# ---- input_channel_queue_flat ----
input_channel_queue_flat, supply network:
Scale bar: 20 microns. Pins as bars on the die edge.
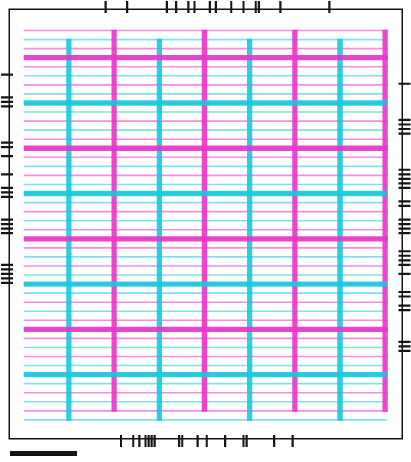
**src/rtl/input_channel_queue_if.sv**
```systemverilog
// Handshake bundle between an upstream enqueueing unit, the input channel queue
// and the consuming PE logic.
interface input_channel_queue_if #(
    parameter int DEPTH      = 4,
    parameter int WORD_WIDTH = 32,
    parameter int TAG_WIDTH  = 2
);
    localparam int CW = $clog2(DEPTH) + 1;

    logic                  enqueue;
    logic [WORD_WIDTH-1:0] input_word;
    logic [TAG_WIDTH-1:0]  input_tag;
    logic                  dequeue;
    logic                  full;
    logic                  head_valid;
    logic [WORD_WIDTH-1:0] head_word;
    logic [TAG_WIDTH-1:0]  head_tag;
    logic [CW-1:0]         count;
    logic                  error;

    modport master (
        output enqueue, input_word, input_tag, dequeue,
        input  full, head_valid, head_word, head_tag, count, error
    );

    modport slave (
        input  enqueue, input_word, input_tag, dequeue,
        output full, head_valid, head_word, head_tag, count, error
    );
endinterface

```
**src/rtl/input_channel_queue.sv**
```systemverilog
// Receive-side FIFO for one tagged input channel: buffers word/tag pairs and
// exposes the head entry to trigger resolution, with a sticky protocol error.
module input_channel_queue #(
    parameter int DEPTH      = 4,
    parameter int WORD_WIDTH = 32,
    parameter int TAG_WIDTH  = 2
) (
    input  logic clock,
    input  logic reset,
    input_channel_queue_if.slave q_if
);
    localparam int AW = $clog2(DEPTH);
    localparam int CW = AW + 1;

    logic [WORD_WIDTH-1:0] word_q [DEPTH];
    logic [TAG_WIDTH-1:0]  tag_q  [DEPTH];
    logic [AW-1:0]         rd_ptr_q, rd_ptr_d;
    logic [AW-1:0]         wr_ptr_q, wr_ptr_d;
    logic [CW-1:0]         count_q, count_d;
    logic                  error_q, error_d;
    logic                  full, head_valid, push, pop;

    // Status depends only on registered occupancy, never on this cycle's requests.
    assign full       = (count_q == CW'(DEPTH));
    assign head_valid = (count_q != '0);

    always_comb begin
        push     = q_if.enqueue && (!full || q_if.dequeue);
        pop      = q_if.dequeue && head_valid;
        rd_ptr_d = pop  ? rd_ptr_q + AW'(1) : rd_ptr_q;
        wr_ptr_d = push ? wr_ptr_q + AW'(1) : wr_ptr_q;
        count_d  = count_q + CW'(push) - CW'(pop);
        error_d  = error_q
                 | (q_if.dequeue && !head_valid)
                 | (q_if.enqueue && full && !q_if.dequeue);
    end

    always_ff @(posedge clock or posedge reset) begin
        if (reset) begin
            rd_ptr_q <= '0;
            wr_ptr_q <= '0;
            count_q  <= '0;
            error_q  <= 1'b0;
            for (int i = 0; i < DEPTH; i++) begin
                word_q[i] <= '0;
                tag_q[i]  <= '0;
            end
        end else begin
            rd_ptr_q <= rd_ptr_d;
            wr_ptr_q <= wr_ptr_d;
            count_q  <= count_d;
            error_q  <= error_d;
            if (push) begin
                word_q[wr_ptr_q] <= q_if.input_word;
                tag_q[wr_ptr_q]  <= q_if.input_tag;
            end
        end
    end

    assign q_if.full       = full;
    assign q_if.head_valid = head_valid;
    assign q_if.head_word  = head_valid ? word_q[rd_ptr_q] : '0;
    assign q_if.head_tag   = head_valid ? tag_q[rd_ptr_q]  : '0;
    assign q_if.count      = count_q;
    assign q_if.error      = error_q;
endmodule
```
**src/flat_wrapper.sv**
```systemverilog
// flat-port wrapper written by rule: the top's interface ports become plain ports
module input_channel_queue_flat 
#(
    parameter int DEPTH      = 4,
    parameter int WORD_WIDTH = 32,
    parameter int TAG_WIDTH  = 2
)
  (clock, reset, q_if_enqueue, q_if_input_word, q_if_input_tag, q_if_dequeue, q_if_full, q_if_head_valid, q_if_head_word, q_if_head_tag, q_if_count, q_if_error);
  input_channel_queue_if #(.DEPTH(DEPTH), .WORD_WIDTH(WORD_WIDTH), .TAG_WIDTH(TAG_WIDTH)) q_if_i ();
  input  logic clock;
  input  logic reset;
  input wire logic [$bits(q_if_i.enqueue)-1:0] q_if_enqueue;
  input wire logic [$bits(q_if_i.input_word)-1:0] q_if_input_word;
  input wire logic [$bits(q_if_i.input_tag)-1:0] q_if_input_tag;
  input wire logic [$bits(q_if_i.dequeue)-1:0] q_if_dequeue;
  output wire logic [$bits(q_if_i.full)-1:0] q_if_full;
  output wire logic [$bits(q_if_i.head_valid)-1:0] q_if_head_valid;
  output wire logic [$bits(q_if_i.head_word)-1:0] q_if_head_word;
  output wire logic [$bits(q_if_i.head_tag)-1:0] q_if_head_tag;
  output wire logic [$bits(q_if_i.count)-1:0] q_if_count;
  output wire logic [$bits(q_if_i.error)-1:0] q_if_error;
  assign q_if_i.enqueue = q_if_enqueue;
  assign q_if_i.input_word = q_if_input_word;
  assign q_if_i.input_tag = q_if_input_tag;
  assign q_if_i.dequeue = q_if_dequeue;
  assign q_if_full = q_if_i.full;
  assign q_if_head_valid = q_if_i.head_valid;
  assign q_if_head_word = q_if_i.head_word;
  assign q_if_head_tag = q_if_i.head_tag;
  assign q_if_count = q_if_i.count;
  assign q_if_error = q_if_i.error;
  input_channel_queue #(.DEPTH(DEPTH), .WORD_WIDTH(WORD_WIDTH), .TAG_WIDTH(TAG_WIDTH)) u_core (.clock(clock), .reset(reset), .q_if(q_if_i));
endmodule
```
**config.mk**
```make
export PLATFORM = sky130hd
export DESIGN_NAME = input_channel_queue_flat
export DESIGN_NICKNAME = d
export VERILOG_FILES = /design/src/rtl/input_channel_queue_if.sv /design/src/rtl/input_channel_queue.sv /design/src/flat_wrapper.sv
export SDC_FILE = /design/constraint.sdc
export NUM_CORES = 1
export LEC_CHECK = 0
export ABC_CLOCK_PERIOD_IN_PS = 5280
export CORE_ASPECT_RATIO = 1.1
export CORE_MARGIN = 4
export CORE_UTILIZATION = 50
export DETAILED_ROUTE_END_ITERATION = 10
export GPL_ROUTABILITY_DRIVEN = 0
export PLACE_DENSITY = 0.75
export SLEW_MARGIN = 20
export SYNTH_ARGS = -nofsm -noshare
export SYNTH_HDL_FRONTEND = slang
export SYNTH_SLANG_ARGS = --single-unit
```
**constraint.sdc**
```tcl
create_clock -name clock -period 5.28 [get_ports clock]
set_input_delay 1.32 -clock clock [delete_from_list [all_inputs] [get_ports clock]]
set_output_delay 1.32 -clock clock [all_outputs]
set_load 0.1 [all_outputs]
```
==> summary.txt <==
run results: status=complete, no violations, CP Cell Sequence=mux4_2 > and2_1 > clkdlybuf4s50_1, Inverters=8, Cells after Synth=around 400, Area leader share=a little over half, FP Util=about 52%, Setup crit start kind=flip-flop, Cell Rows=43, Hold Slack=between 0.4 and 0.5 ns, Synth Area in XOR/XNOR=less than 1%, R2R Path End=u_core.q_if.count[1], CP peak stage delay=0.96 ns, crit path DRT=roughly 4 ns, # Cells Yosys=408, count leader, synth=dfrtp_1, io pins=around 80, Slew Viols, Final=0, Worst Slack Setup Final=just under 1 ns, fin crit period=4.318 ns, Leading cell kind=sequential cells, Wirelength per Cell=roughly 20 microns, nets=535, WS Path Type=flip-flop to output pin, Comb/total area=between 30 and 40%, mux cell area share after synthesis=about a third, CP max stage cell=clkdlybuf4s50_1, Post-CTS Setup Bufs=0, Seq cells post-synth=144, worst hold start=u_core.q_if.error, hold-fix buffers at CTS=0, Largest Register=u_core.word_q
Notes on 'supply network' of input_channel_queue_flat above:
[magenta] VDD
[cyan] VSS
met1 rails: 44
met5 straps: 8
signal pins: 78
rows: 43
met4 straps: 8


# ---- alu_mw_seq_flat ----
alu_mw_seq_flat, supply network:
Scale bar: 20 microns. Pins as bars on the die edge.
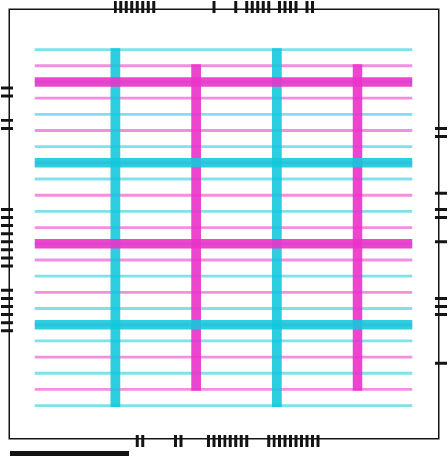
alu_mw_seq_flat, placed cells, one colour a class:
Scale bar: 20 microns.
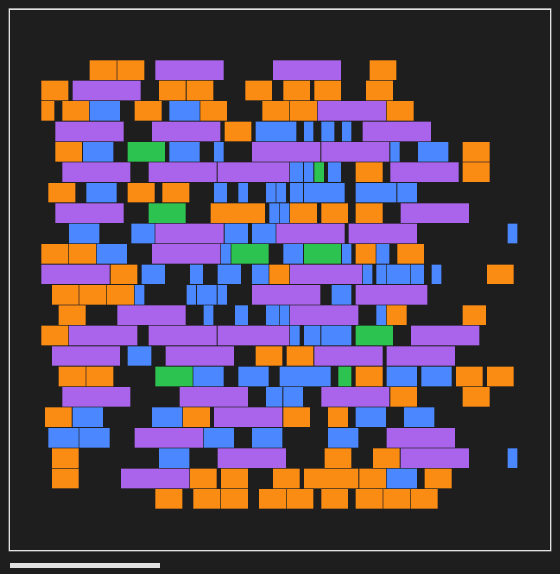
$ cat config.mk
export PLATFORM = sky130hd
export DESIGN_NAME = alu_mw_seq_flat
export DESIGN_NICKNAME = d
export VERILOG_FILES = /design/src/rtl/alu_mw_seq_if.sv /design/src/rtl/alu_mw_seq.sv /design/src/flat_wrapper.sv
export SDC_FILE = /design/constraint.sdc
export NUM_CORES = 1
export LEC_CHECK = 0
export ABC_CLOCK_PERIOD_IN_PS = 1800
export CORE_MARGIN = 4
export CORE_UTILIZATION = 42
export CTS_CLUSTER_DIAMETER = 50
export DETAILED_ROUTE_END_ITERATION = 12
export GPL_ROUTABILITY_DRIVEN = 0
export PLACE_DENSITY = 0.79
export SYNTH_ARGS = -nofsm -noshare
export SYNTH_HDL_FRONTEND = slang
export SYNTH_SLANG_ARGS = --single-unit
$ cat constraint.sdc
create_clock -name clk -period 1.8 [get_ports clk]
set_clock_uncertainty 0.15 [all_clocks]
set_input_delay 0.36 -clock clk [delete_from_list [all_inputs] [get_ports clk]]
set_output_delay 0.36 -clock clk [all_outputs]
set_load 0.005 [all_outputs]
$ cat src/rtl/alu_mw_seq_if.sv
// Bundle of the operand stream, ALU drive/return bus and result stream of alu_mw_seq.
// slave is the sequencer's view; master is the surrounding CPU/ALU/consumer side.
`ifndef DATA_WIDTH
`define DATA_WIDTH 8
`endif

interface alu_mw_seq_if #(
   parameter int DATA_WIDTH = `DATA_WIDTH
);
   logic                  in_valid;
   logic                  in_ready;
   logic [DATA_WIDTH-1:0] in_a;
   logic [DATA_WIDTH-1:0] in_b;
   logic                  in_last;
   logic                  op_sub;
   logic [DATA_WIDTH-1:0] alu_A;
   logic [DATA_WIDTH-1:0] alu_B;
   logic [4:0]            alu_opcode;
   logic [DATA_WIDTH-1:0] alu_C;
   logic [3:0]            alu_status;
   logic                  out_valid;
   logic                  out_ready;
   logic [DATA_WIDTH-1:0] out_data;
   logic                  out_last;
   logic [3:0]            flags;
   logic                  busy;

   modport slave (
      input  in_valid, in_a, in_b, in_last, op_sub, alu_C, alu_status, out_ready,
      output in_ready, alu_A, alu_B, alu_opcode, out_valid, out_data, out_last, flags, busy
   );

   modport master (
      output in_valid, in_a, in_b, in_last, op_sub, alu_C, alu_status, out_ready,
      input  in_ready, alu_A, alu_B, alu_opcode, out_valid, out_data, out_last, flags, busy
   );
endinterface

$ cat src/rtl/alu_mw_seq.sv
// Multi-word add/subtract sequencer: feeds word pairs LSW-first to the combinational
// ALU, chaining carry/borrow via ADC/SBB, and accumulates packet-level status flags.
`ifndef DATA_WIDTH
`define DATA_WIDTH 8
`endif

module alu_mw_seq #(
   parameter int         DATA_WIDTH = `DATA_WIDTH,
   parameter logic [4:0] OP_ADD     = 5'h02,
   parameter logic [4:0] OP_ADC     = 5'h03,
   parameter logic [4:0] OP_SBB     = 5'h04,
   parameter logic [4:0] OP_SUB     = 5'h05,
   parameter logic [4:0] OP_LD      = 5'h00
) (
   input logic         clk,
   input logic         reset_n,
   alu_mw_seq_if.slave bus
);

   typedef enum logic [1:0] {IDLE, EXEC, OUT} state_t;

   state_t state;
   logic   first;
   logic   carry_r;
   logic   sub_r;
   logic   last_r;
   logic   zacc;
   logic   pacc;
   logic   zacc_nxt;
   logic   pacc_nxt;

   assign bus.in_ready = (state == IDLE);

   always_comb begin
      zacc_nxt = zacc & bus.alu_status[2];
      pacc_nxt = pacc ^ bus.alu_status[1];
   end

   always_ff @(posedge clk or negedge reset_n) begin
      if (!reset_n) begin
         state          <= IDLE;
         bus.alu_A      <= '0;
         bus.alu_B      <= '0;
         bus.alu_opcode <= OP_LD;
         bus.out_valid  <= 1'b0;
         bus.out_data   <= '0;
         bus.out_last   <= 1'b0;
         bus.flags      <= '0;
         bus.busy       <= 1'b0;
         first          <= 1'b1;
         carry_r        <= 1'b0;
         sub_r          <= 1'b0;
         last_r         <= 1'b0;
         zacc           <= 1'b1;
         pacc           <= 1'b0;
      end else begin
         case (state)
            IDLE: begin
               if (bus.in_valid) begin
                  bus.alu_A <= bus.in_a;
                  bus.alu_B <= bus.in_b;
                  last_r    <= bus.in_last;
                  // op_sub is only honoured on a packet's first word
                  if (first) begin
                     sub_r          <= bus.op_sub;
                     bus.alu_opcode <= bus.op_sub ? OP_SUB : OP_ADD;
                  end else if (sub_r) begin
                     bus.alu_opcode <= carry_r ? OP_SBB : OP_SUB;
                  end else begin
                     bus.alu_opcode <= carry_r ? OP_ADC : OP_ADD;
                  end
                  bus.busy <= 1'b1;
                  first    <= 1'b0;
                  state    <= EXEC;
               end
            end
            EXEC: begin
               bus.out_data  <= bus.alu_C;
               bus.out_last  <= last_r;
               bus.out_valid <= 1'b1;
               carry_r       <= bus.alu_status[0];
               zacc          <= zacc_nxt;
               pacc          <= pacc_nxt;
               if (last_r)
                  bus.flags <= {bus.alu_status[3], zacc_nxt, pacc_nxt, bus.alu_status[0]};
               state <= OUT;
            end
            OUT: begin
               if (bus.out_ready) begin
                  bus.out_valid  <= 1'b0;
                  bus.alu_opcode <= OP_LD;
                  if (bus.out_last) begin
                     first    <= 1'b1;
                     zacc     <= 1'b1;
                     pacc     <= 1'b0;
                     carry_r  <= 1'b0;
                     bus.busy <= 1'b0;
                  end
                  state <= IDLE;
               end
            end
            default: state <= IDLE;
         endcase
      end
   end

endmodule

$ cat src/flat_wrapper.sv
// flat-port wrapper written by rule: the top's interface ports become plain ports
module alu_mw_seq_flat 
#(
   parameter int         DATA_WIDTH = `DATA_WIDTH,
   parameter logic [4:0] OP_ADD     = 5'h02,
   parameter logic [4:0] OP_ADC     = 5'h03,
   parameter logic [4:0] OP_SBB     = 5'h04,
   parameter logic [4:0] OP_SUB     = 5'h05,
   parameter logic [4:0] OP_LD      = 5'h00
)
  (clk, reset_n, bus_in_valid, bus_in_a, bus_in_b, bus_in_last, bus_op_sub, bus_alu_C, bus_alu_status, bus_out_ready, bus_in_ready, bus_alu_A, bus_alu_B, bus_alu_opcode, bus_out_valid, bus_out_data, bus_out_last, bus_flags, bus_busy);
  alu_mw_seq_if #(.DATA_WIDTH(DATA_WIDTH)) bus_i ();
  input logic clk;
  input logic reset_n;
  input wire logic [$bits(bus_i.in_valid)-1:0] bus_in_valid;
  input wire logic [$bits(bus_i.in_a)-1:0] bus_in_a;
  input wire logic [$bits(bus_i.in_b)-1:0] bus_in_b;
  input wire logic [$bits(bus_i.in_last)-1:0] bus_in_last;
  input wire logic [$bits(bus_i.op_sub)-1:0] bus_op_sub;
  input wire logic [$bits(bus_i.alu_C)-1:0] bus_alu_C;
  input wire logic [$bits(bus_i.alu_status)-1:0] bus_alu_status;
  input wire logic [$bits(bus_i.out_ready)-1:0] bus_out_ready;
  output wire logic [$bits(bus_i.in_ready)-1:0] bus_in_ready;
  output wire logic [$bits(bus_i.alu_A)-1:0] bus_alu_A;
  output wire logic [$bits(bus_i.alu_B)-1:0] bus_alu_B;
  output wire logic [$bits(bus_i.alu_opcode)-1:0] bus_alu_opcode;
  output wire logic [$bits(bus_i.out_valid)-1:0] bus_out_valid;
  output wire logic [$bits(bus_i.out_data)-1:0] bus_out_data;
  output wire logic [$bits(bus_i.out_last)-1:0] bus_out_last;
  output wire logic [$bits(bus_i.flags)-1:0] bus_flags;
  output wire logic [$bits(bus_i.busy)-1:0] bus_busy;
  assign bus_i.in_valid = bus_in_valid;
  assign bus_i.in_a = bus_in_a;
  assign bus_i.in_b = bus_in_b;
  assign bus_i.in_last = bus_in_last;
  assign bus_i.op_sub = bus_op_sub;
  assign bus_i.alu_C = bus_alu_C;
  assign bus_i.alu_status = bus_alu_status;
  assign bus_i.out_ready = bus_out_ready;
  assign bus_in_ready = bus_i.in_ready;
  assign bus_alu_A = bus_i.alu_A;
  assign bus_alu_B = bus_i.alu_B;
  assign bus_alu_opcode = bus_i.alu_opcode;
  assign bus_out_valid = bus_i.out_valid;
  assign bus_out_data = bus_i.out_data;
  assign bus_out_last = bus_i.out_last;
  assign bus_flags = bus_i.flags;
  assign bus_busy = bus_i.busy;
  alu_mw_seq #(.DATA_WIDTH(DATA_WIDTH), .OP_ADD(OP_ADD), .OP_ADC(OP_ADC), .OP_SBB(OP_SBB), .OP_SUB(OP_SUB), .OP_LD(OP_LD)) u_core (.clk(clk), .reset_n(reset_n), .bus(bus_i));
endmodule
==> summary.txt <==
run results: Top Layout Cells=clkdlybuf4s50_1 (66), dfrtp_1 (38), mux2_2 (24), nand2_1 (13), o21ai_0 (7), # Cells Yosys=around 130, Crit path buffers/inverters=1, first-pass GRT wire length=6327 microns, Max Clk Rate=about 0.58 GHz, Peak VDD IR=between 800 and 900 uV, Commonest Layout Cell=clkdlybuf4s50_1, RSZ-0062 raised after global routing=false, Flop+latch power=roughly 0.0017 W, status=complete, no violations, placed cell areas=2436 sq um, mux cell area share after synthesis=a little under a fifth, Seq cells post-synth=~42, Worst-path clk slew=0.08 ns, io pins=between 70 and 80, Ys Warns=0, nets=about 240, Worst Hold Class=flip-flop to flip-flop, Slew Viols, Final=0, hold-fix buffers at CTS=1, mean post-synth cell area=around 14 sq um, clk pwr=between 0.0006 and 0.0007 W, Cell Type Count=23, pre-CTS WS=-0.1116 ns, Hold Crit Depth=2, CTS Buffer Depth=2, cell area power density=1637 nW/um^2, Synth Area in XOR/XNOR=under 10%, Comb power frac=45.3%, comb area leader=multiplexers, # fillers=296, max-cap violations=0, Final Util=67.23%
About 'supply network' of alu_mw_seq_flat:
[cyan] VSS
[magenta] VDD
met4 straps: 4
rows: 22

About 'placed cells, one colour a class' of alu_mw_seq_flat:
[green] clock drivers and dummy loads | cells: 8 | share of their area: 3.7%
[blue] combinational and other logic | cells: 77 | share of their area: 24%
[orange] other buffers and delay cells | cells: 75 | share of their area: 30%
[purple] flops | cells: 42 | share of their area: 42%


# ---- slice_ray_angle_sequencer_flat ----
`src/rtl/slice_ray_angle_sequencer_if.sv`:
```
// Ray output channel of slice_ray_angle_sequencer: valid/ready handshake
// carrying the slice index and the angle as integer degrees plus thousandths.
interface slice_ray_angle_sequencer_if;
    logic       ray_valid;
    logic       ray_ready;
    logic [7:0] ray_slice;
    logic [9:0] ray_angle_X;
    logic [9:0] ray_angle_Y;

    // Producer side: the sequencer drives the ray, the consumer drives ready.
    modport master (
        output ray_valid,
        output ray_slice,
        output ray_angle_X,
        output ray_angle_Y,
        input  ray_ready
    );

    // Consumer side: the fixed-point arithmetic stage.
    modport slave (
        input  ray_valid,
        input  ray_slice,
        input  ray_angle_X,
        input  ray_angle_Y,
        output ray_ready
    );
endinterface

```
`src/rtl/slice_ray_angle_sequencer.sv`:
```
// slice_ray_angle_sequencer
// Per-frame ray-angle generator. On start it walks slices 0..NUM_SLICES-1 and
// emits one angle per slice: player_angle - FOV_HALF + slice*STEP_FRAC/1000,
// wrapped into 0..359.999, as integer degrees (X) plus thousandths (Y).
// The angle is advanced by an accumulator on each accepted ray; there is no
// multiplier.
// Optional feature: define SLICE_RAY_ABORT_EN to add an abort input that
// cancels a frame in progress (no frame_done pulse is produced).
module slice_ray_angle_sequencer #(
    parameter int NUM_SLICES = 160,
    parameter int STEP_FRAC  = 375,
    parameter int FOV_HALF   = 30
) (
    input  logic                          clock,
    input  logic                          reset,
    input  logic                          start,
    input  logic [8:0]                    player_angle,
`ifdef SLICE_RAY_ABORT_EN
    input  logic                          abort,
`endif
    output logic                          busy,
    output logic                          frame_done,
    slice_ray_angle_sequencer_if.master   ray
);

    typedef enum logic [1:0] {
        IDLE = 2'd0,
        EMIT = 2'd1,
        DONE = 2'd2
    } state_t;

    localparam logic [7:0]  LAST_SLICE = 8'(NUM_SLICES - 1);
    localparam logic [9:0]  FOV        = 10'(FOV_HALF);
    localparam logic [10:0] STEP       = 11'(STEP_FRAC);

    state_t     state, state_nxt;
    logic [7:0] slice_q, slice_nxt;
    logic [9:0] x_q, x_nxt;
    logic [9:0] y_q, y_nxt;
    logic [9:0] x_step, y_step;
    logic       handshake;
    logic       abort_req;

    // First ray angle of a frame: heading minus half the field of view,
    // wrapped below zero back into 0..359. The heading is captured directly
    // into the angle register, so no separate copy of it is kept.
    function automatic logic [9:0] start_angle(input logic [8:0] pa);
        logic [9:0] p;
        p = {1'b0, pa};
        if (p >= FOV)
            return p - FOV;
        else
            return p + 10'd360 - FOV;
    endfunction

    // One accumulator step: add STEP_FRAC thousandths, carry into degrees
    // when the fraction reaches 1000, and wrap 360 back to 0. Y stays below
    // 1000 because both addends are at most 999.
    function automatic logic [19:0] step_angle(input logic [9:0] x,
                                               input logic [9:0] y);
        logic [10:0] s;
        logic [9:0]  nx;
        logic [9:0]  ny;
        s  = {1'b0, y} + STEP;
        nx = x;
        if (s >= 11'd1000) begin
            ny = 10'(s - 11'd1000);
            nx = x + 10'd1;
        end else begin
            ny = s[9:0];
        end
        if (nx == 10'd360)
            nx = 10'd0;
        return {nx, ny};
    endfunction

`ifdef SLICE_RAY_ABORT_EN
    assign abort_req = abort;
`else
    assign abort_req = 1'b0;
`endif

    assign handshake        = ray.ray_valid & ray.ray_ready;
    assign {x_step, y_step} = step_angle(x_q, y_q);

    // State and ray registers; reset clears everything, including mid-frame.
    always_ff @(posedge clock or posedge reset) begin
        if (reset) begin
            state   <= IDLE;
            slice_q <= 8'd0;
            x_q     <= 10'd0;
            y_q     <= 10'd0;
        end else begin
            state   <= state_nxt;
            slice_q <= slice_nxt;
            x_q     <= x_nxt;
            y_q     <= y_nxt;
        end
    end

    // Next-state and ray update; abort outranks a same-cycle handshake, and
    // the last accepted ray keeps its slice/angle visible through DONE.
    always_comb begin
        state_nxt = state;
        slice_nxt = slice_q;
        x_nxt     = x_q;
        y_nxt     = y_q;
        unique case (state)
            IDLE: begin
                if (start) begin
                    state_nxt = EMIT;
                    slice_nxt = 8'd0;
                    x_nxt     = start_angle(player_angle);
                    y_nxt     = 10'd0;
                end
            end
            EMIT: begin
                if (abort_req) begin
                    state_nxt = IDLE;
                end else if (handshake) begin
                    if (slice_q == LAST_SLICE) begin
                        state_nxt = DONE;
                    end else begin
                        slice_nxt = slice_q + 8'd1;
                        x_nxt     = x_step;
                        y_nxt     = y_step;
                    end
                end
            end
            DONE: begin
                state_nxt = IDLE;
            end
            default: begin
                state_nxt = IDLE;
            end
        endcase
    end

    // Status and ray outputs decoded from the registered state.
    always_comb begin
        ray.ray_valid   = (state == EMIT);
        ray.ray_slice   = slice_q;
        ray.ray_angle_X = x_q;
        ray.ray_angle_Y = y_q;
        busy            = (state != IDLE);
        frame_done      = (state == DONE);
    end

endmodule

```
`src/flat_wrapper.sv`:
```
// flat-port wrapper written by rule: the top's interface ports become plain ports
module slice_ray_angle_sequencer_flat 
#(
    parameter int NUM_SLICES = 160,
    parameter int STEP_FRAC  = 375,
    parameter int FOV_HALF   = 30
)
  (clock, reset, start, player_angle, busy, frame_done, ray_ray_valid, ray_ray_slice, ray_ray_angle_X, ray_ray_angle_Y, ray_ray_ready);
  slice_ray_angle_sequencer_if ray_i ();
  input  logic clock;
  input  logic reset;
  input  logic start;
  input  logic [8:0] player_angle;
  output logic busy;
  output logic frame_done;
  output wire logic [$bits(ray_i.ray_valid)-1:0] ray_ray_valid;
  output wire logic [$bits(ray_i.ray_slice)-1:0] ray_ray_slice;
  output wire logic [$bits(ray_i.ray_angle_X)-1:0] ray_ray_angle_X;
  output wire logic [$bits(ray_i.ray_angle_Y)-1:0] ray_ray_angle_Y;
  input wire logic [$bits(ray_i.ray_ready)-1:0] ray_ray_ready;
  assign ray_ray_valid = ray_i.ray_valid;
  assign ray_ray_slice = ray_i.ray_slice;
  assign ray_ray_angle_X = ray_i.ray_angle_X;
  assign ray_ray_angle_Y = ray_i.ray_angle_Y;
  assign ray_i.ray_ready = ray_ray_ready;
  slice_ray_angle_sequencer #(.NUM_SLICES(NUM_SLICES), .STEP_FRAC(STEP_FRAC), .FOV_HALF(FOV_HALF)) u_core (.clock(clock), .reset(reset), .start(start), .player_angle(player_angle), .busy(busy), .frame_done(frame_done), .ray(ray_i));
endmodule
```
`config.mk`:
```
export PLATFORM = sky130hd
export DESIGN_NAME = slice_ray_angle_sequencer_flat
export DESIGN_NICKNAME = d
export VERILOG_FILES = /design/src/rtl/slice_ray_angle_sequencer_if.sv /design/src/rtl/slice_ray_angle_sequencer.sv /design/src/flat_wrapper.sv
export SDC_FILE = /design/constraint.sdc
export NUM_CORES = 1
export LEC_CHECK = 0
export ABC_AREA = 1
export CORE_ASPECT_RATIO = 1.25
export CORE_UTILIZATION = 47
export DETAILED_ROUTE_END_ITERATION = 12
export PLACE_DENSITY = 0.79
export RECOVER_POWER = 100
export SYNTH_ARGS = -nofsm -noshare
export SYNTH_HDL_FRONTEND = slang
export SYNTH_SLANG_ARGS = --single-unit
```
`constraint.sdc`:
```
create_clock -name clock -period 2.1 [get_ports clock]
set_input_delay 0.525 -clock clock [delete_from_list [all_inputs] [get_ports clock]]
set_output_delay 0.525 -clock clock [all_outputs]
set_load 0.01 [all_outputs]
```
slice_ray_angle_sequencer_flat, supply network:
Scale bar: 20 microns. Pins as bars on the die edge.
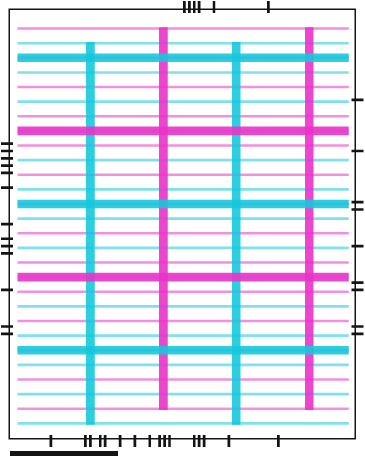
[cyan] VSS
[magenta] VDD
met4 straps: 4
met1 rails: 28
signal pins: 44
rows: 27

slice_ray_angle_sequencer_flat, placed cells, one colour a class:
Scale bar: 20 microns.
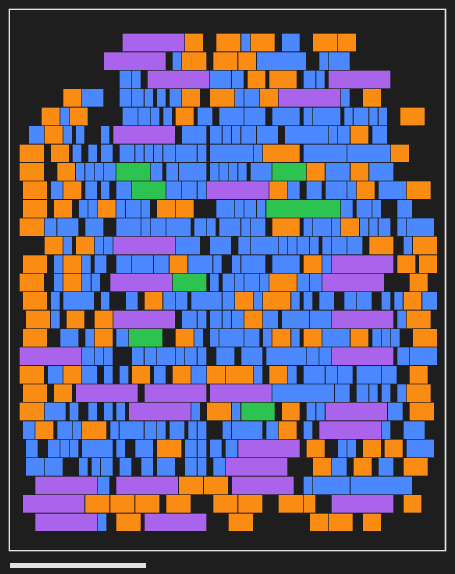
[purple] flops | cells: 30 | share of their area: 21%
[orange] other buffers and delay cells | cells: 114 | share of their area: 28%
[green] clock drivers and dummy loads | cells: 7 | share of their area: 3.1%
[blue] combinational and other logic | cells: 293 | share of their area: 48%

==> summary.txt <==
run results: sequential share of power=18.5%, hold-fix buffers at CTS=0, Hold Violations, Final=0, ANT cells=0, clk tree area frac=3.083%, io pins=44, Cell Rows=27, Wirelength per Cell=13.51 microns, area leader, netlist=dfrtp_1, # fillers=295, initial antenna violation count=0, Tot Pwr=approximately 0.0064 W, Power Combinational=approximately 0.0046 W, final setup violating endpoints=18, Crit path buffers/inverters=2, failing checks=negative setup slack, main flop type=dfrtp_1, Worst Tran Pin Value=between 0.7 and 0.8 ns, Seq/Total Area, Yosys=around a third, sw frac=between 40% and 50%, FP Util=between 50% and 60%, Basic Gates by Area=~36%, YS chip area=roughly 2300 sq um, Worst Slack Setup Final=-0.2126 ns, Die Ht=79.61 microns, CP Cell Sequence=inv_2 > ha_4 > nand2_4 > nand2_4 > nand2_2 > nand2_2 > inv_2 > nand4_1 > nand2_4 > nand3_4 > nand2_8 > nand2_1 > o21ai_2 > nand2_1 > nor2_2 > nand2_2 > nand2_1 > a21oi_1, Non-clk bufs=between 100 and 150, worst setup path endpoint=u_core.ray.ray_angle_X[8], Inverters=between 50 and 60, GR peak layer=met2, crit path DRT=around 2.3 ns, Cells after Synth=approximately 330, RSZ-0062 raised after global routing=true, fa+ha+maj area frac=~3.3%, Leading cell kind=multi-input combinational cells, CP max stage cell=dfrtp_1, status=complete, but fails checks, Worst setup EP type=flip-flop, Final Util=80.68%, Root Buffer=clkbuf_8, leakage power figure=about 1.8 nW, Hold Crit Depth=2, Top Layout Cells=buf_4 (64), nand2_1 (53), inv_1 (42), dfrtp_1 (30), nor2_1 (25), # Cells Yosys=~330

# ---- fetch_unit_flat ----
`src/rtl/fetch_unit_pkg.sv`:
```
// Shared fetch-stage types and constants: state encoding, data widths,
// the canonical NOP encoding and the byte-to-word address shift.
package fetch_unit_pkg;

  localparam int unsigned XLEN       = 32;
  localparam int unsigned INSTR_W    = 32;
  localparam int unsigned WORD_SHIFT = 2;
  localparam logic [INSTR_W-1:0] NOP = 32'h0000_0013;

  typedef enum logic [1:0] {
    ST_IDLE = 2'd0,
    ST_RUN  = 2'd1,
    ST_TRAP = 2'd2
  } fetch_state_e;

endpackage

```
`src/rtl/fetch_unit_if.sv`:
```
// Fetch-to-decode valid/ready slot: fetch drives the master side,
// the decoder the slave side.
interface fetch_unit_if;
  import fetch_unit_pkg::*;

  logic               out_valid;
  logic               out_ready;
  logic [XLEN-1:0]    out_pc;
  logic [INSTR_W-1:0] out_instr;

  modport master (output out_valid, output out_pc, output out_instr, input  out_ready);
  modport slave  (input  out_valid, input  out_pc, input  out_instr, output out_ready);
endinterface

```
`src/rtl/fetch_unit_pc_check.sv`:
```
// Combinational fetch-target checker: flags byte addresses that are not
// word aligned or whose word index falls outside the instruction memory.
module fetch_pc_check
  import fetch_unit_pkg::*;
#(
  parameter int unsigned IMEM_DEPTH = 1024
) (
  input  logic [XLEN-1:0] addr,
  output logic            fault
);

  logic [XLEN-1:0] word_idx;

  assign word_idx = addr >> WORD_SHIFT;
  assign fault    = (addr[WORD_SHIFT-1:0] != '0) || (word_idx >= XLEN'(IMEM_DEPTH));

endmodule

```
`src/rtl/fetch_unit.sv`:
```
// Instruction-fetch stage: owns the PC, registers one fetched instruction for
// decode, handles redirects and traps on bad targets. Optional FETCH_PERF_CNT_EN.
module fetch_unit
  import fetch_unit_pkg::*;
#(
  parameter logic [XLEN-1:0] RESET_PC   = 32'h0000_0000,
  parameter int unsigned     IMEM_DEPTH = 1024
) (
  input  logic               clk,
  input  logic               rst_n,
  input  logic               fetch_en,
  input  logic               redirect_valid,
  input  logic [XLEN-1:0]    redirect_pc,
  output logic [XLEN-1:0]    imem_addr,
  input  logic [INSTR_W-1:0] imem_instr,
  fetch_unit_if.master       dec,
  output logic               fetch_err,
  output logic [XLEN-1:0]    err_pc
`ifdef FETCH_PERF_CNT_EN
  ,
  output logic [31:0]        perf_fetched,
  output logic [31:0]        perf_redirects
`endif
);

  fetch_state_e       state_q, state_d;
  logic [XLEN-1:0]    pc_q, pc_d;
  logic               out_valid_q, out_valid_d;
  logic [XLEN-1:0]    out_pc_q, out_pc_d;
  logic [INSTR_W-1:0] out_instr_q, out_instr_d;
  logic               fetch_err_q, fetch_err_d;
  logic [XLEN-1:0]    err_pc_q, err_pc_d;
  logic [XLEN-1:0]    pc_plus4;
  logic               redir_fault, seq_fault;
  logic               load;

  assign pc_plus4 = pc_q + XLEN'(4);

  fetch_pc_check #(.IMEM_DEPTH(IMEM_DEPTH)) u_redir_check (.addr(redirect_pc), .fault(redir_fault));
  fetch_pc_check #(.IMEM_DEPTH(IMEM_DEPTH)) u_seq_check   (.addr(pc_plus4),    .fault(seq_fault));

  // NOTE: every variable gets its hold value first so no path can infer a latch.
  always_comb begin
    state_d     = state_q;
    pc_d        = pc_q;
    out_valid_d = out_valid_q;
    out_pc_d    = out_pc_q;
    out_instr_d = out_instr_q;
    fetch_err_d = fetch_err_q;
    err_pc_d    = err_pc_q;
    load        = 1'b0;

    unique case (state_q)
      ST_IDLE: begin
        if (redirect_valid) begin
          out_valid_d = 1'b0;
          if (redir_fault) begin
            state_d     = ST_TRAP;
            fetch_err_d = 1'b1;
            err_pc_d    = redirect_pc;
          end else begin
            pc_d = redirect_pc;
          end
        end else if (fetch_en) begin
          state_d = ST_RUN;
        end
      end

      ST_RUN: begin
        if (redirect_valid) begin
          out_valid_d = 1'b0;
          if (redir_fault) begin
            state_d     = ST_TRAP;
            fetch_err_d = 1'b1;
            err_pc_d    = redirect_pc;
          end else begin
            pc_d = redirect_pc;
          end
        end else if (!out_valid_q || dec.out_ready) begin
          if (fetch_en) begin
            load        = 1'b1;
            out_valid_d = 1'b1;
            out_pc_d    = pc_q;
            out_instr_d = imem_instr;
            // The last in-range word is still delivered; only the PC advance traps.
            if (seq_fault) begin
              state_d     = ST_TRAP;
              fetch_err_d = 1'b1;
              err_pc_d    = pc_plus4;
            end else begin
              pc_d = pc_plus4;
            end
          end else begin
            out_valid_d = 1'b0;
            state_d     = ST_IDLE;
          end
        end
      end

      ST_TRAP: begin
        if (redirect_valid) begin
          out_valid_d = 1'b0;
          if (redir_fault) begin
            err_pc_d = redirect_pc;
          end else begin
            pc_d        = redirect_pc;
            fetch_err_d = 1'b0;
            state_d     = ST_RUN;
          end
        end else if (dec.out_ready) begin
          out_valid_d = 1'b0;
        end
      end

      default: state_d = ST_IDLE;
    endcase
  end

  // NOTE: sequential state uses non-blocking assignments so all flops update together.
  always_ff @(posedge clk or negedge rst_n) begin
    if (!rst_n) begin
      state_q     <= ST_IDLE;
      pc_q        <= RESET_PC;
      out_valid_q <= 1'b0;
      out_pc_q    <= '0;
      out_instr_q <= '0;
      fetch_err_q <= 1'b0;
      err_pc_q    <= '0;
    end else begin
      state_q     <= state_d;
      pc_q        <= pc_d;
      out_valid_q <= out_valid_d;
      out_pc_q    <= out_pc_d;
      out_instr_q <= out_instr_d;
      fetch_err_q <= fetch_err_d;
      err_pc_q    <= err_pc_d;
    end
  end

  assign imem_addr     = {{WORD_SHIFT{1'b0}}, pc_q[XLEN-1:WORD_SHIFT]};
  assign dec.out_valid = out_valid_q;
  assign dec.out_pc    = out_pc_q;
  assign dec.out_instr = out_instr_q;
  assign fetch_err     = fetch_err_q;
  assign err_pc        = err_pc_q;

`ifdef FETCH_PERF_CNT_EN
  logic [31:0] perf_fetched_q, perf_fetched_d;
  logic [31:0] perf_redirects_q, perf_redirects_d;

  always_comb begin
    perf_fetched_d   = perf_fetched_q;
    perf_redirects_d = perf_redirects_q;
    if (state_q != ST_TRAP) begin
      if (load)           perf_fetched_d   = perf_fetched_q + 32'd1;
      if (redirect_valid) perf_redirects_d = perf_redirects_q + 32'd1;
    end
  end

  always_ff @(posedge clk or negedge rst_n) begin
    if (!rst_n) begin
      perf_fetched_q   <= '0;
      perf_redirects_q <= '0;
    end else begin
      perf_fetched_q   <= perf_fetched_d;
      perf_redirects_q <= perf_redirects_d;
    end
  end

  assign perf_fetched   = perf_fetched_q;
  assign perf_redirects = perf_redirects_q;
`endif

endmodule

```
`src/flat_wrapper.sv`:
```
// flat-port wrapper written by rule: the top's interface ports become plain ports
module fetch_unit_flat import fetch_unit_pkg::*;
#(
  parameter logic [XLEN-1:0] RESET_PC   = 32'h0000_0000,
  parameter int unsigned     IMEM_DEPTH = 1024
)
  (clk, rst_n, fetch_en, redirect_valid, redirect_pc, imem_addr, imem_instr, fetch_err, err_pc, dec_out_valid, dec_out_pc, dec_out_instr, dec_out_ready);
  fetch_unit_if dec_i ();
  input  logic clk;
  input  logic rst_n;
  input  logic fetch_en;
  input  logic redirect_valid;
  input  logic [XLEN-1:0] redirect_pc;
  output logic [XLEN-1:0] imem_addr;
  input  logic [INSTR_W-1:0] imem_instr;
  output logic fetch_err;
  output logic [XLEN-1:0] err_pc;
  output wire logic [$bits(dec_i.out_valid)-1:0] dec_out_valid;
  output wire logic [$bits(dec_i.out_pc)-1:0] dec_out_pc;
  output wire logic [$bits(dec_i.out_instr)-1:0] dec_out_instr;
  input wire logic [$bits(dec_i.out_ready)-1:0] dec_out_ready;
  assign dec_out_valid = dec_i.out_valid;
  assign dec_out_pc = dec_i.out_pc;
  assign dec_out_instr = dec_i.out_instr;
  assign dec_i.out_ready = dec_out_ready;
  fetch_unit #(.RESET_PC(RESET_PC), .IMEM_DEPTH(IMEM_DEPTH)) u_core (.clk(clk), .rst_n(rst_n), .fetch_en(fetch_en), .redirect_valid(redirect_valid), .redirect_pc(redirect_pc), .imem_addr(imem_addr), .imem_instr(imem_instr), .dec(dec_i), .fetch_err(fetch_err), .err_pc(err_pc));
endmodule
```
`config.mk`:
```
export PLATFORM = sky130hd
export DESIGN_NAME = fetch_unit_flat
export DESIGN_NICKNAME = d
export VERILOG_FILES = /design/src/rtl/fetch_unit_pkg.sv /design/src/rtl/fetch_unit_if.sv /design/src/rtl/fetch_unit_pc_check.sv /design/src/rtl/fetch_unit.sv /design/src/flat_wrapper.sv
export SDC_FILE = /design/constraint.sdc
export NUM_CORES = 1
export LEC_CHECK = 0
export CORE_UTILIZATION = 52
export CTS_BUF_LIST = sky130_fd_sc_hd__clkbuf_16
export DETAILED_ROUTE_END_ITERATION = 12
export PLACE_DENSITY = 0.95
export SKIP_CTS_REPAIR_TIMING = 1
export SLEW_MARGIN = 40
export SYNTH_ARGS = -nofsm -noshare
export SYNTH_HDL_FRONTEND = slang
export SYNTH_SLANG_ARGS = --single-unit
```
`constraint.sdc`:
```
create_clock -name clk -period 6.35 [get_ports clk]
set_clock_uncertainty 0.05 [all_clocks]
set_input_delay 1.27 -clock clk [delete_from_list [all_inputs] [get_ports clk]]
set_output_delay 1.27 -clock clk [all_outputs]
set_load 0.1 [all_outputs]
```
fetch_unit_flat, supply network:
Scale bar: 20 microns. Pins as bars on the die edge.
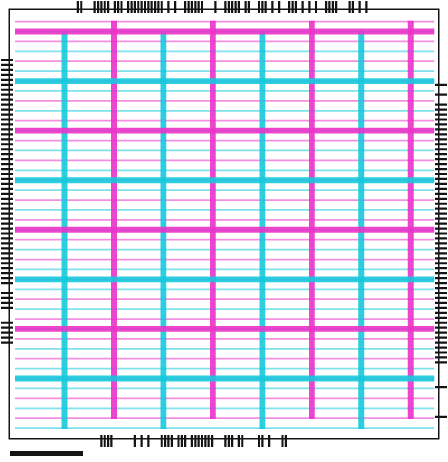
[cyan] VSS
[magenta] VDD
signal pins: 199
met1 rails: 42
met4 straps: 8
met5 straps: 8
rows: 41

fetch_unit_flat, placed cells, one colour a class:
Scale bar: 20 microns.
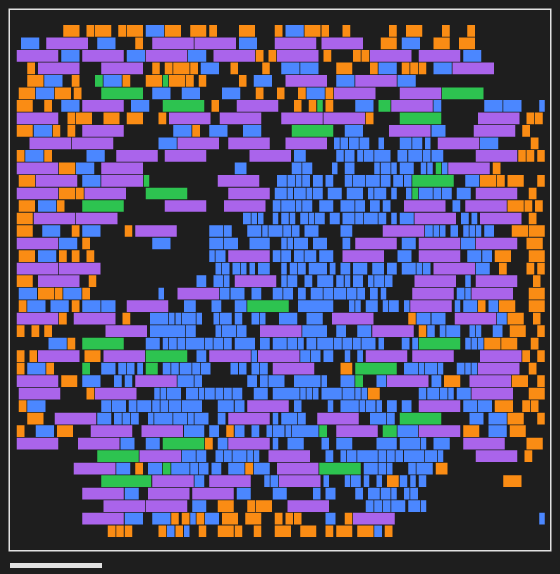
[green] clock drivers and dummy loads | cells: 31 | share of their area: 6.1%
[blue] combinational and other logic | cells: 488 | share of their area: 39%
[purple] flops | cells: 132 | share of their area: 39%
[orange] other buffers and delay cells | cells: 201 | share of their area: 16%

==> summary.txt <==
run results: crit path DRT=6.60 ns, mean post-synth cell area=around 10 sq um, Relative slew margins=43.53%, first-pass GRT wire length=around 32000 microns, mux cell area share after synthesis=a little over a tenth, delay-heaviest family, CP=simple AND/OR/NAND/NOR gates, met1 usage=approximately 39%, # fillers=987, chip area=13790 sq um, sequential fraction of total cell area=37.59%, # Cells Yosys=675, status=complete, no violations, area leader, netlist=dfrtp_1

# ---- mips_multicycle_cpu ----
**src/rtl/mips_multicycle_cpu.sv**
```systemverilog
// Multi-cycle MIPS subset core: one shared request/ready memory port,
// FSM-sequenced fetch/decode/execute/memory/writeback, retire strobe and sticky halt.
module mips_multicycle_cpu #(
   parameter logic [31:0] RESET_PC = 32'h0000_0000,
   parameter int          NUM_REGS = 32
) (
   input  logic        clk,
   input  logic        rst_n,
   output logic        mem_req,
   output logic        mem_we,
   output logic [31:0] mem_addr,
   output logic [31:0] mem_wdata,
   input  logic [31:0] mem_rdata,
   input  logic        mem_ready,
   output logic [31:0] pc_out,
   output logic        retire,
   output logic        halt
);

   localparam int RW = $clog2(NUM_REGS);

   typedef enum logic [3:0] {
      S_FETCH, S_DECODE, S_EXEC_R, S_WB_R, S_EXEC_I, S_WB_I, S_MEM_ADDR,
      S_MEM_RD, S_WB_MEM, S_MEM_WR, S_BRANCH, S_JUMP, S_HALT
   } state_t;

   state_t      state_reg, state_next;
   logic [31:0] pc_reg, ir_reg, a_reg, b_reg, aluout_reg, mdr_reg;
   logic [31:0] rf [NUM_REGS];

   logic [5:0]    opcode, funct;
   logic [RW-1:0] rs_idx, rt_idx, rd_idx;
   logic [31:0]   imm_sext;

   logic          req_state;
   logic          rf_we;
   logic [RW-1:0] rf_waddr;
   logic [31:0]   rf_wdata;
   logic [31:0]   alu_r;
   logic          funct_ok;

   // Register indices wrap modulo NUM_REGS by keeping only the low bits.
   assign opcode   = ir_reg[31:26];
   assign funct    = ir_reg[5:0];
   assign rs_idx   = ir_reg[21 +: RW];
   assign rt_idx   = ir_reg[16 +: RW];
   assign rd_idx   = ir_reg[11 +: RW];
   assign imm_sext = {{16{ir_reg[15]}}, ir_reg[15:0]};

   always_comb begin
      alu_r    = 32'h0;
      funct_ok = 1'b1;
      case (funct)
         6'h20:   alu_r = a_reg + b_reg;
         6'h22:   alu_r = a_reg - b_reg;
         6'h24:   alu_r = a_reg & b_reg;
         6'h25:   alu_r = a_reg | b_reg;
         6'h2A:   alu_r = ($signed(a_reg) < $signed(b_reg)) ? 32'h1 : 32'h0;
         default: funct_ok = 1'b0;
      endcase
   end

   always_ff @(posedge clk or negedge rst_n) begin
      if (!rst_n) begin
         state_reg <= S_FETCH;
      end else begin
         state_reg <= state_next;
      end
   end

   always_comb begin
      state_next = state_reg;
      req_state  = 1'b0;
      mem_we     = 1'b0;
      mem_addr   = pc_reg;
      mem_wdata  = b_reg;
      retire     = 1'b0;
      rf_we      = 1'b0;
      rf_waddr   = rd_idx;
      rf_wdata   = aluout_reg;
      case (state_reg)
         S_FETCH: begin
            req_state = 1'b1;
            if (mem_ready) state_next = S_DECODE;
         end
         S_DECODE: begin
            case (opcode)
               6'h00:        state_next = S_EXEC_R;
               6'h23, 6'h2B: state_next = S_MEM_ADDR;
               6'h08:        state_next = S_EXEC_I;
               6'h04:        state_next = S_BRANCH;
               6'h02:        state_next = S_JUMP;
               default:      state_next = S_HALT;
            endcase
         end
         S_EXEC_R: state_next = funct_ok ? S_WB_R : S_HALT;
         S_WB_R: begin
            rf_we      = 1'b1;
            retire     = 1'b1;
            state_next = S_FETCH;
         end
         S_EXEC_I: state_next = S_WB_I;
         S_WB_I: begin
            rf_we      = 1'b1;
            rf_waddr   = rt_idx;
            retire     = 1'b1;
            state_next = S_FETCH;
         end
         S_MEM_ADDR: state_next = (opcode == 6'h23) ? S_MEM_RD : S_MEM_WR;
         S_MEM_RD: begin
            req_state = 1'b1;
            mem_addr  = aluout_reg;
            if (mem_ready) state_next = S_WB_MEM;
         end
         S_WB_MEM: begin
            rf_we      = 1'b1;
            rf_waddr   = rt_idx;
            rf_wdata   = mdr_reg;
            retire     = 1'b1;
            state_next = S_FETCH;
         end
         S_MEM_WR: begin
            req_state = 1'b1;
            mem_we    = 1'b1;
            mem_addr  = aluout_reg;
            if (mem_ready) begin
               retire     = 1'b1;
               state_next = S_FETCH;
            end
         end
         S_BRANCH, S_JUMP: begin
            retire     = 1'b1;
            state_next = S_FETCH;
         end
         S_HALT:  state_next = S_HALT;
         default: state_next = S_FETCH;
      endcase
   end

   // The reset state is FETCH, so the request is masked while reset is held.
   assign mem_req = req_state & rst_n;
   assign halt    = (state_reg == S_HALT);
   assign pc_out  = pc_reg;

   always_ff @(posedge clk or negedge rst_n) begin
      if (!rst_n) begin
         pc_reg     <= RESET_PC;
         ir_reg     <= 32'h0;
         a_reg      <= 32'h0;
         b_reg      <= 32'h0;
         aluout_reg <= 32'h0;
         mdr_reg    <= 32'h0;
      end else begin
         case (state_reg)
            S_FETCH: begin
               if (mem_ready) begin
                  ir_reg <= mem_rdata;
                  pc_reg <= pc_reg + 32'd4;
               end
            end
            S_DECODE: begin
               a_reg      <= rf[rs_idx];
               b_reg      <= rf[rt_idx];
               aluout_reg <= pc_reg + {imm_sext[29:0], 2'b00};
            end
            S_EXEC_R: begin
               if (funct_ok) aluout_reg <= alu_r;
            end
            S_EXEC_I, S_MEM_ADDR: aluout_reg <= a_reg + imm_sext;
            S_MEM_RD: begin
               if (mem_ready) mdr_reg <= mem_rdata;
            end
            S_BRANCH: begin
               if (a_reg == b_reg) pc_reg <= aluout_reg;
            end
            S_JUMP:  pc_reg <= {pc_reg[31:28], ir_reg[25:0], 2'b00};
            default: ;
         endcase
      end
   end

   // Register 0 is never written, so it always reads zero.
   always_ff @(posedge clk or negedge rst_n) begin
      if (!rst_n) begin
         for (int i = 0; i < NUM_REGS; i++) rf[i] <= 32'h0;
      end else if (rf_we && (rf_waddr != '0)) begin
         rf[rf_waddr] <= rf_wdata;
      end
   end

endmodule

```
**config.mk**
```make
export PLATFORM = sky130hd
export DESIGN_NAME = mips_multicycle_cpu
export DESIGN_NICKNAME = d
export VERILOG_FILES = /design/src/rtl/mips_multicycle_cpu.sv
export SDC_FILE = /design/constraint.sdc
export NUM_CORES = 2
export LEC_CHECK = 0
export CAP_MARGIN = 20
export CORE_MARGIN = 5
export CORE_UTILIZATION = 55
export DETAILED_ROUTE_END_ITERATION = 16
export PLACE_DENSITY_LB_ADDON = 0.08
export SYNTH_ARGS = -nofsm -noshare
export SYNTH_HDL_FRONTEND = slang
export SYNTH_SLANG_ARGS = --single-unit
```
**constraint.sdc**
```tcl
create_clock -name clk -period 3.3 [get_ports clk]
set_input_delay 0.66 -clock clk [delete_from_list [all_inputs] [get_ports clk]]
set_output_delay 0.66 -clock clk [all_outputs]
set_load 0.02 [all_outputs]
```
mips_multicycle_cpu, supply network:
Scale bar: 100 microns. Pins as bars on the die edge.
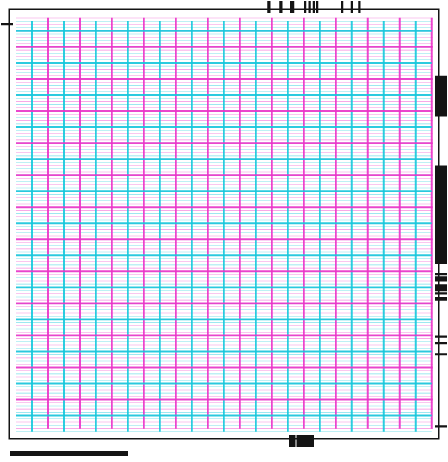
[cyan] VSS
[magenta] VDD
signal pins: 135
met1 rails: 130
met4 straps: 26
rows: 129
met5 straps: 25

mips_multicycle_cpu, placed cells, one colour a class:
Scale bar: 100 microns.
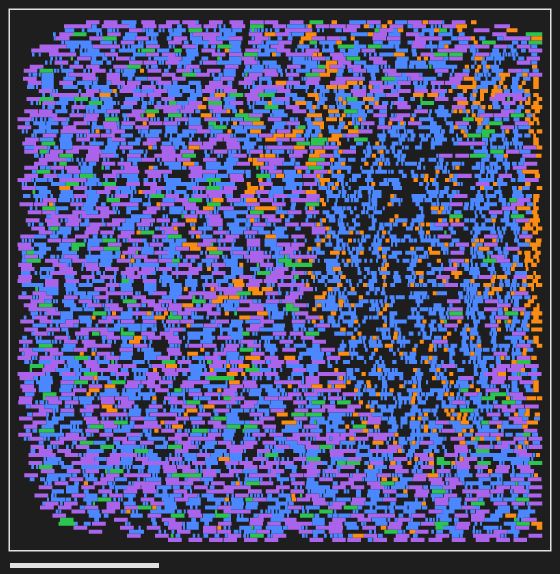
[purple] flops | cells: 1220 | share of their area: 39%
[blue] combinational and other logic | cells: 4514 | share of their area: 47%
[orange] other buffers and delay cells | cells: 620 | share of their area: 8.0%
[green] clock drivers and dummy loads | cells: 235 | share of their area: 5.9%

mips_multicycle_cpu, clock wires, drivers and flops:
Scale bar: 100 microns.
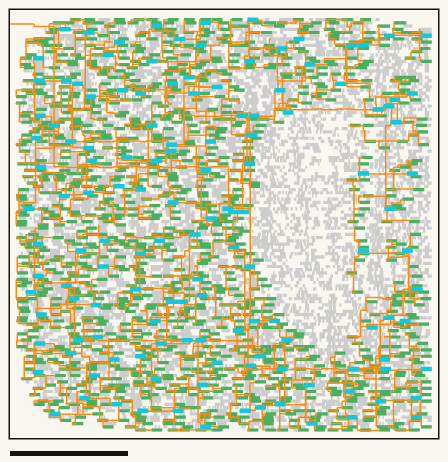
[cyan] clock drivers | count: 136
[green] flip-flops | count: 1220
[orange] clock wires | length: 15600 microns
routed clock nets: 137

==> summary.txt <==
run results: status=complete, but fails checks, failing checks=negative setup slack, final antenna-violating net count=0, Wirelength per Cell=approximately 29 microns, nets=6688, Layout Cells excl Fill=8231, Seq cells post-synth=1220, Clk pwr share=about 17%, Syn Std Cell Area=68590 sq um, post-layout period usage=102.0%, main flop type=dfrtp_1, DRC Markers=0, Comb/total area=between 40% and 50%, YS chip area=between 60000 and 70000 sq um, Placed Instances=roughly 8000, Area leader share=between 40% and 50%, CP peak stage delay=0.42 ns, chip area=131900 sq um, hold-fix buffers at CTS=1, count leader, synth=dfrtp_1, leakage power figure=34.75 nW, final setup violating endpoints=2, clk tree area frac=5.700%, Worst Slack Setup Final=-0.06680 ns, Num CTS Buffers=136, M1 WL=roughly 97000 microns, vias per cell=between 6 and 7, via count=around 54000, mean post-synth cell area=about 11 sq um, Synth Area in XOR/XNOR=less than 1%, grt total ovfl=0, Post-CTS Resized=124, Clock Sinks=about 1200, placed cell areas=74990 sq um, Ys Warns=0, met2 Use GR=a little under three fifths, Seq cells=between 1000 and 1500, clk ins delay skew pair=about 0.78 ns, sequential share of power=~28%, Critical Path Fanout Max=2, Cells after Synth=6314, R2R cell count=12, GR peak layer=met2, Multi-input gate area=between 30000 and 40000 sq um, mux cell area share after synthesis=about 24%, largest net degree at the start of global routing=between 150 and 200, first drt pass iteration count=6, Largest Register=rf, met3 GRT Util=under 10%, share of layout cells above drive strength 1=around a quarter, CP Depth=12, Core Region=around 120000 sq um, Non-clk bufs=620, MI comb cells=4391, Top Layout Cells=dfrtp_1 (1203), nand2_1 (822), o21ai_0 (808), mux4_2 (640), a21oi_1 (534), met1 usage=about half, Crit path buffers/inverters=0, Power Combinational=between 0.05 and 0.06 W, Final Util=between 60% and 70%, Post-synth EDFFs=0, fin crit period=between 3 and 4 ns, Commonest Layout Cell=dfrtp_1, metal2 WL=between 100000 and 150000 microns, first-pass GRT wire length=approximately 360000 microns, aggregate routed wire length=238100 microns, Seq/Total Area, Yosys=44.51%, Post-CTS Setup Bufs=2, Tapcells=approximately 1600

# ---- ex_mem_reg_flat ----
`src/rtl/ex_mem_reg_if.sv`:
```
// EX/MEM boundary bundle: the EX-side request captured by the register and the
// MEM-side view it presents, plus the MADD/MSUB partial-product feedback path.
interface ex_mem_reg_if #(
    parameter int unsigned DATA_W  = 32,
    parameter int unsigned RADDR_W = 5,
    parameter int unsigned CNT_W   = 2
);
    logic [RADDR_W-1:0]  ex_wd_i;
    logic                ex_wreg_i;
    logic [DATA_W-1:0]   ex_wdata_i;
    logic                ex_whilo_i;
    logic [DATA_W-1:0]   ex_hi_i;
    logic [DATA_W-1:0]   ex_lo_i;
    logic [2*DATA_W-1:0] hilo_temp_i;
    logic [CNT_W-1:0]    cnt_i;

    logic [RADDR_W-1:0]  mem_wd_o;
    logic                mem_wreg_o;
    logic [DATA_W-1:0]   mem_wdata_o;
    logic                mem_whilo_o;
    logic [DATA_W-1:0]   mem_hi_o;
    logic [DATA_W-1:0]   mem_lo_o;
    logic [2*DATA_W-1:0] hilo_temp_o;
    logic [CNT_W-1:0]    cnt_o;

    modport master (
        output ex_wd_i, ex_wreg_i, ex_wdata_i, ex_whilo_i, ex_hi_i, ex_lo_i,
               hilo_temp_i, cnt_i,
        input  mem_wd_o, mem_wreg_o, mem_wdata_o, mem_whilo_o, mem_hi_o, mem_lo_o,
               hilo_temp_o, cnt_o
    );

    modport slave (
        input  ex_wd_i, ex_wreg_i, ex_wdata_i, ex_whilo_i, ex_hi_i, ex_lo_i,
               hilo_temp_i, cnt_i,
        output mem_wd_o, mem_wreg_o, mem_wdata_o, mem_whilo_o, mem_hi_o, mem_lo_o,
               hilo_temp_o, cnt_o
    );
endinterface

```
`src/rtl/ex_mem_reg.sv`:
```
// EX->MEM pipeline register: forwards write-back/HI-LO requests, parks the
// MADD/MSUB partial product during EX stalls, and counts inserted bubbles.
module ex_mem_reg #(
    parameter int unsigned DATA_W  = 32,
    parameter int unsigned RADDR_W = 5,
    parameter int unsigned CNT_W   = 2,
    parameter int unsigned PERF_W  = 16
) (
    input  logic              clk,
    input  logic              rst,
    input  logic              stall_ex_i,
    input  logic              stall_mem_i,
    input  logic              flush_i,
    ex_mem_reg_if.slave       bus,
    output logic [PERF_W-1:0] bubble_cnt_o
);
    logic [RADDR_W-1:0]  wd_q,     wd_d;
    logic                wreg_q,   wreg_d;
    logic [DATA_W-1:0]   wdata_q,  wdata_d;
    logic                whilo_q,  whilo_d;
    logic [DATA_W-1:0]   hi_q,     hi_d;
    logic [DATA_W-1:0]   lo_q,     lo_d;
    logic [2*DATA_W-1:0] htemp_q,  htemp_d;
    logic [CNT_W-1:0]    cnt_q,    cnt_d;
    logic [PERF_W-1:0]   bubble_q, bubble_d;

    logic bubble_c;
    logic advance_c;

    assign bubble_c  = stall_ex_i && !stall_mem_i;
    assign advance_c = !stall_ex_i && !stall_mem_i;

    // Next-state selection; flush beats everything, illegal advance+mem-stall holds.
    always_comb begin
        wd_d     = wd_q;
        wreg_d   = wreg_q;
        wdata_d  = wdata_q;
        whilo_d  = whilo_q;
        hi_d     = hi_q;
        lo_d     = lo_q;
        htemp_d  = htemp_q;
        cnt_d    = cnt_q;
        bubble_d = bubble_q;
        if (flush_i) begin
            wd_d    = '0;
            wreg_d  = 1'b0;
            wdata_d = '0;
            whilo_d = 1'b0;
            hi_d    = '0;
            lo_d    = '0;
            htemp_d = '0;
            cnt_d   = '0;
        end else if (bubble_c) begin
            wd_d    = '0;
            wreg_d  = 1'b0;
            wdata_d = '0;
            whilo_d = 1'b0;
            hi_d    = '0;
            lo_d    = '0;
            htemp_d = bus.hilo_temp_i;
            cnt_d   = bus.cnt_i;
            if (bubble_q != {PERF_W{1'b1}}) begin
                bubble_d = bubble_q + PERF_W'(1);
            end
        end else if (advance_c) begin
            wd_d    = bus.ex_wd_i;
            wreg_d  = bus.ex_wreg_i;
            wdata_d = bus.ex_wdata_i;
            whilo_d = bus.ex_whilo_i;
            hi_d    = bus.ex_hi_i;
            lo_d    = bus.ex_lo_i;
            htemp_d = '0;
            cnt_d   = '0;
        end
    end

    always_ff @(posedge clk or negedge rst) begin
        if (!rst) begin
            wd_q     <= '0;
            wreg_q   <= 1'b0;
            wdata_q  <= '0;
            whilo_q  <= 1'b0;
            hi_q     <= '0;
            lo_q     <= '0;
            htemp_q  <= '0;
            cnt_q    <= '0;
            bubble_q <= '0;
        end else begin
            wd_q     <= wd_d;
            wreg_q   <= wreg_d;
            wdata_q  <= wdata_d;
            whilo_q  <= whilo_d;
            hi_q     <= hi_d;
            lo_q     <= lo_d;
            htemp_q  <= htemp_d;
            cnt_q    <= cnt_d;
            bubble_q <= bubble_d;
        end
    end

    assign bus.mem_wd_o    = wd_q;
    assign bus.mem_wreg_o  = wreg_q;
    assign bus.mem_wdata_o = wdata_q;
    assign bus.mem_whilo_o = whilo_q;
    assign bus.mem_hi_o    = hi_q;
    assign bus.mem_lo_o    = lo_q;
    assign bus.hilo_temp_o = htemp_q;
    assign bus.cnt_o       = cnt_q;
    assign bubble_cnt_o    = bubble_q;

    // Stall only propagates upstream, so MEM stalled under a running EX is a control bug.
    a_no_mem_stall_alone : assert property (
        @(posedge clk) disable iff (!rst) !(stall_mem_i && !stall_ex_i && !flush_i)
    );
endmodule

```
`src/flat_wrapper.sv`:
```
// flat-port wrapper written by rule: the top's interface ports become plain ports
module ex_mem_reg_flat 
#(
    parameter int unsigned DATA_W  = 32,
    parameter int unsigned RADDR_W = 5,
    parameter int unsigned CNT_W   = 2,
    parameter int unsigned PERF_W  = 16
)
  (clk, rst, stall_ex_i, stall_mem_i, flush_i, bubble_cnt_o, bus_ex_wd_i, bus_ex_wreg_i, bus_ex_wdata_i, bus_ex_whilo_i, bus_ex_hi_i, bus_ex_lo_i, bus_hilo_temp_i, bus_cnt_i, bus_mem_wd_o, bus_mem_wreg_o, bus_mem_wdata_o, bus_mem_whilo_o, bus_mem_hi_o, bus_mem_lo_o, bus_hilo_temp_o, bus_cnt_o);
  ex_mem_reg_if #(.DATA_W(DATA_W), .RADDR_W(RADDR_W), .CNT_W(CNT_W)) bus_i ();
  input  logic clk;
  input  logic rst;
  input  logic stall_ex_i;
  input  logic stall_mem_i;
  input  logic flush_i;
  output logic [PERF_W-1:0] bubble_cnt_o;
  input wire logic [$bits(bus_i.ex_wd_i)-1:0] bus_ex_wd_i;
  input wire logic [$bits(bus_i.ex_wreg_i)-1:0] bus_ex_wreg_i;
  input wire logic [$bits(bus_i.ex_wdata_i)-1:0] bus_ex_wdata_i;
  input wire logic [$bits(bus_i.ex_whilo_i)-1:0] bus_ex_whilo_i;
  input wire logic [$bits(bus_i.ex_hi_i)-1:0] bus_ex_hi_i;
  input wire logic [$bits(bus_i.ex_lo_i)-1:0] bus_ex_lo_i;
  input wire logic [$bits(bus_i.hilo_temp_i)-1:0] bus_hilo_temp_i;
  input wire logic [$bits(bus_i.cnt_i)-1:0] bus_cnt_i;
  output wire logic [$bits(bus_i.mem_wd_o)-1:0] bus_mem_wd_o;
  output wire logic [$bits(bus_i.mem_wreg_o)-1:0] bus_mem_wreg_o;
  output wire logic [$bits(bus_i.mem_wdata_o)-1:0] bus_mem_wdata_o;
  output wire logic [$bits(bus_i.mem_whilo_o)-1:0] bus_mem_whilo_o;
  output wire logic [$bits(bus_i.mem_hi_o)-1:0] bus_mem_hi_o;
  output wire logic [$bits(bus_i.mem_lo_o)-1:0] bus_mem_lo_o;
  output wire logic [$bits(bus_i.hilo_temp_o)-1:0] bus_hilo_temp_o;
  output wire logic [$bits(bus_i.cnt_o)-1:0] bus_cnt_o;
  assign bus_i.ex_wd_i = bus_ex_wd_i;
  assign bus_i.ex_wreg_i = bus_ex_wreg_i;
  assign bus_i.ex_wdata_i = bus_ex_wdata_i;
  assign bus_i.ex_whilo_i = bus_ex_whilo_i;
  assign bus_i.ex_hi_i = bus_ex_hi_i;
  assign bus_i.ex_lo_i = bus_ex_lo_i;
  assign bus_i.hilo_temp_i = bus_hilo_temp_i;
  assign bus_i.cnt_i = bus_cnt_i;
  assign bus_mem_wd_o = bus_i.mem_wd_o;
  assign bus_mem_wreg_o = bus_i.mem_wreg_o;
  assign bus_mem_wdata_o = bus_i.mem_wdata_o;
  assign bus_mem_whilo_o = bus_i.mem_whilo_o;
  assign bus_mem_hi_o = bus_i.mem_hi_o;
  assign bus_mem_lo_o = bus_i.mem_lo_o;
  assign bus_hilo_temp_o = bus_i.hilo_temp_o;
  assign bus_cnt_o = bus_i.cnt_o;
  ex_mem_reg #(.DATA_W(DATA_W), .RADDR_W(RADDR_W), .CNT_W(CNT_W), .PERF_W(PERF_W)) u_core (.clk(clk), .rst(rst), .stall_ex_i(stall_ex_i), .stall_mem_i(stall_mem_i), .flush_i(flush_i), .bus(bus_i), .bubble_cnt_o(bubble_cnt_o));
endmodule
```
`config.mk`:
```
export PLATFORM = sky130hd
export DESIGN_NAME = ex_mem_reg_flat
export DESIGN_NICKNAME = d
export VERILOG_FILES = /design/src/rtl/ex_mem_reg_if.sv /design/src/rtl/ex_mem_reg.sv /design/src/flat_wrapper.sv
export SDC_FILE = /design/constraint.sdc
export NUM_CORES = 1
export LEC_CHECK = 0
export CORE_ASPECT_RATIO = 1.1
export CORE_MARGIN = 2
export CORE_UTILIZATION = 35
export CTS_CLUSTER_DIAMETER = 80
export DETAILED_ROUTE_END_ITERATION = 7
export HOLD_SLACK_MARGIN = 0.06
export PLACE_DENSITY = 0.76
export SLEW_MARGIN = 40
export SYNTH_ARGS = -nofsm -noshare
export SYNTH_HDL_FRONTEND = slang
export SYNTH_SLANG_ARGS = --single-unit
```
`constraint.sdc`:
```
create_clock -name clk -period 2.1 [get_ports clk]
set_input_delay 0.42 -clock clk [delete_from_list [all_inputs] [get_ports clk]]
set_output_delay 0.42 -clock clk [all_outputs]
set_load 0.01 [all_outputs]
```
ex_mem_reg_flat, supply network:
Scale bar: 50 microns. Pins as bars on the die edge.
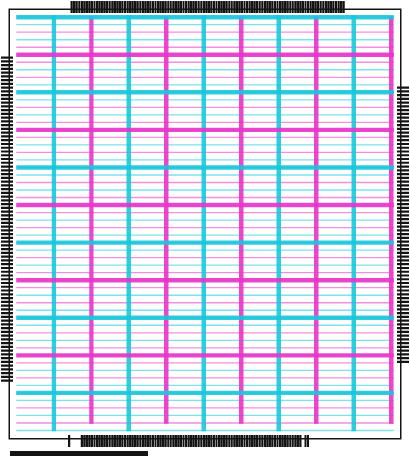
[cyan] VSS
[magenta] VDD
met4 straps: 10
rows: 55

==> summary.txt <==
run results: Detailed Place HPWL=16220 microns, # fillers=roughly 1700, Wirelength per Cell=18.28 microns, Worst setup EP type=output pin, met2 Use GR=between 30% and 40%, area grow syn2layout=62.86%, CP max stage cell=clkdlybuf4s50_1, Seq/Total Area, Yosys=a little under two thirds, RSZ-0062 raised after global routing=false, Worst Slack Setup Final=0.1606 ns, GR peak layer=met2, Tapcells=approximately 260, comb area leader=AND-OR/OR-AND gates, Worst-path clk slew=about 0.07 ns, gr usage total=around a fifth, Final TNS setup=0 ns, crit path DRT=about 1.7 ns, Worst EP arrival=roughly 1.5 ns, aggregate routed wire length=between 20000 and 25000 microns, Cell area leaders=dfrtp_1 (64%), a22oi_1 (18%), nor2_1 (8.8%), final setup violating endpoints=0, Commonest Layout Cell=clkdlybuf4s50_1, Die Ht=approximately 150 microns, Die Span X=roughly 140 microns, ANT cells=0, Non-clk bufs=approximately 380, Slew Viols, Final=0, vias per cell=5.099, Reg2Reg Launch Point=u_core.bubble_cnt_o[1], metal2 WL=between 10000 and 15000 microns, YS chip area=between 7000 and 8000 sq um, Synth Area in XOR/XNOR=around 1.6%, fa+ha+maj area frac=less than 1%, Post-CTS Setup Bufs=0, MI comb cells=approximately 400, Layout Cells excl Fill=around 1300, Comb power frac=16.5%, CP Cell Sequence=clkdlybuf4s50_1, R2R Path End=u_core.bubble_cnt_o[1], first-pass GRT wire length=about 36000 microns, Area leader share=63.88%, internal power=0.006150 W, Hold Slack=~0.46 ns, Syn Std Cell Area=~7200 sq um, R2R cell count=5, status=complete, no violations, Basic Gates by Area=about an eighth
ex_mem_reg_flat, placed cells, one colour a class:
Scale bar: 50 microns.
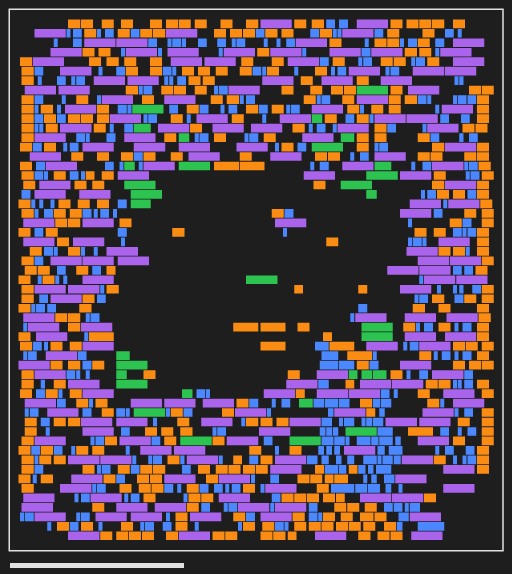
[blue] combinational and other logic | cells: 400 | share of their area: 21%
[green] clock drivers and dummy loads | cells: 32 | share of their area: 5.1%
[purple] flops | cells: 185 | share of their area: 40%
[orange] other buffers and delay cells | cells: 381 | share of their area: 34%


# ---- video_in_capture ----
video_in_capture, clock wires, drivers and flops:
Scale bar: 20 microns.
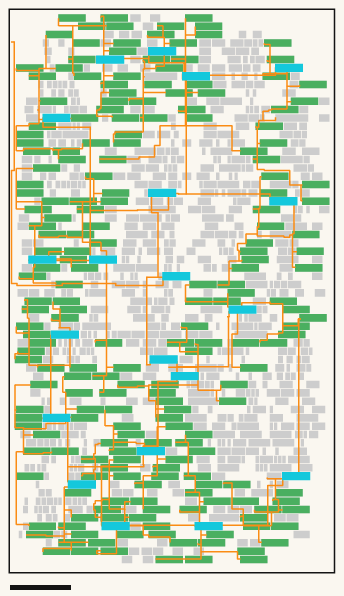
==> src/rtl/video_in_capture_pkg.sv <==
// Shared types and constants for the video capture front-end.
// Holds the FSM state encoding, the luma coefficients and the RGB888 field layout.
package video_in_capture_pkg;

  typedef enum logic [1:0] {
    ST_UNLOCKED = 2'd0,
    ST_VBLANK   = 2'd1,
    ST_ACTIVE   = 2'd2,
    ST_HBLANK   = 2'd3
  } cap_state_t;

  localparam int unsigned LUMA_COEF_R = 77;
  localparam int unsigned LUMA_COEF_G = 150;
  localparam int unsigned LUMA_COEF_B = 29;
  localparam int unsigned LUMA_SHIFT  = 8;

  localparam int unsigned RGB_R_LSB = 16;
  localparam int unsigned RGB_G_LSB = 8;
  localparam int unsigned RGB_B_LSB = 0;

  function automatic logic [7:0] rgb_field(input logic [23:0] rgb, input int unsigned lsb);
    return rgb[lsb +: 8];
  endfunction

endpackage

==> src/rtl/rgb_to_luma.sv <==
// Two-stage RGB888 to 8-bit luma pipeline with a matching sideband delay.
// Latency 2 cycles, no backpressure; sideband reads zero whenever out_vld is low.
module rgb_to_luma
  import video_in_capture_pkg::*;
#(
  parameter int SIDE_W = 1
) (
  input  logic              core_clk,
  input  logic              rst_n,
  input  logic              in_vld,
  input  logic [23:0]       in_rgb,
  input  logic [SIDE_W-1:0] in_side,
  output logic              out_vld,
  output logic [7:0]        out_y,
  output logic [SIDE_W-1:0] out_side
);

  logic [15:0]       prod_r, prod_g, prod_b;
  logic              vld1;
  logic [SIDE_W-1:0] side1;
  logic [15:0]       sum;

  // Coefficients add up to 256, so the 16-bit sum tops out at 65280 and never overflows.
  assign sum = prod_r + prod_g + prod_b;

  always_ff @(posedge core_clk or negedge rst_n) begin
    if (!rst_n) begin
      prod_r   <= '0;
      prod_g   <= '0;
      prod_b   <= '0;
      vld1     <= 1'b0;
      side1    <= '0;
      out_vld  <= 1'b0;
      out_y    <= '0;
      out_side <= '0;
    end else begin
      prod_r   <= 16'(LUMA_COEF_R) * {8'd0, rgb_field(in_rgb, RGB_R_LSB)};
      prod_g   <= 16'(LUMA_COEF_G) * {8'd0, rgb_field(in_rgb, RGB_G_LSB)};
      prod_b   <= 16'(LUMA_COEF_B) * {8'd0, rgb_field(in_rgb, RGB_B_LSB)};
      vld1     <= in_vld;
      side1    <= in_vld ? in_side : '0;
      out_vld  <= vld1;
      out_y    <= 8'(sum >> LUMA_SHIFT);
      out_side <= side1;
    end
  end

endmodule

==> src/rtl/sync_ff.sv <==
// Generic multi-stage flop chain bringing an asynchronous bus into core_clk.
// Latency STAGES cycles, no backpressure.
module sync_ff #(
  parameter int WIDTH  = 1,
  parameter int STAGES = 2
) (
  input  logic             core_clk,
  input  logic             rst_n,
  input  logic [WIDTH-1:0] d,
  output logic [WIDTH-1:0] q
);

  logic [WIDTH-1:0] chain [STAGES];

  always_ff @(posedge core_clk or negedge rst_n) begin
    if (!rst_n) begin
      for (int i = 0; i < STAGES; i++) chain[i] <= '0;
    end else begin
      chain[0] <= d;
      for (int i = 1; i < STAGES; i++) chain[i] <= chain[i-1];
    end
  end

  assign q = chain[STAGES-1];

endmodule

==> src/rtl/video_in_capture.sv <==
// Samples the raw video bus in the core clock, tracks frame/line position and emits gray pixels.
// Pixel, EOF and ERR outputs appear 2 cycles after the PCLK strobe that triggers them; no backpressure.
module video_in_capture
  import video_in_capture_pkg::*;
#(
  parameter int SYNC_STAGES = 2,
  parameter int COL_W       = 11,
  parameter int ROW_W       = 10
) (
  input  logic             I_CORE_CLK,
  input  logic             I_RST_N,
  input  logic             I_PCLK,
  input  logic             I_VSYNC,
  input  logic             I_HSYNC,
  input  logic             I_DE,
  input  logic [23:0]      I_PIX_DATA,
  output logic [7:0]       O_GRAY,
  output logic             O_VALID,
  output logic             O_SOF,
  output logic             O_EOL,
  output logic             O_EOF,
  output logic [COL_W-1:0] O_COL,
  output logic [ROW_W-1:0] O_ROW,
  output logic             O_LOCKED,
  output logic             O_ERR
);

  localparam int SIDE_W = 2 + COL_W + ROW_W;

  logic        pclk_s, vsync_s, hsync_s, de_s;
  logic [23:0] pix_s;
  logic        hsync_unused;

  sync_ff #(.WIDTH(1),  .STAGES(SYNC_STAGES)) u_sync_pclk  (.core_clk(I_CORE_CLK), .rst_n(I_RST_N), .d(I_PCLK),     .q(pclk_s));
  sync_ff #(.WIDTH(1),  .STAGES(SYNC_STAGES)) u_sync_vsync (.core_clk(I_CORE_CLK), .rst_n(I_RST_N), .d(I_VSYNC),    .q(vsync_s));
  sync_ff #(.WIDTH(1),  .STAGES(SYNC_STAGES)) u_sync_hsync (.core_clk(I_CORE_CLK), .rst_n(I_RST_N), .d(I_HSYNC),    .q(hsync_s));
  sync_ff #(.WIDTH(1),  .STAGES(SYNC_STAGES)) u_sync_de    (.core_clk(I_CORE_CLK), .rst_n(I_RST_N), .d(I_DE),       .q(de_s));
  sync_ff #(.WIDTH(24), .STAGES(SYNC_STAGES)) u_sync_pix   (.core_clk(I_CORE_CLK), .rst_n(I_RST_N), .d(I_PIX_DATA), .q(pix_s));

  // Line boundaries come from DE alone; HSYNC is carried through for status only.
  assign hsync_unused = hsync_s;

  logic pclk_d, vsync_prev, de_prev;
  logic strobe, vsync_rise, de_rise;

  assign strobe     = pclk_s & ~pclk_d;
  assign vsync_rise = strobe & vsync_s & ~vsync_prev;
  assign de_rise    = strobe & de_s & ~de_prev;

  cap_state_t       state_q, state_nxt;
  logic [COL_W-1:0] col_q, col_nxt;
  logic [ROW_W-1:0] row_q, row_nxt;
  logic             sof_pend_q, sof_pend_nxt;
  logic [23:0]      hold_q, hold_nxt;
  logic             emit, emit_eol, eof_now, err_now;
  logic [1:0]       eof_pipe, err_pipe;

  always_ff @(posedge I_CORE_CLK or negedge I_RST_N) begin
    if (!I_RST_N) begin
      pclk_d     <= 1'b0;
      vsync_prev <= 1'b0;
      de_prev    <= 1'b0;
      state_q    <= ST_UNLOCKED;
      col_q      <= '0;
      row_q      <= '0;
      sof_pend_q <= 1'b0;
      hold_q     <= '0;
      eof_pipe   <= '0;
      err_pipe   <= '0;
    end else begin
      pclk_d <= pclk_s;
      if (strobe) begin
        vsync_prev <= vsync_s;
        de_prev    <= de_s;
      end
      state_q    <= state_nxt;
      col_q      <= col_nxt;
      row_q      <= row_nxt;
      sof_pend_q <= sof_pend_nxt;
      hold_q     <= hold_nxt;
      eof_pipe   <= {eof_pipe[0], eof_now};
      err_pipe   <= {err_pipe[0], err_now};
    end
  end

  // A pixel sits in hold_q until the next strobe tells us whether it ends the line.
  always_comb begin
    state_nxt    = state_q;
    col_nxt      = col_q;
    row_nxt      = row_q;
    sof_pend_nxt = sof_pend_q;
    hold_nxt     = hold_q;
    emit         = 1'b0;
    emit_eol     = 1'b0;
    eof_now      = 1'b0;
    err_now      = 1'b0;
    if (strobe) begin
      unique case (state_q)
        ST_UNLOCKED: begin
          if (vsync_rise) state_nxt = ST_VBLANK;
        end
        ST_VBLANK: begin
          if (de_s) begin
            state_nxt    = ST_ACTIVE;
            row_nxt      = '0;
            col_nxt      = '0;
            sof_pend_nxt = 1'b1;
            hold_nxt     = pix_s;
          end
        end
        ST_ACTIVE: begin
          if (vsync_rise) begin
            err_now   = 1'b1;
            state_nxt = ST_VBLANK;
          end else if (de_s) begin
            emit         = 1'b1;
            hold_nxt     = pix_s;
            col_nxt      = (&col_q) ? col_q : col_q + 1'b1;
            sof_pend_nxt = 1'b0;
          end else begin
            emit         = 1'b1;
            emit_eol     = 1'b1;
            sof_pend_nxt = 1'b0;
            state_nxt    = ST_HBLANK;
          end
        end
        ST_HBLANK: begin
          if (vsync_rise) begin
            eof_now   = 1'b1;
            state_nxt = ST_VBLANK;
          end else if (de_rise) begin
            row_nxt   = (&row_q) ? row_q : row_q + 1'b1;
            col_nxt   = '0;
            hold_nxt  = pix_s;
            state_nxt = ST_ACTIVE;
          end
        end
        default: state_nxt = ST_UNLOCKED;
      endcase
    end
  end

  rgb_to_luma #(.SIDE_W(SIDE_W)) u_luma (
    .core_clk (I_CORE_CLK),
    .rst_n    (I_RST_N),
    .in_vld   (emit),
    .in_rgb   (hold_q),
    .in_side  ({sof_pend_q, emit_eol, col_q, row_q}),
    .out_vld  (O_VALID),
    .out_y    (O_GRAY),
    .out_side ({O_SOF, O_EOL, O_COL, O_ROW})
  );

  assign O_EOF    = eof_pipe[1];
  assign O_ERR    = err_pipe[1];
  assign O_LOCKED = (state_q != ST_UNLOCKED);

endmodule

==> config.mk <==
export PLATFORM = sky130hd
export DESIGN_NAME = video_in_capture
export DESIGN_NICKNAME = d
export VERILOG_FILES = /design/src/rtl/video_in_capture_pkg.sv /design/src/rtl/rgb_to_luma.sv /design/src/rtl/sync_ff.sv /design/src/rtl/video_in_capture.sv
export SDC_FILE = /design/constraint.sdc
export NUM_CORES = 1
export LEC_CHECK = 0
export CELL_PAD_IN_SITES_DETAIL_PLACEMENT = 0
export CELL_PAD_IN_SITES_GLOBAL_PLACEMENT = 1
export CORE_ASPECT_RATIO = 1.75
export CORE_UTILIZATION = 53
export CTS_CLUSTER_SIZE = 24
export DETAILED_ROUTE_END_ITERATION = 8
export GPL_TIMING_DRIVEN = 0
export PLACE_DENSITY_LB_ADDON = 0.1
export SLEW_MARGIN = 25
export SYNTH_ARGS = -nofsm -noshare
export SYNTH_HDL_FRONTEND = slang
export SYNTH_SLANG_ARGS = --single-unit
export TNS_END_PERCENT = 20
==> constraint.sdc <==
create_clock -name I_CORE_CLK -period 6.07 [get_ports I_CORE_CLK]
set_clock_uncertainty 0.05 [all_clocks]
set_input_delay 1.214 -clock I_CORE_CLK [delete_from_list [all_inputs] [get_ports I_CORE_CLK]]
set_output_delay 1.214 -clock I_CORE_CLK [all_outputs]
set_load 0.02 [all_outputs]
==> summary.txt <==
run results: Worst Tran Pin Value=0.5073 ns, worst setup path endpoint=u_luma.prod_r[14], Cell Type Count=between 60 and 70, max-cap violations=0, vias per cell=between 5 and 6, Core Region=18500 sq um, Critical Path Fanout Max=5, FP Util=between 50 and 60%, Placed Instances=between 1000 and 1500, worst hold start=u_sync_pix.chain[36], Top Layout Cells=dfrtp_1 (208), ha_1 (115), inv_1 (73), clkdlybuf4s50_1 (62), nand2_1 (39), Worst Hold Class=flip-flop to flip-flop, grt total ovfl=0, Post-CTS Resized=0, Synth Area in XOR/XNOR=2.722%, number of DRC markers in iteration 0=about 250, Relative slew margins=66.16%, clkbuf count=30, Die Span X=~110 microns, crit path DRT=approximately 6.4 ns, chip area=between 15000 and 20000 sq um, RSZ-0062 raised after global routing=false, aggregate routed wire length=approximately 18000 microns, NetSw=0.001308 W, Seq/Total Area, Yosys=a little over half, pre-CTS WS=2.384 ns, Critical Path Most Common Cell=ha_1, Slew Viols, Final=0, sequential share of power=between 30% and 40%, Seq cells post-synth=approximately 210, Comb power frac=29.3%, Flop+latch power=between 0.0015 and 0.002 W, Power Combinational=0.00126 W, max layer used=met4, Ys Warns=0, count leader, synth=dfrtp_1, Detailed Place HPWL=~13000 microns, Worst-path clk slew=~0.060 ns, sw frac=between 30 and 40%, initial antenna violation count=0, DRC Markers=0, Register Area=5205 sq um, fa+ha+maj area frac=around 22%, R2R Path End=u_luma.prod_r[14], cell area power density=366.4 nW/um^2, Basic Gates by Area=under 10%, Data buffer area share=roughly 6.5%, via count=~6000, Post-CTS Setup Bufs=0, sequential fraction of total cell area=about 45%, hold-fix buffers at CTS=0, met3 GRT Util=2.765%, placed cell areas=10960 sq um, vias in the first global route=around 6500, first-pass GRT wire length=~30000 microns, Pwr top=registers, final antenna-violating net count=0, Num CTS Buffers=20, clk pwr=around 0.0013 W, Hold Violations, Final=0, area leader, netlist=dfrtp_1, status=complete, no violations
Notes on 'clock wires, drivers and flops' of video_in_capture above:
[orange] clock wires | length: 2430 microns
[cyan] clock drivers | count: 20
[green] flip-flops | count: 208
routed clock nets: 21


# ---- arb_wrr ----
arb_wrr, placed cells, one colour a class:
Scale bar: 20 microns.
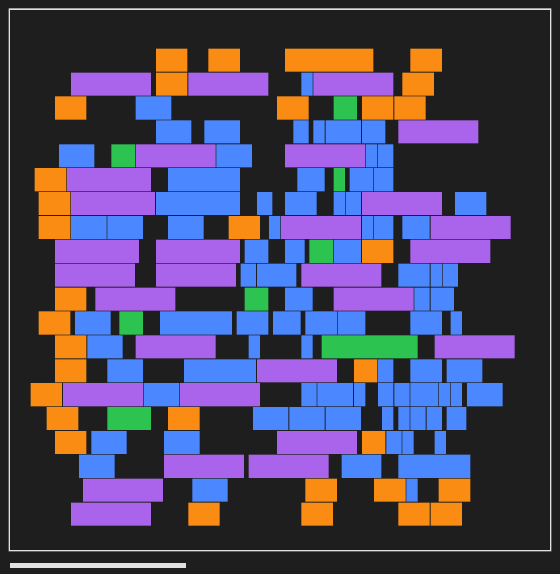
File: src/rtl/arb_pkg.sv
// Shared types and defaults for the weighted round-robin arbiter.
// The typedefs are sized for the default configuration.
package arb_pkg;

   localparam int ARB_N_REQ = 4;
   localparam int ARB_WGT_W = 4;
   localparam int ARB_IDX_W = $clog2(ARB_N_REQ);

   typedef enum logic [0:0] {
      IDLE  = 1'b0,
      GRANT = 1'b1
   } state_e;

   typedef logic [ARB_N_REQ-1:0] req_vec_t;
   typedef logic [ARB_WGT_W-1:0] wgt_t;
   typedef logic [ARB_IDX_W-1:0] idx_t;

   function automatic wgt_t wgt_field(input logic [ARB_N_REQ*ARB_WGT_W-1:0] cfg,
                                      input idx_t i);
      return cfg[i*ARB_WGT_W +: ARB_WGT_W];
   endfunction

endpackage

File: src/rtl/arb_rr_pick.sv
// Rotating priority encoder: first set bit of req starting at ptr, wrapping.
module arb_rr_pick
   import arb_pkg::*;
#(
   parameter int N_REQ = ARB_N_REQ,
   localparam int IDX_W = $clog2(N_REQ)
) (
   input  logic [N_REQ-1:0] req,
   input  logic [IDX_W-1:0] ptr,
   output logic [IDX_W-1:0] idx,
   output logic             valid
);

   logic [IDX_W:0] pos;

   always_comb begin
      idx   = '0;
      valid = 1'b0;
      pos   = '0;
      for (int i = 0; i < N_REQ; i++) begin
         // Extra bit lets the modulo be a single conditional subtract.
         pos = {1'b0, ptr} + (IDX_W+1)'(i);
         if (pos >= (IDX_W+1)'(N_REQ)) begin
            pos = pos - (IDX_W+1)'(N_REQ);
         end
         if (!valid && req[pos[IDX_W-1:0]]) begin
            valid = 1'b1;
            idx   = pos[IDX_W-1:0];
         end
      end
   end

endmodule

File: src/rtl/arb_wrr.sv
// Weighted round-robin arbiter: each grantee keeps the resource for up to
// its weight in cycles, then the rotation moves on with no idle gap.
module arb_wrr
   import arb_pkg::*;
#(
   parameter int N_REQ       = ARB_N_REQ,
   parameter int WGT_W       = ARB_WGT_W,
   parameter int DEFAULT_WGT = 1,
   localparam int IDX_W      = $clog2(N_REQ)
) (
   input  logic                   clock,
   input  logic                   rst,
   input  logic [N_REQ-1:0]       req,
   input  logic [N_REQ*WGT_W-1:0] wgt_cfg,
   input  logic                   cfg_load,
   output logic [N_REQ-1:0]       gnt,
   output logic [IDX_W-1:0]       gnt_id,
   output logic                   busy
);

   state_e             state_q, state_d;
   logic [N_REQ-1:0]   gnt_q, gnt_d;
   logic [IDX_W-1:0]   gid_q, gid_d;
   logic [IDX_W-1:0]   ptr_q, ptr_d;
   logic [WGT_W-1:0]   cnt_q, cnt_d;
   logic [WGT_W-1:0]   wgt_q [N_REQ];
   logic [IDX_W-1:0]   nxt_ptr, ptr_sel, pick_idx;
   logic               pick_vld;

   function automatic logic [WGT_W-1:0] burst_len(input logic [WGT_W-1:0] w);
      return (w == '0) ? WGT_W'(1) : w;
   endfunction

   // On release the search starts just past the current grantee, so a lone
   // requester wraps back to itself and is re-granted on the same edge.
   assign nxt_ptr = (gid_q == IDX_W'(N_REQ-1)) ? '0 : gid_q + 1'b1;
   assign ptr_sel = (state_q == GRANT) ? nxt_ptr : ptr_q;

   arb_rr_pick #(.N_REQ(N_REQ)) u_pick (
      .req   (req),
      .ptr   (ptr_sel),
      .idx   (pick_idx),
      .valid (pick_vld)
   );

   always_comb begin
      state_d = state_q;
      gnt_d   = gnt_q;
      gid_d   = gid_q;
      ptr_d   = ptr_q;
      cnt_d   = cnt_q;
      if (state_q == GRANT && req[gid_q] && cnt_q != '0) begin
         cnt_d = cnt_q - 1'b1;
      end else begin
         if (state_q == GRANT) begin
            ptr_d = nxt_ptr;
         end
         if (pick_vld) begin
            state_d = GRANT;
            gnt_d   = N_REQ'(1) << pick_idx;
            gid_d   = pick_idx;
            cnt_d   = burst_len(wgt_q[pick_idx]) - 1'b1;
         end else begin
            state_d = IDLE;
            gnt_d   = '0;
         end
      end
   end

   always_ff @(posedge clock or posedge rst) begin
      if (rst) begin
         state_q <= IDLE;
         gnt_q   <= '0;
         gid_q   <= '0;
         ptr_q   <= '0;
         cnt_q   <= '0;
      end else begin
         state_q <= state_d;
         gnt_q   <= gnt_d;
         gid_q   <= gid_d;
         ptr_q   <= ptr_d;
         cnt_q   <= cnt_d;
      end
   end

   // Grant start reads the pre-edge weights, so a coincident load applies next time.
   always_ff @(posedge clock or posedge rst) begin
      if (rst) begin
         for (int i = 0; i < N_REQ; i++) begin
            wgt_q[i] <= WGT_W'(DEFAULT_WGT);
         end
      end else if (cfg_load) begin
         for (int i = 0; i < N_REQ; i++) begin
            wgt_q[i] <= wgt_cfg[i*WGT_W +: WGT_W];
         end
      end
   end

   assign gnt    = gnt_q;
   assign gnt_id = gid_q;
   assign busy   = |gnt_q;

endmodule

File: config.mk
export PLATFORM = sky130hd
export DESIGN_NAME = arb_wrr
export DESIGN_NICKNAME = d
export VERILOG_FILES = /design/src/rtl/arb_pkg.sv /design/src/rtl/arb_rr_pick.sv /design/src/rtl/arb_wrr.sv
export SDC_FILE = /design/constraint.sdc
export NUM_CORES = 1
export LEC_CHECK = 0
export ABC_CLOCK_PERIOD_IN_PS = 4470
export CAP_MARGIN = 20
export CORE_MARGIN = 2
export CORE_UTILIZATION = 45
export DETAILED_ROUTE_END_ITERATION = 7
export GPL_ROUTABILITY_DRIVEN = 0
export PLACE_DENSITY = 0.71
export REMOVE_ABC_BUFFERS = 1
export SLEW_MARGIN = 15
export SYNTH_ARGS = -nofsm -noshare
export SYNTH_HDL_FRONTEND = slang
export SYNTH_HIERARCHICAL = 1
export SYNTH_SLANG_ARGS = --single-unit
File: constraint.sdc
create_clock -name clock -period 4.47 [get_ports clock]
set_clock_uncertainty 0.2 [all_clocks]
set_input_delay 1.1175 -clock clock [delete_from_list [all_inputs] [get_ports clock]]
set_output_delay 1.1175 -clock clock [all_outputs]
set_load 0.03 [all_outputs]
==> summary.txt <==
run results: status=complete, no violations, Pwr top=combinational cells, asr flop ratio synth=100.0%, Post-synth EDFFs=0, met3 WL=~100 microns, port buffer count=29, clk ins delay skew pair=0.32 ns, htree depth=2, Hold EP=cnt_q[3], number of DRC markers in iteration 0=~40, Critical Path Fanout Max=9, # fillers=around 280, met2 Use GR=28.42%, Seq cells post-synth=29, Peak VDD IR=roughly 250 uV, Max Clk Rate=approximately 0.25 GHz, DRC Markers=0, Root Buffer=clkbuf_4, fin crit period=slightly above 4 ns, Comb/total area=between 30% and 40%, Cell Rows=20, clkbuf count=7, metal2 WL=~1400 microns, Die Ht=about 60 microns, crit path DRT=around 4.5 ns, Clock Sinks=29, Basic Gates by Area=9.343%, NetSw=between 0.0004 and 0.0005 W, share of layout cells above drive strength 1=28.76%, Post-CTS Resized=0, worst hold start=cnt_q[3], Non-clk bufs=32, aggregate routed wire length=approximately 2800 microns, vias in the first global route=around 1100, sequential fraction of total cell area=between 30% and 40%, mux cell area share after synthesis=27.27%, clk pwr=between 0.0002 and 0.00025 W, comb area leader=multiplexers, Core Region=roughly 3100 sq um, grt total ovfl=0, initial antenna violation count=0
Notes on 'placed cells, one colour a class' of arb_wrr above:
[purple] flops | cells: 29 | share of their area: 39%
[orange] other buffers and delay cells | cells: 32 | share of their area: 18%
[blue] combinational and other logic | cells: 84 | share of their area: 39%
[green] clock drivers and dummy loads | cells: 8 | share of their area: 4.5%


# ---- ped_walk_ctrl ----
ped_walk_ctrl, supply network:
Scale bar: 20 microns. Pins as bars on the die edge.
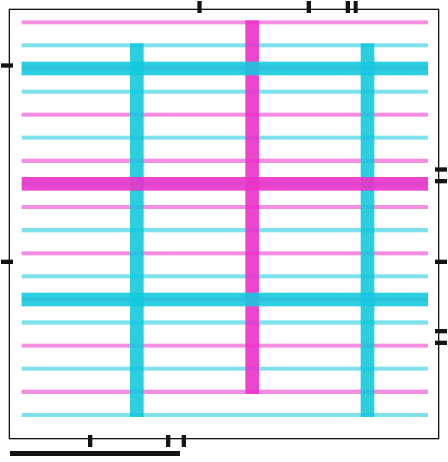
ped_walk_ctrl, placed cells, one colour a class:
Scale bar: 20 microns.
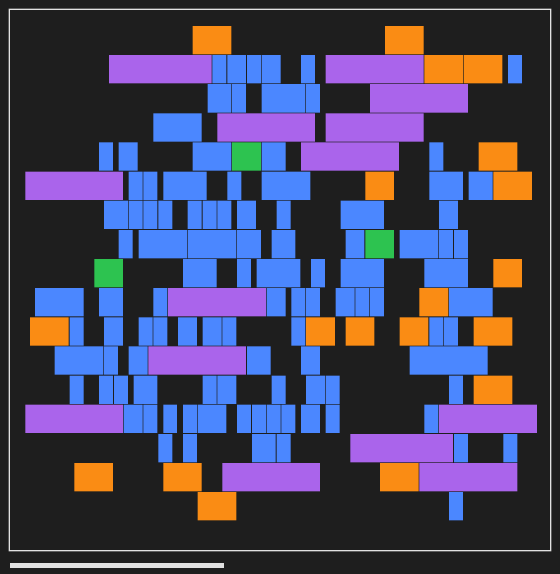
--- src/rtl/ped_walk_ctrl.sv ---
// Pedestrian crossing controller fed by the traffic FSM's one-hot {Red,Yellow,Green} lights.
// Grants WALK only inside a vehicle RED phase, then a blinking DONT_WALK clearance phase.
module ped_walk_ctrl #(
    parameter int unsigned WALK_CYCLES  = 6,
    parameter int unsigned FLASH_CYCLES = 4,
    parameter int unsigned BLINK_HALF   = 1,
    parameter int unsigned CNT_W        = 4
) (
    input  logic             clk,
    input  logic             reset,
    input  logic [2:0]       lights,
    input  logic             ped_button,
    output logic             walk,
    output logic             dont_walk,
    output logic             req_pending,
    output logic [CNT_W-1:0] countdown,
    output logic             fault
);

    localparam int unsigned      BLINK_W    = (BLINK_HALF > 1) ? $clog2(BLINK_HALF) : 1;
    localparam logic [2:0]       LIGHTS_RED = 3'b100;
    localparam logic [CNT_W-1:0] WALK_LOAD  = CNT_W'(WALK_CYCLES - 1);
    localparam logic [CNT_W-1:0] FLASH_LOAD = CNT_W'(FLASH_CYCLES - 1);
    localparam logic [BLINK_W-1:0] BLINK_TOP = BLINK_W'(BLINK_HALF - 1);

    typedef enum logic [1:0] {
        ST_IDLE  = 2'd0,
        ST_WALK  = 2'd1,
        ST_FLASH = 2'd2,
        ST_FAULT = 2'd3
    } state_e;

    state_e             state_q, state_d;
    logic [2:0]         lights_q;
    logic [CNT_W-1:0]   countdown_q, countdown_d;
    logic [BLINK_W-1:0] blink_tmr_q, blink_tmr_d;
    logic               blink_q, blink_d;
    logic               req_pending_q, req_pending_d;
    logic               walk_q, walk_d;
    logic               dont_walk_q, dont_walk_d;
    logic               fault_q, fault_d;

    logic illegal;
    logic red_on;
    logic red_rise;

    // Lights decode: anything other than exactly one lamp lit is a malformed vector.
    always_comb begin
        illegal  = ($countones(lights) != 1);
        red_on   = lights[2];
        red_rise = (lights == LIGHTS_RED) && (lights_q != LIGHTS_RED);
    end

    // Next-state and registered-output computation; priority is illegal > red drop > phase.
    always_comb begin
        state_d       = state_q;
        countdown_d   = countdown_q;
        blink_d       = blink_q;
        blink_tmr_d   = blink_tmr_q;
        req_pending_d = req_pending_q;

        if (illegal) begin
            state_d       = ST_FAULT;
            countdown_d   = '0;
            blink_d       = 1'b0;
            blink_tmr_d   = '0;
            req_pending_d = 1'b0;
        end else begin
            case (state_q)
                ST_IDLE: begin
                    if (red_rise && (req_pending_q || ped_button)) begin
                        state_d       = ST_WALK;
                        countdown_d   = WALK_LOAD;
                        req_pending_d = 1'b0;
                    end else if (ped_button) begin
                        req_pending_d = 1'b1;
                    end
                end

                ST_WALK: begin
                    if (!red_on) begin
                        state_d     = ST_IDLE;
                        countdown_d = '0;
                    end else if (countdown_q == '0) begin
                        state_d     = ST_FLASH;
                        countdown_d = FLASH_LOAD;
                        blink_d     = 1'b1;
                        blink_tmr_d = '0;
                    end else begin
                        countdown_d = countdown_q - CNT_W'(1);
                    end
                end

                ST_FLASH: begin
                    if (ped_button) begin
                        req_pending_d = 1'b1;
                    end
                    if (!red_on || (countdown_q == '0)) begin
                        state_d     = ST_IDLE;
                        countdown_d = '0;
                        blink_d     = 1'b0;
                        blink_tmr_d = '0;
                    end else begin
                        countdown_d = countdown_q - CNT_W'(1);
                        if (blink_tmr_q == BLINK_TOP) begin
                            blink_d     = ~blink_q;
                            blink_tmr_d = '0;
                        end else begin
                            blink_tmr_d = blink_tmr_q + BLINK_W'(1);
                        end
                    end
                end

                ST_FAULT: begin
                    state_d = ST_FAULT;
                end

                default: begin
                    state_d       = ST_FAULT;
                    countdown_d   = '0;
                    req_pending_d = 1'b0;
                end
            endcase
        end

        // Lamp outputs are registered from the next state so they track the phase exactly.
        walk_d      = (state_d == ST_WALK);
        fault_d     = (state_d == ST_FAULT);
        dont_walk_d = (state_d == ST_FLASH) ? blink_d : (state_d != ST_WALK);
    end

    always_ff @(posedge clk or posedge reset) begin
        if (reset) begin
            state_q       <= ST_IDLE;
            lights_q      <= LIGHTS_RED;
            countdown_q   <= '0;
            blink_q       <= 1'b0;
            blink_tmr_q   <= '0;
            req_pending_q <= 1'b0;
            walk_q        <= 1'b0;
            dont_walk_q   <= 1'b1;
            fault_q       <= 1'b0;
        end else begin
            state_q       <= state_d;
            lights_q      <= lights;
            countdown_q   <= countdown_d;
            blink_q       <= blink_d;
            blink_tmr_q   <= blink_tmr_d;
            req_pending_q <= req_pending_d;
            walk_q        <= walk_d;
            dont_walk_q   <= dont_walk_d;
            fault_q       <= fault_d;
        end
    end

    assign walk        = walk_q;
    assign dont_walk   = dont_walk_q;
    assign req_pending = req_pending_q;
    assign countdown   = countdown_q;
    assign fault       = fault_q;

endmodule

--- config.mk ---
export PLATFORM = sky130hd
export DESIGN_NAME = ped_walk_ctrl
export DESIGN_NICKNAME = d
export VERILOG_FILES = /design/src/rtl/ped_walk_ctrl.sv
export SDC_FILE = /design/constraint.sdc
export NUM_CORES = 1
export LEC_CHECK = 0
export ABC_AREA = 1
export CORE_UTILIZATION = 40
export CTS_CLUSTER_DIAMETER = 30
export DETAILED_ROUTE_END_ITERATION = 10
export SLEW_MARGIN = 5
export SYNTH_ARGS = -nofsm -noshare
export SYNTH_HDL_FRONTEND = slang
export SYNTH_SLANG_ARGS = --single-unit
--- constraint.sdc ---
create_clock -name clk -period 2.2 [get_ports clk]
set_input_delay 0.44 -clock clk [delete_from_list [all_inputs] [get_ports clk]]
set_output_delay 0.44 -clock clk [all_outputs]
set_load 0.02 [all_outputs]
==> summary.txt <==
run results: status=complete, no violations, Die Ht=between 50 and 60 microns, leakage power figure=roughly 0.54 nW, first drt pass iteration count=4, area leader, netlist=dfrtp_1, grt total ovfl=0, RSZ-0062 raised after global routing=false, via count=between 800 and 900, NetSw=about 0.00018 W, fa+ha+maj area frac=~10%, Placed Instances=approximately 160, aggregate routed wire length=about 2000 microns, final setup violating endpoints=0, Reg2Reg Launch Point=state_q[1], Final TNS setup=0 ns, post-layout period usage=about 94%, YS chip area=~940 sq um, Post-CTS Setup Bufs=0, CTS Buffer Depth=2, Worst EP arrival=2.32 ns, Worst setup EP type=flip-flop, worst setup path endpoint=countdown[3], area grow syn2layout=24.83%, GP Congestion=just over 0.8, internal power=~0.00039 W, # Cells Yosys=around 120, Worst-path clk slew=around 0.090 ns, htree depth=1, Crit. Startpoint=lights[0], Die Span X=~50 microns, Worst Hold Class=input pin to asynchronous set/reset pin, vias per cell=about 4.8, CTS tree=built, clk pwr=0.000154 W, met3 GRT Util=roughly 5.8%, CP peak stage delay=between 0.5 and 0.6 ns, Cell Rows=17, Final Util=52.88%
About 'supply network' of ped_walk_ctrl:
[magenta] VDD
[cyan] VSS
met5 straps: 3
rows: 17
met1 rails: 18

About 'placed cells, one colour a class' of ped_walk_ctrl:
[orange] other buffers and delay cells | cells: 19 | share of their area: 15%
[blue] combinational and other logic | cells: 104 | share of their area: 51%
[purple] flops | cells: 14 | share of their area: 31%
[green] clock drivers | cells: 3 | share of their area: 2.0%


# ---- dot_product_accumulator_flat ----
dot_product_accumulator_flat, supply network:
Scale bar: 50 microns. Pins as bars on the die edge.
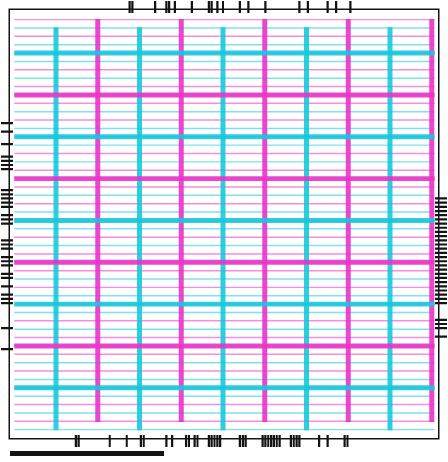
dot_product_accumulator_flat, placed cells, one colour a class:
Scale bar: 50 microns.
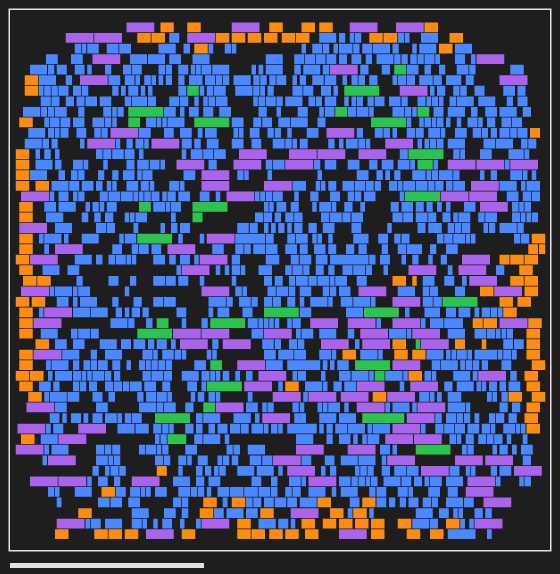
`src/rtl/dot_product_accumulator_if.sv`:
```
// Handshake bundle between the serial multiplier, the dot-product accumulator and its consumer.
// The master side drives bursts and accepts results; the slave side is the accumulator.
interface dot_product_accumulator_if #(
    parameter int PROD_W = 64,
    parameter int LEN_W  = 8,
    parameter int OUT_W  = 32
);
    logic              start;
    logic [LEN_W-1:0]  len;
    logic              in_valid;
    logic              in_ready;
    logic [PROD_W-1:0] in_prod;
    logic              out_valid;
    logic              out_ready;
    logic [OUT_W-1:0]  out_sum;
    logic              out_sat;
    logic              busy;

    modport master (
        output start, len, in_valid, in_prod, out_ready,
        input  in_ready, out_valid, out_sum, out_sat, busy
    );

    modport slave (
        input  start, len, in_valid, in_prod, out_ready,
        output in_ready, out_valid, out_sum, out_sat, busy
    );
endinterface

```
`src/rtl/dot_product_accumulator.sv`:
```
// Sums a burst of signed products, then rounds, shifts and saturates the total
// to a fixed-point result held on a valid/ready port.
//
// state | meaning
// IDLE  | waiting for start; len captured with it
// ACCUM | adding products until the burst count reaches zero
// ROUND | one cycle: round, shift and saturate the sum
// HOLD  | result presented until out_ready
module dot_product_accumulator #(
    parameter int PROD_W = 64,
    parameter int LEN_W  = 8,
    parameter int ACC_W  = 72,
    parameter int OUT_W  = 32,
    parameter int SHIFT  = 16
) (
    input logic clk,
    input logic rst,
    dot_product_accumulator_if.slave bus
);
    typedef enum logic [1:0] {IDLE, ACCUM, ROUND, HOLD} state_t;

    // Half an output LSB; collapses to zero when no fraction bits are dropped.
    localparam logic [ACC_W:0] RND_INC = ({{ACC_W{1'b0}}, 1'b1} << SHIFT) >> 1;
    localparam logic signed [ACC_W:0] SAT_MAX = {{(ACC_W-OUT_W+2){1'b0}}, {(OUT_W-1){1'b1}}};
    localparam logic signed [ACC_W:0] SAT_MIN = {{(ACC_W-OUT_W+2){1'b1}}, {(OUT_W-1){1'b0}}};

    state_t                   state;
    logic signed [ACC_W-1:0]  acc;
    logic        [LEN_W-1:0]  cnt;
    logic signed [ACC_W-1:0]  prod_ext;
    logic signed [ACC_W:0]    r;

    assign prod_ext     = {{(ACC_W-PROD_W){bus.in_prod[PROD_W-1]}}, bus.in_prod};
    // One extra bit so the rounding increment can never wrap the sum.
    assign r            = $signed({acc[ACC_W-1], acc} + RND_INC) >>> SHIFT;
    assign bus.in_ready = (state == ACCUM);

    always_ff @(posedge clk) begin
        if (rst) begin
            state         <= IDLE;
            acc           <= '0;
            cnt           <= '0;
            bus.out_sum   <= '0;
            bus.out_sat   <= 1'b0;
            bus.out_valid <= 1'b0;
            bus.busy      <= 1'b0;
        end else begin
            case (state)
                IDLE: begin
                    if (bus.start) begin
                        acc      <= '0;
                        cnt      <= bus.len;
                        bus.busy <= 1'b1;
                        state    <= (bus.len != '0) ? ACCUM : ROUND;
                    end
                end
                ACCUM: begin
                    if (bus.in_valid) begin
                        acc <= acc + prod_ext;
                        cnt <= cnt - LEN_W'(1);
                        if (cnt == LEN_W'(1))
                            state <= ROUND;
                    end
                end
                ROUND: begin
                    if (r > SAT_MAX) begin
                        bus.out_sum <= SAT_MAX[OUT_W-1:0];
                        bus.out_sat <= 1'b1;
                    end else if (r < SAT_MIN) begin
                        bus.out_sum <= SAT_MIN[OUT_W-1:0];
                        bus.out_sat <= 1'b1;
                    end else begin
                        bus.out_sum <= r[OUT_W-1:0];
                        bus.out_sat <= 1'b0;
                    end
                    bus.out_valid <= 1'b1;
                    state         <= HOLD;
                end
                HOLD: begin
                    if (bus.out_ready) begin
                        bus.out_valid <= 1'b0;
                        bus.busy      <= 1'b0;
                        state         <= IDLE;
                    end
                end
                default: state <= IDLE;
            endcase
        end
    end
endmodule

```
`src/flat_wrapper.sv`:
```
// flat-port wrapper written by rule: the top's interface ports become plain ports
module dot_product_accumulator_flat 
#(
    parameter int PROD_W = 64,
    parameter int LEN_W  = 8,
    parameter int ACC_W  = 72,
    parameter int OUT_W  = 32,
    parameter int SHIFT  = 16
)
  (clk, rst, bus_start, bus_len, bus_in_valid, bus_in_prod, bus_out_ready, bus_in_ready, bus_out_valid, bus_out_sum, bus_out_sat, bus_busy);
  dot_product_accumulator_if #(.PROD_W(PROD_W), .LEN_W(LEN_W), .OUT_W(OUT_W)) bus_i ();
  input logic clk;
  input logic rst;
  input wire logic [$bits(bus_i.start)-1:0] bus_start;
  input wire logic [$bits(bus_i.len)-1:0] bus_len;
  input wire logic [$bits(bus_i.in_valid)-1:0] bus_in_valid;
  input wire logic [$bits(bus_i.in_prod)-1:0] bus_in_prod;
  input wire logic [$bits(bus_i.out_ready)-1:0] bus_out_ready;
  output wire logic [$bits(bus_i.in_ready)-1:0] bus_in_ready;
  output wire logic [$bits(bus_i.out_valid)-1:0] bus_out_valid;
  output wire logic [$bits(bus_i.out_sum)-1:0] bus_out_sum;
  output wire logic [$bits(bus_i.out_sat)-1:0] bus_out_sat;
  output wire logic [$bits(bus_i.busy)-1:0] bus_busy;
  assign bus_i.start = bus_start;
  assign bus_i.len = bus_len;
  assign bus_i.in_valid = bus_in_valid;
  assign bus_i.in_prod = bus_in_prod;
  assign bus_i.out_ready = bus_out_ready;
  assign bus_in_ready = bus_i.in_ready;
  assign bus_out_valid = bus_i.out_valid;
  assign bus_out_sum = bus_i.out_sum;
  assign bus_out_sat = bus_i.out_sat;
  assign bus_busy = bus_i.busy;
  dot_product_accumulator #(.PROD_W(PROD_W), .LEN_W(LEN_W), .ACC_W(ACC_W), .OUT_W(OUT_W), .SHIFT(SHIFT)) u_core (.clk(clk), .rst(rst), .bus(bus_i));
endmodule
```
`config.mk`:
```
export PLATFORM = sky130hd
export DESIGN_NAME = dot_product_accumulator_flat
export DESIGN_NICKNAME = d
export VERILOG_FILES = /design/src/rtl/dot_product_accumulator_if.sv /design/src/rtl/dot_product_accumulator.sv /design/src/flat_wrapper.sv
export SDC_FILE = /design/constraint.sdc
export NUM_CORES = 1
export LEC_CHECK = 0
export CORE_UTILIZATION = 54
export DETAILED_ROUTE_END_ITERATION = 8
export PLACE_DENSITY = 0.77
export RECOVER_POWER = 50
export SLEW_MARGIN = 10
export SYNTH_ARGS = -nofsm -noshare
export SYNTH_HDL_FRONTEND = slang
export SYNTH_SLANG_ARGS = --single-unit
```
`constraint.sdc`:
```
create_clock -name clk -period 7.8 [get_ports clk]
set_input_delay 1.95 -clock clk [delete_from_list [all_inputs] [get_ports clk]]
set_output_delay 1.95 -clock clk [all_outputs]
set_load 0.01 [all_outputs]
```
==> summary.txt <==
run results: status=complete, but fails checks, failing checks=design-rule violations, max-capacitance violations, max-slew violations, area grow syn2layout=17.02%, htree depth=4, Reg2Reg Launch Point=u_core.acc[41], NetSw=approximately 0.0011 W, Worst setup EP type=flip-flop, Placed Instances=1608, Basic Gates by Area=24.60%, final setup violating endpoints=0, Clock Sinks=117, placed cell areas=11330 sq um, Hold Crit Depth=2, Final Util=around two thirds, area leader, netlist=dfxtp_1, max-cap violations=2, main flop type=dfxtp_1, Core Region=approximately 18000 sq um, share of layout cells above drive strength 1=around 6.5%, YS chip area=about 10000 sq um, Crit. Startpoint=u_core.acc[41], mean post-synth cell area=7.634 sq um, cell area power density=about 230 nW/um^2, Tot Pwr=around 0.0028 W, Top Layout Cells=nand2_1 (158), dfxtp_1 (117), a21oi_1 (111), nor2_1 (108), ha_1 (78), sequential share of power=a little under a third, mux cell area share after synthesis=less than 1%, initial antenna violation count=0, Commonest Layout Cell=nand2_1, Critical Path Fanout Max=27, Die Span X=139.1 microns, DRC Markers=9, Layout Cells excl Fill=1640, MI comb cells=1103, sw frac=41.13%, Setup crit start kind=flip-flop, Flop+latch power=around 0.00084 W, Ys Warns=0, Clk pwr share=between 20% and 30%, delay-heaviest family, CP=simple AND/OR/NAND/NOR gates, clkbuf count=19, Slew Viols, Final=85, max layer used=met4, post-layout period usage=roughly 72%, Non-clk bufs=between 100 and 150, Synth Area in XOR/XNOR=9.144%
Notes on 'supply network' of dot_product_accumulator_flat above:
[cyan] VSS
[magenta] VDD
signal pins: 113
met5 straps: 9
rows: 49
met4 straps: 10

Notes on 'placed cells, one colour a class' of dot_product_accumulator_flat above:
[green] clock drivers and dummy loads | cells: 32 | share of their area: 5.0%
[purple] flops | cells: 117 | share of their area: 20%
[orange] other buffers and delay cells | cells: 120 | share of their area: 10%
[blue] combinational and other logic | cells: 1142 | share of their area: 65%


# ---- f2c_dma_writer ----
## src/rtl/tlp_xcvr_pkg.sv

```systemverilog
// Shared TLP transceiver definitions: FPGA->CPU ring geometry and 3DW MWr header packing.
package tlp_xcvr_pkg;

   localparam int F2C_NUMCHUNKS = 4;
   localparam int F2C_CHUNKSIZE = 1024;
   localparam int F2C_TLPSIZE   = 128;

   typedef logic [$clog2(F2C_NUMCHUNKS)-1:0] F2CChunkIndex;

   localparam logic [1:0] FMT_3DW_DATA = 2'b10;
   localparam logic [4:0] TYPE_MEM     = 5'b00000;

   // Beat 0 of a 3DW memory write: {DW1, DW0}
   function automatic logic [63:0] pack_mwr_qw0(
      input logic [15:0] req_id,
      input logic [9:0]  length,
      input logic [3:0]  first_be,
      input logic [3:0]  last_be
   );
      return {req_id, 8'h00, last_be, first_be,
              1'b0, FMT_3DW_DATA, TYPE_MEM, 14'h0000, length};
   endfunction

endpackage

```

## src/rtl/f2c_hdr_gen.sv

```systemverilog
// Combinational 3DW MWr header builder: produces the two header QWs of a TLP.
module f2c_hdr_gen
   import tlp_xcvr_pkg::*;
(
   input  logic [15:0] req_id,
   input  logic [31:0] addr,
   input  logic [9:0]  length,
   input  logic [3:0]  first_be,
   input  logic [3:0]  last_be,
   output logic [63:0] hdr_qw0,
   output logic [63:0] hdr_qw1
);

   always_comb begin
      hdr_qw0 = pack_mwr_qw0(req_id, length, first_be, last_be);
      hdr_qw1 = {32'h0000_0000, addr & 32'hFFFF_FFFC};
   end

endmodule

```

## src/rtl/f2c_dma_writer.sv

```systemverilog
// FPGA->CPU DMA writer: streams application QWs into a host ring as MWr TLPs and
// posts the updated write pointer to the metrics buffer after every chunk.
module f2c_dma_writer #(
   parameter int F2C_NUMCHUNKS = tlp_xcvr_pkg::F2C_NUMCHUNKS,
   parameter int F2C_CHUNKSIZE = tlp_xcvr_pkg::F2C_CHUNKSIZE,
   parameter int F2C_TLPSIZE   = tlp_xcvr_pkg::F2C_TLPSIZE
) (
   input  logic                             clk_in,
   input  logic                             reset_in,
   input  logic [12:0]                      cfgBusDev_in,
   input  logic                             enable_in,
   input  logic [28:0]                      f2cBase_in,
   input  logic [28:0]                      mtrBase_in,
   input  logic [$clog2(F2C_NUMCHUNKS)-1:0] rdPtr_in,
   input  logic [63:0]                      f2cData_in,
   input  logic                             f2cValid_in,
   output logic                             f2cReady_out,
   output logic [63:0]                      txData_out,
   output logic                             txValid_out,
   input  logic                             txReady_in,
   output logic                             txSOP_out,
   output logic                             txEOP_out
);
   import tlp_xcvr_pkg::*;

   localparam int PTR_W          = $clog2(F2C_NUMCHUNKS);
   localparam int TLPS_PER_CHUNK = F2C_CHUNKSIZE / F2C_TLPSIZE;
   localparam int QWS_PER_TLP    = F2C_TLPSIZE / 8;
   localparam int TLP_W          = (TLPS_PER_CHUNK > 1) ? $clog2(TLPS_PER_CHUNK) : 1;
   localparam int QW_W           = (QWS_PER_TLP > 1) ? $clog2(QWS_PER_TLP) : 1;
   localparam logic [TLP_W-1:0] LAST_TLP = TLP_W'(TLPS_PER_CHUNK - 1);
   localparam logic [QW_W-1:0]  LAST_QW  = QW_W'(QWS_PER_TLP - 1);

   typedef enum logic [2:0] {IDLE, HDR0, HDR1, DATA, MHDR0, MHDR1, MDATA} state_t;

   state_t           state;
   logic [PTR_W-1:0] wr_ptr;
   logic [PTR_W-1:0] next_ptr;
   logic [TLP_W-1:0] tlp_idx;
   logic [QW_W-1:0]  qw_idx;
   logic             is_mtr;
   logic             xfer;
   logic [31:0]      data_addr;
   logic [63:0]      hdr_qw0;
   logic [63:0]      hdr_qw1;

   assign next_ptr  = wr_ptr + 1'b1;
   assign is_mtr    = (state == MHDR0) || (state == MHDR1) || (state == MDATA);
   assign xfer      = txValid_out & txReady_in;
   assign data_addr = {f2cBase_in, 3'b000}
                    + (32'(wr_ptr)  * 32'(F2C_CHUNKSIZE))
                    + (32'(tlp_idx) * 32'(F2C_TLPSIZE));

   f2c_hdr_gen u_hdr_gen (
      .req_id   ({cfgBusDev_in, 3'b000}),
      .addr     (is_mtr ? {mtrBase_in, 3'b000} : data_addr),
      .length   (is_mtr ? 10'd1 : 10'(F2C_TLPSIZE / 4)),
      .first_be (4'hF),
      .last_be  (is_mtr ? 4'h0 : 4'hF),
      .hdr_qw0  (hdr_qw0),
      .hdr_qw1  (hdr_qw1)
   );

   always_ff @(posedge clk_in) begin
      if (reset_in) begin
         state   <= IDLE;
         wr_ptr  <= '0;
         tlp_idx <= '0;
         qw_idx  <= '0;
      end else begin
         case (state)
            IDLE: begin
               // Ring-full and enable are only evaluated here, so a started chunk always completes
               if (!enable_in)
                  wr_ptr <= '0;
               else if (f2cValid_in && (next_ptr != rdPtr_in))
                  state <= HDR0;
            end
            HDR0:  if (xfer) state <= HDR1;
            HDR1: begin
               if (xfer) begin
                  qw_idx <= '0;
                  state  <= DATA;
               end
            end
            DATA: begin
               if (xfer) begin
                  if (qw_idx == LAST_QW) begin
                     qw_idx <= '0;
                     if (tlp_idx == LAST_TLP) begin
                        state <= MHDR0;
                     end else begin
                        tlp_idx <= tlp_idx + 1'b1;
                        state   <= HDR0;
                     end
                  end else begin
                     qw_idx <= qw_idx + 1'b1;
                  end
               end
            end
            MHDR0: if (xfer) state <= MHDR1;
            MHDR1: if (xfer) state <= MDATA;
            MDATA: begin
               if (xfer) begin
                  wr_ptr  <= next_ptr;
                  tlp_idx <= '0;
                  state   <= IDLE;
               end
            end
            default: state <= IDLE;
         endcase
      end
   end

   // Beat outputs decode the registered state; only DATA passes the stream straight through
   always_comb begin
      txValid_out  = 1'b0;
      txSOP_out    = 1'b0;
      txEOP_out    = 1'b0;
      txData_out   = '0;
      f2cReady_out = 1'b0;
      case (state)
         HDR0, MHDR0: begin
            txValid_out = 1'b1;
            txSOP_out   = 1'b1;
            txData_out  = hdr_qw0;
         end
         HDR1, MHDR1: begin
            txValid_out = 1'b1;
            txData_out  = hdr_qw1;
         end
         DATA: begin
            txValid_out  = f2cValid_in;
            txEOP_out    = (qw_idx == LAST_QW);
            txData_out   = f2cData_in;
            f2cReady_out = txReady_in;
         end
         MDATA: begin
            txValid_out = 1'b1;
            txEOP_out   = 1'b1;
            txData_out  = {32'h0000_0000, 32'(next_ptr)};
         end
         default: ;
      endcase
   end

endmodule

```

## config.mk

```make
export PLATFORM = sky130hd
export DESIGN_NAME = f2c_dma_writer
export DESIGN_NICKNAME = d
export VERILOG_FILES = /design/src/rtl/tlp_xcvr_pkg.sv /design/src/rtl/f2c_hdr_gen.sv /design/src/rtl/f2c_dma_writer.sv
export SDC_FILE = /design/constraint.sdc
export NUM_CORES = 1
export LEC_CHECK = 0
export CAP_MARGIN = 20
export CORE_ASPECT_RATIO = 1.5
export CORE_UTILIZATION = 35
export CTS_CLUSTER_DIAMETER = 100
export DETAILED_ROUTE_END_ITERATION = 10
export GPL_TIMING_DRIVEN = 1
export PLACE_DENSITY = 0.86
export SETUP_SLACK_MARGIN = 0.3
export SLEW_MARGIN = 20
export SYNTH_ARGS = -nofsm -noshare
export SYNTH_HDL_FRONTEND = slang
export SYNTH_SLANG_ARGS = --single-unit
export TNS_END_PERCENT = 10
```

## constraint.sdc

```tcl
create_clock -name clk_in -period 5.55 [get_ports clk_in]
set_input_delay 0.8325 -clock clk_in [delete_from_list [all_inputs] [get_ports clk_in]]
set_output_delay 0.8325 -clock clk_in [all_outputs]
set_load 0.02 [all_outputs]
```

f2c_dma_writer, supply network:
Scale bar: 20 microns. Pins as bars on the die edge.
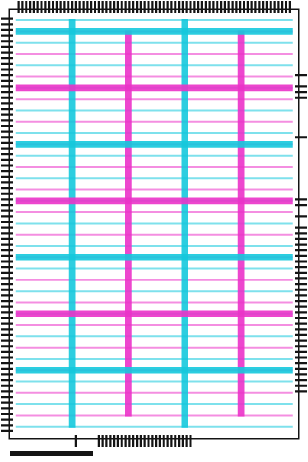
[cyan] VSS
[magenta] VDD
met5 straps: 7
rows: 36
signal pins: 210
met1 rails: 37

==> summary.txt <==
run results: Placed Instances=just under 600, Worst Slack Setup Final=about 1.0 ns, cell area power density=approximately 130 nW/um^2, Relative slew margins=37.66%, Critical Path Fanout Max=10, chip area=7151 sq um, Clk pwr share=16.8%, max layer used=met4, clkbuf count=4, FP Util=36.49%, Crit path buffers/inverters=2, Layout Skew=~0.0030 ns, asr flop ratio synth=0%, Die Span X=around 70 microns, Reg2Reg Launch Point=state[1], Top Layout Cells=clkdlybuf4s50_1 (209), o21ai_0 (30), nand2_1 (27), nor2_1 (22), a21oi_1 (19), NetSw=roughly 0.00021 W, Comb/total area=43.52%, htree depth=1, first drt pass iteration count=4, Pwr top=combinational cells, MI comb cells=286, share of layout cells above drive strength 1=around 4.8%, final setup violating endpoints=0, Worst Tran Pin Value=roughly 0.94 ns, final antenna-violating net count=0, GP Congestion=between 0.9 and 1, Data buffer area share=46.97%, Tapcells=76, clk pwr=between 0.00009 and 0.0001 W, status=complete, no violations, Slew Viols, Final=0, CP Depth=9, CTS tree=built, Log Warnings=26, Area leader share=10.08%, vias in the first global route=3302, Core Region=6531 sq um, Comb power frac=67.2%, Commonest Layout Cell=clkdlybuf4s50_1, Max Clk Rate=0.2214 GHz, area grow syn2layout=88.87%, Post-CTS Resized=0, RSZ-0062 raised after global routing=false, Worst Hold Class=flip-flop to flip-flop, Num CTS Buffers=3, Cell area leaders=dfxtp_1 (10%), o21ai_0 (6.3%), xnor2_1 (5.5%), metal2 WL=between 5000 and 6000 microns, Hold Violations, Final=0, crit path DRT=between 4 and 5 ns, aggregate routed wire length=roughly 10000 microns, Hold Slack=about 0.48 ns, placed cell areas=4442 sq um, Detailed Place HPWL=around 8500 microns, gr usage total=a little over a quarter, CTS Buffer Depth=2, top flop regs=qw_idx x4, state x3, tlp_idx x3, Cell Type Count=~63, mean post-synth cell area=7.115 sq um
f2c_dma_writer, placed cells, one colour a class:
Scale bar: 20 microns.
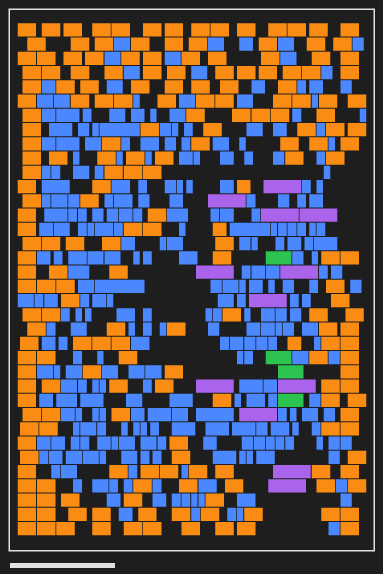
[purple] flops | cells: 12 | share of their area: 5.5%
[blue] combinational and other logic | cells: 296 | share of their area: 45%
[green] clock drivers and dummy loads | cells: 4 | share of their area: 1.2%
[orange] other buffers and delay cells | cells: 212 | share of their area: 48%



==> notes/layouts.md <==
Pictures saved along the way, in no particular order.

Congestion heat map.
image #1
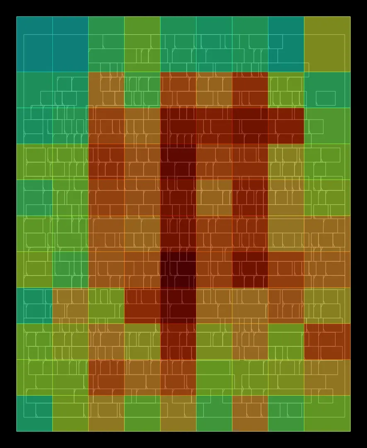
image #2
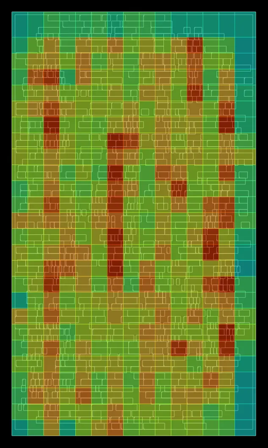
image #3
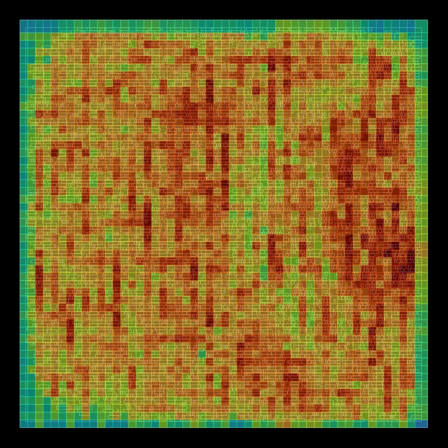
image #4
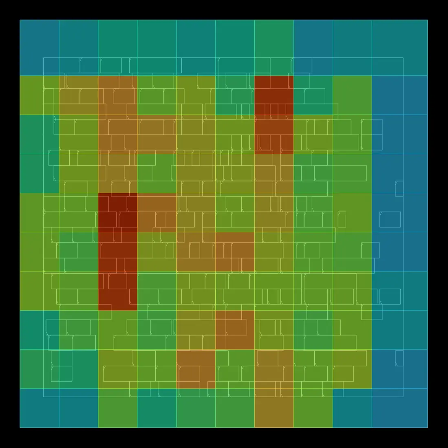
image #5
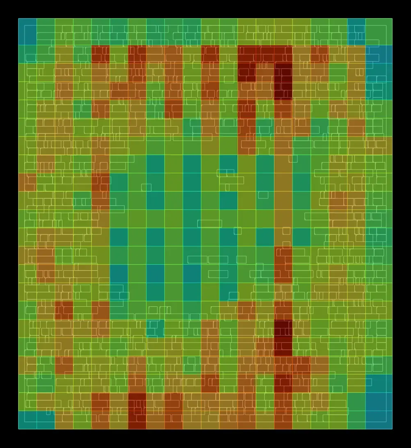
image #6
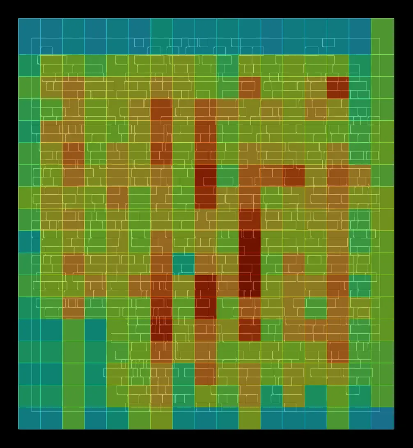
input_channel_queue_flat -> image #6
alu_mw_seq_flat -> image #4
mips_multicycle_cpu -> image #3
video_in_capture -> image #2
ex_mem_reg_flat -> image #5
slice_ray_angle_sequencer_flat -> image #1


## Gallery

Signal wires by layer.
panel A
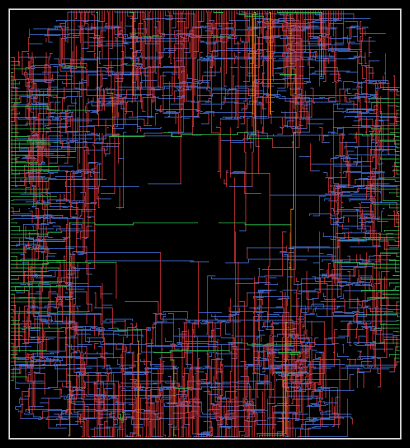
panel B
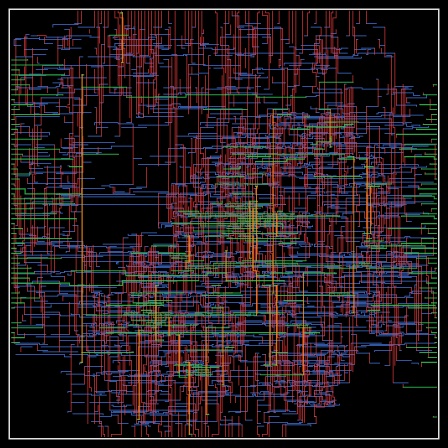
panel C
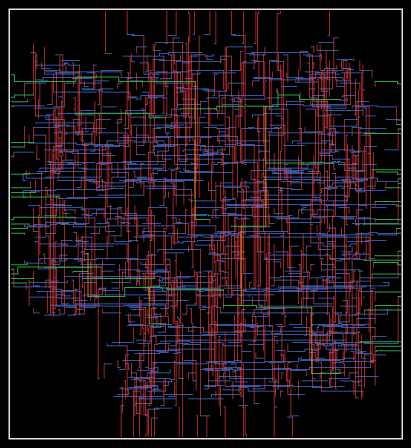
panel D
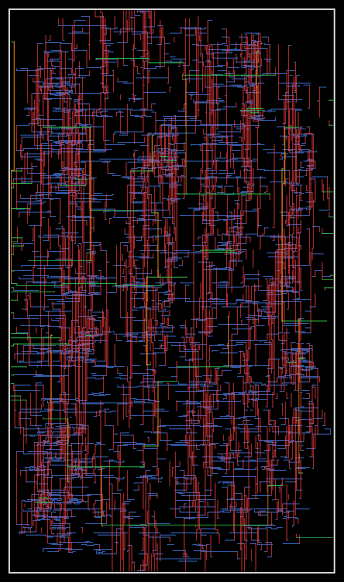
panel E
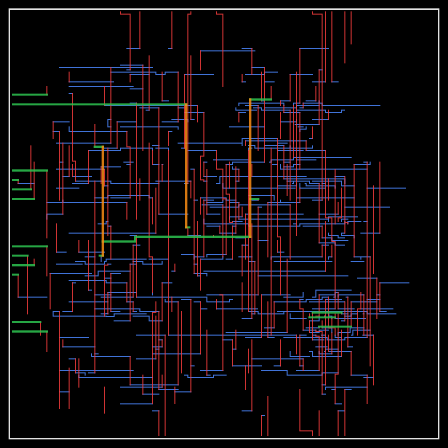
panel F
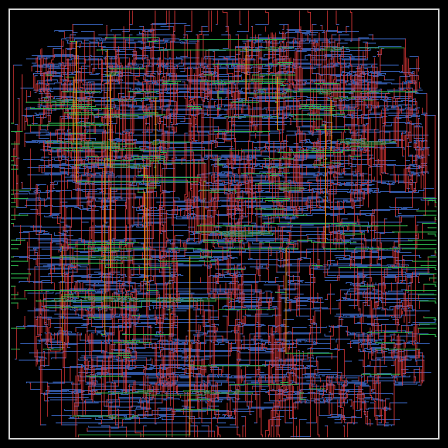
- least wire: panel E
| from | picture |
|---|---|
| ex_mem_reg_flat | panel A |
| arb_wrr | panel E |
| input_channel_queue_flat | panel C |
| video_in_capture | panel D |
| dot_product_accumulator_flat | panel F |
| fetch_unit_flat | panel B |

Key to panel D:
[blue] metal 1 | wire length: 6420 microns
[red] metal 2 | wire length: 10100 microns
[orange] metal 4 | wire length: 476 microns
[green] metal 3 | wire length: 553 microns

Power is estimated from default activity; no workload was simulated.
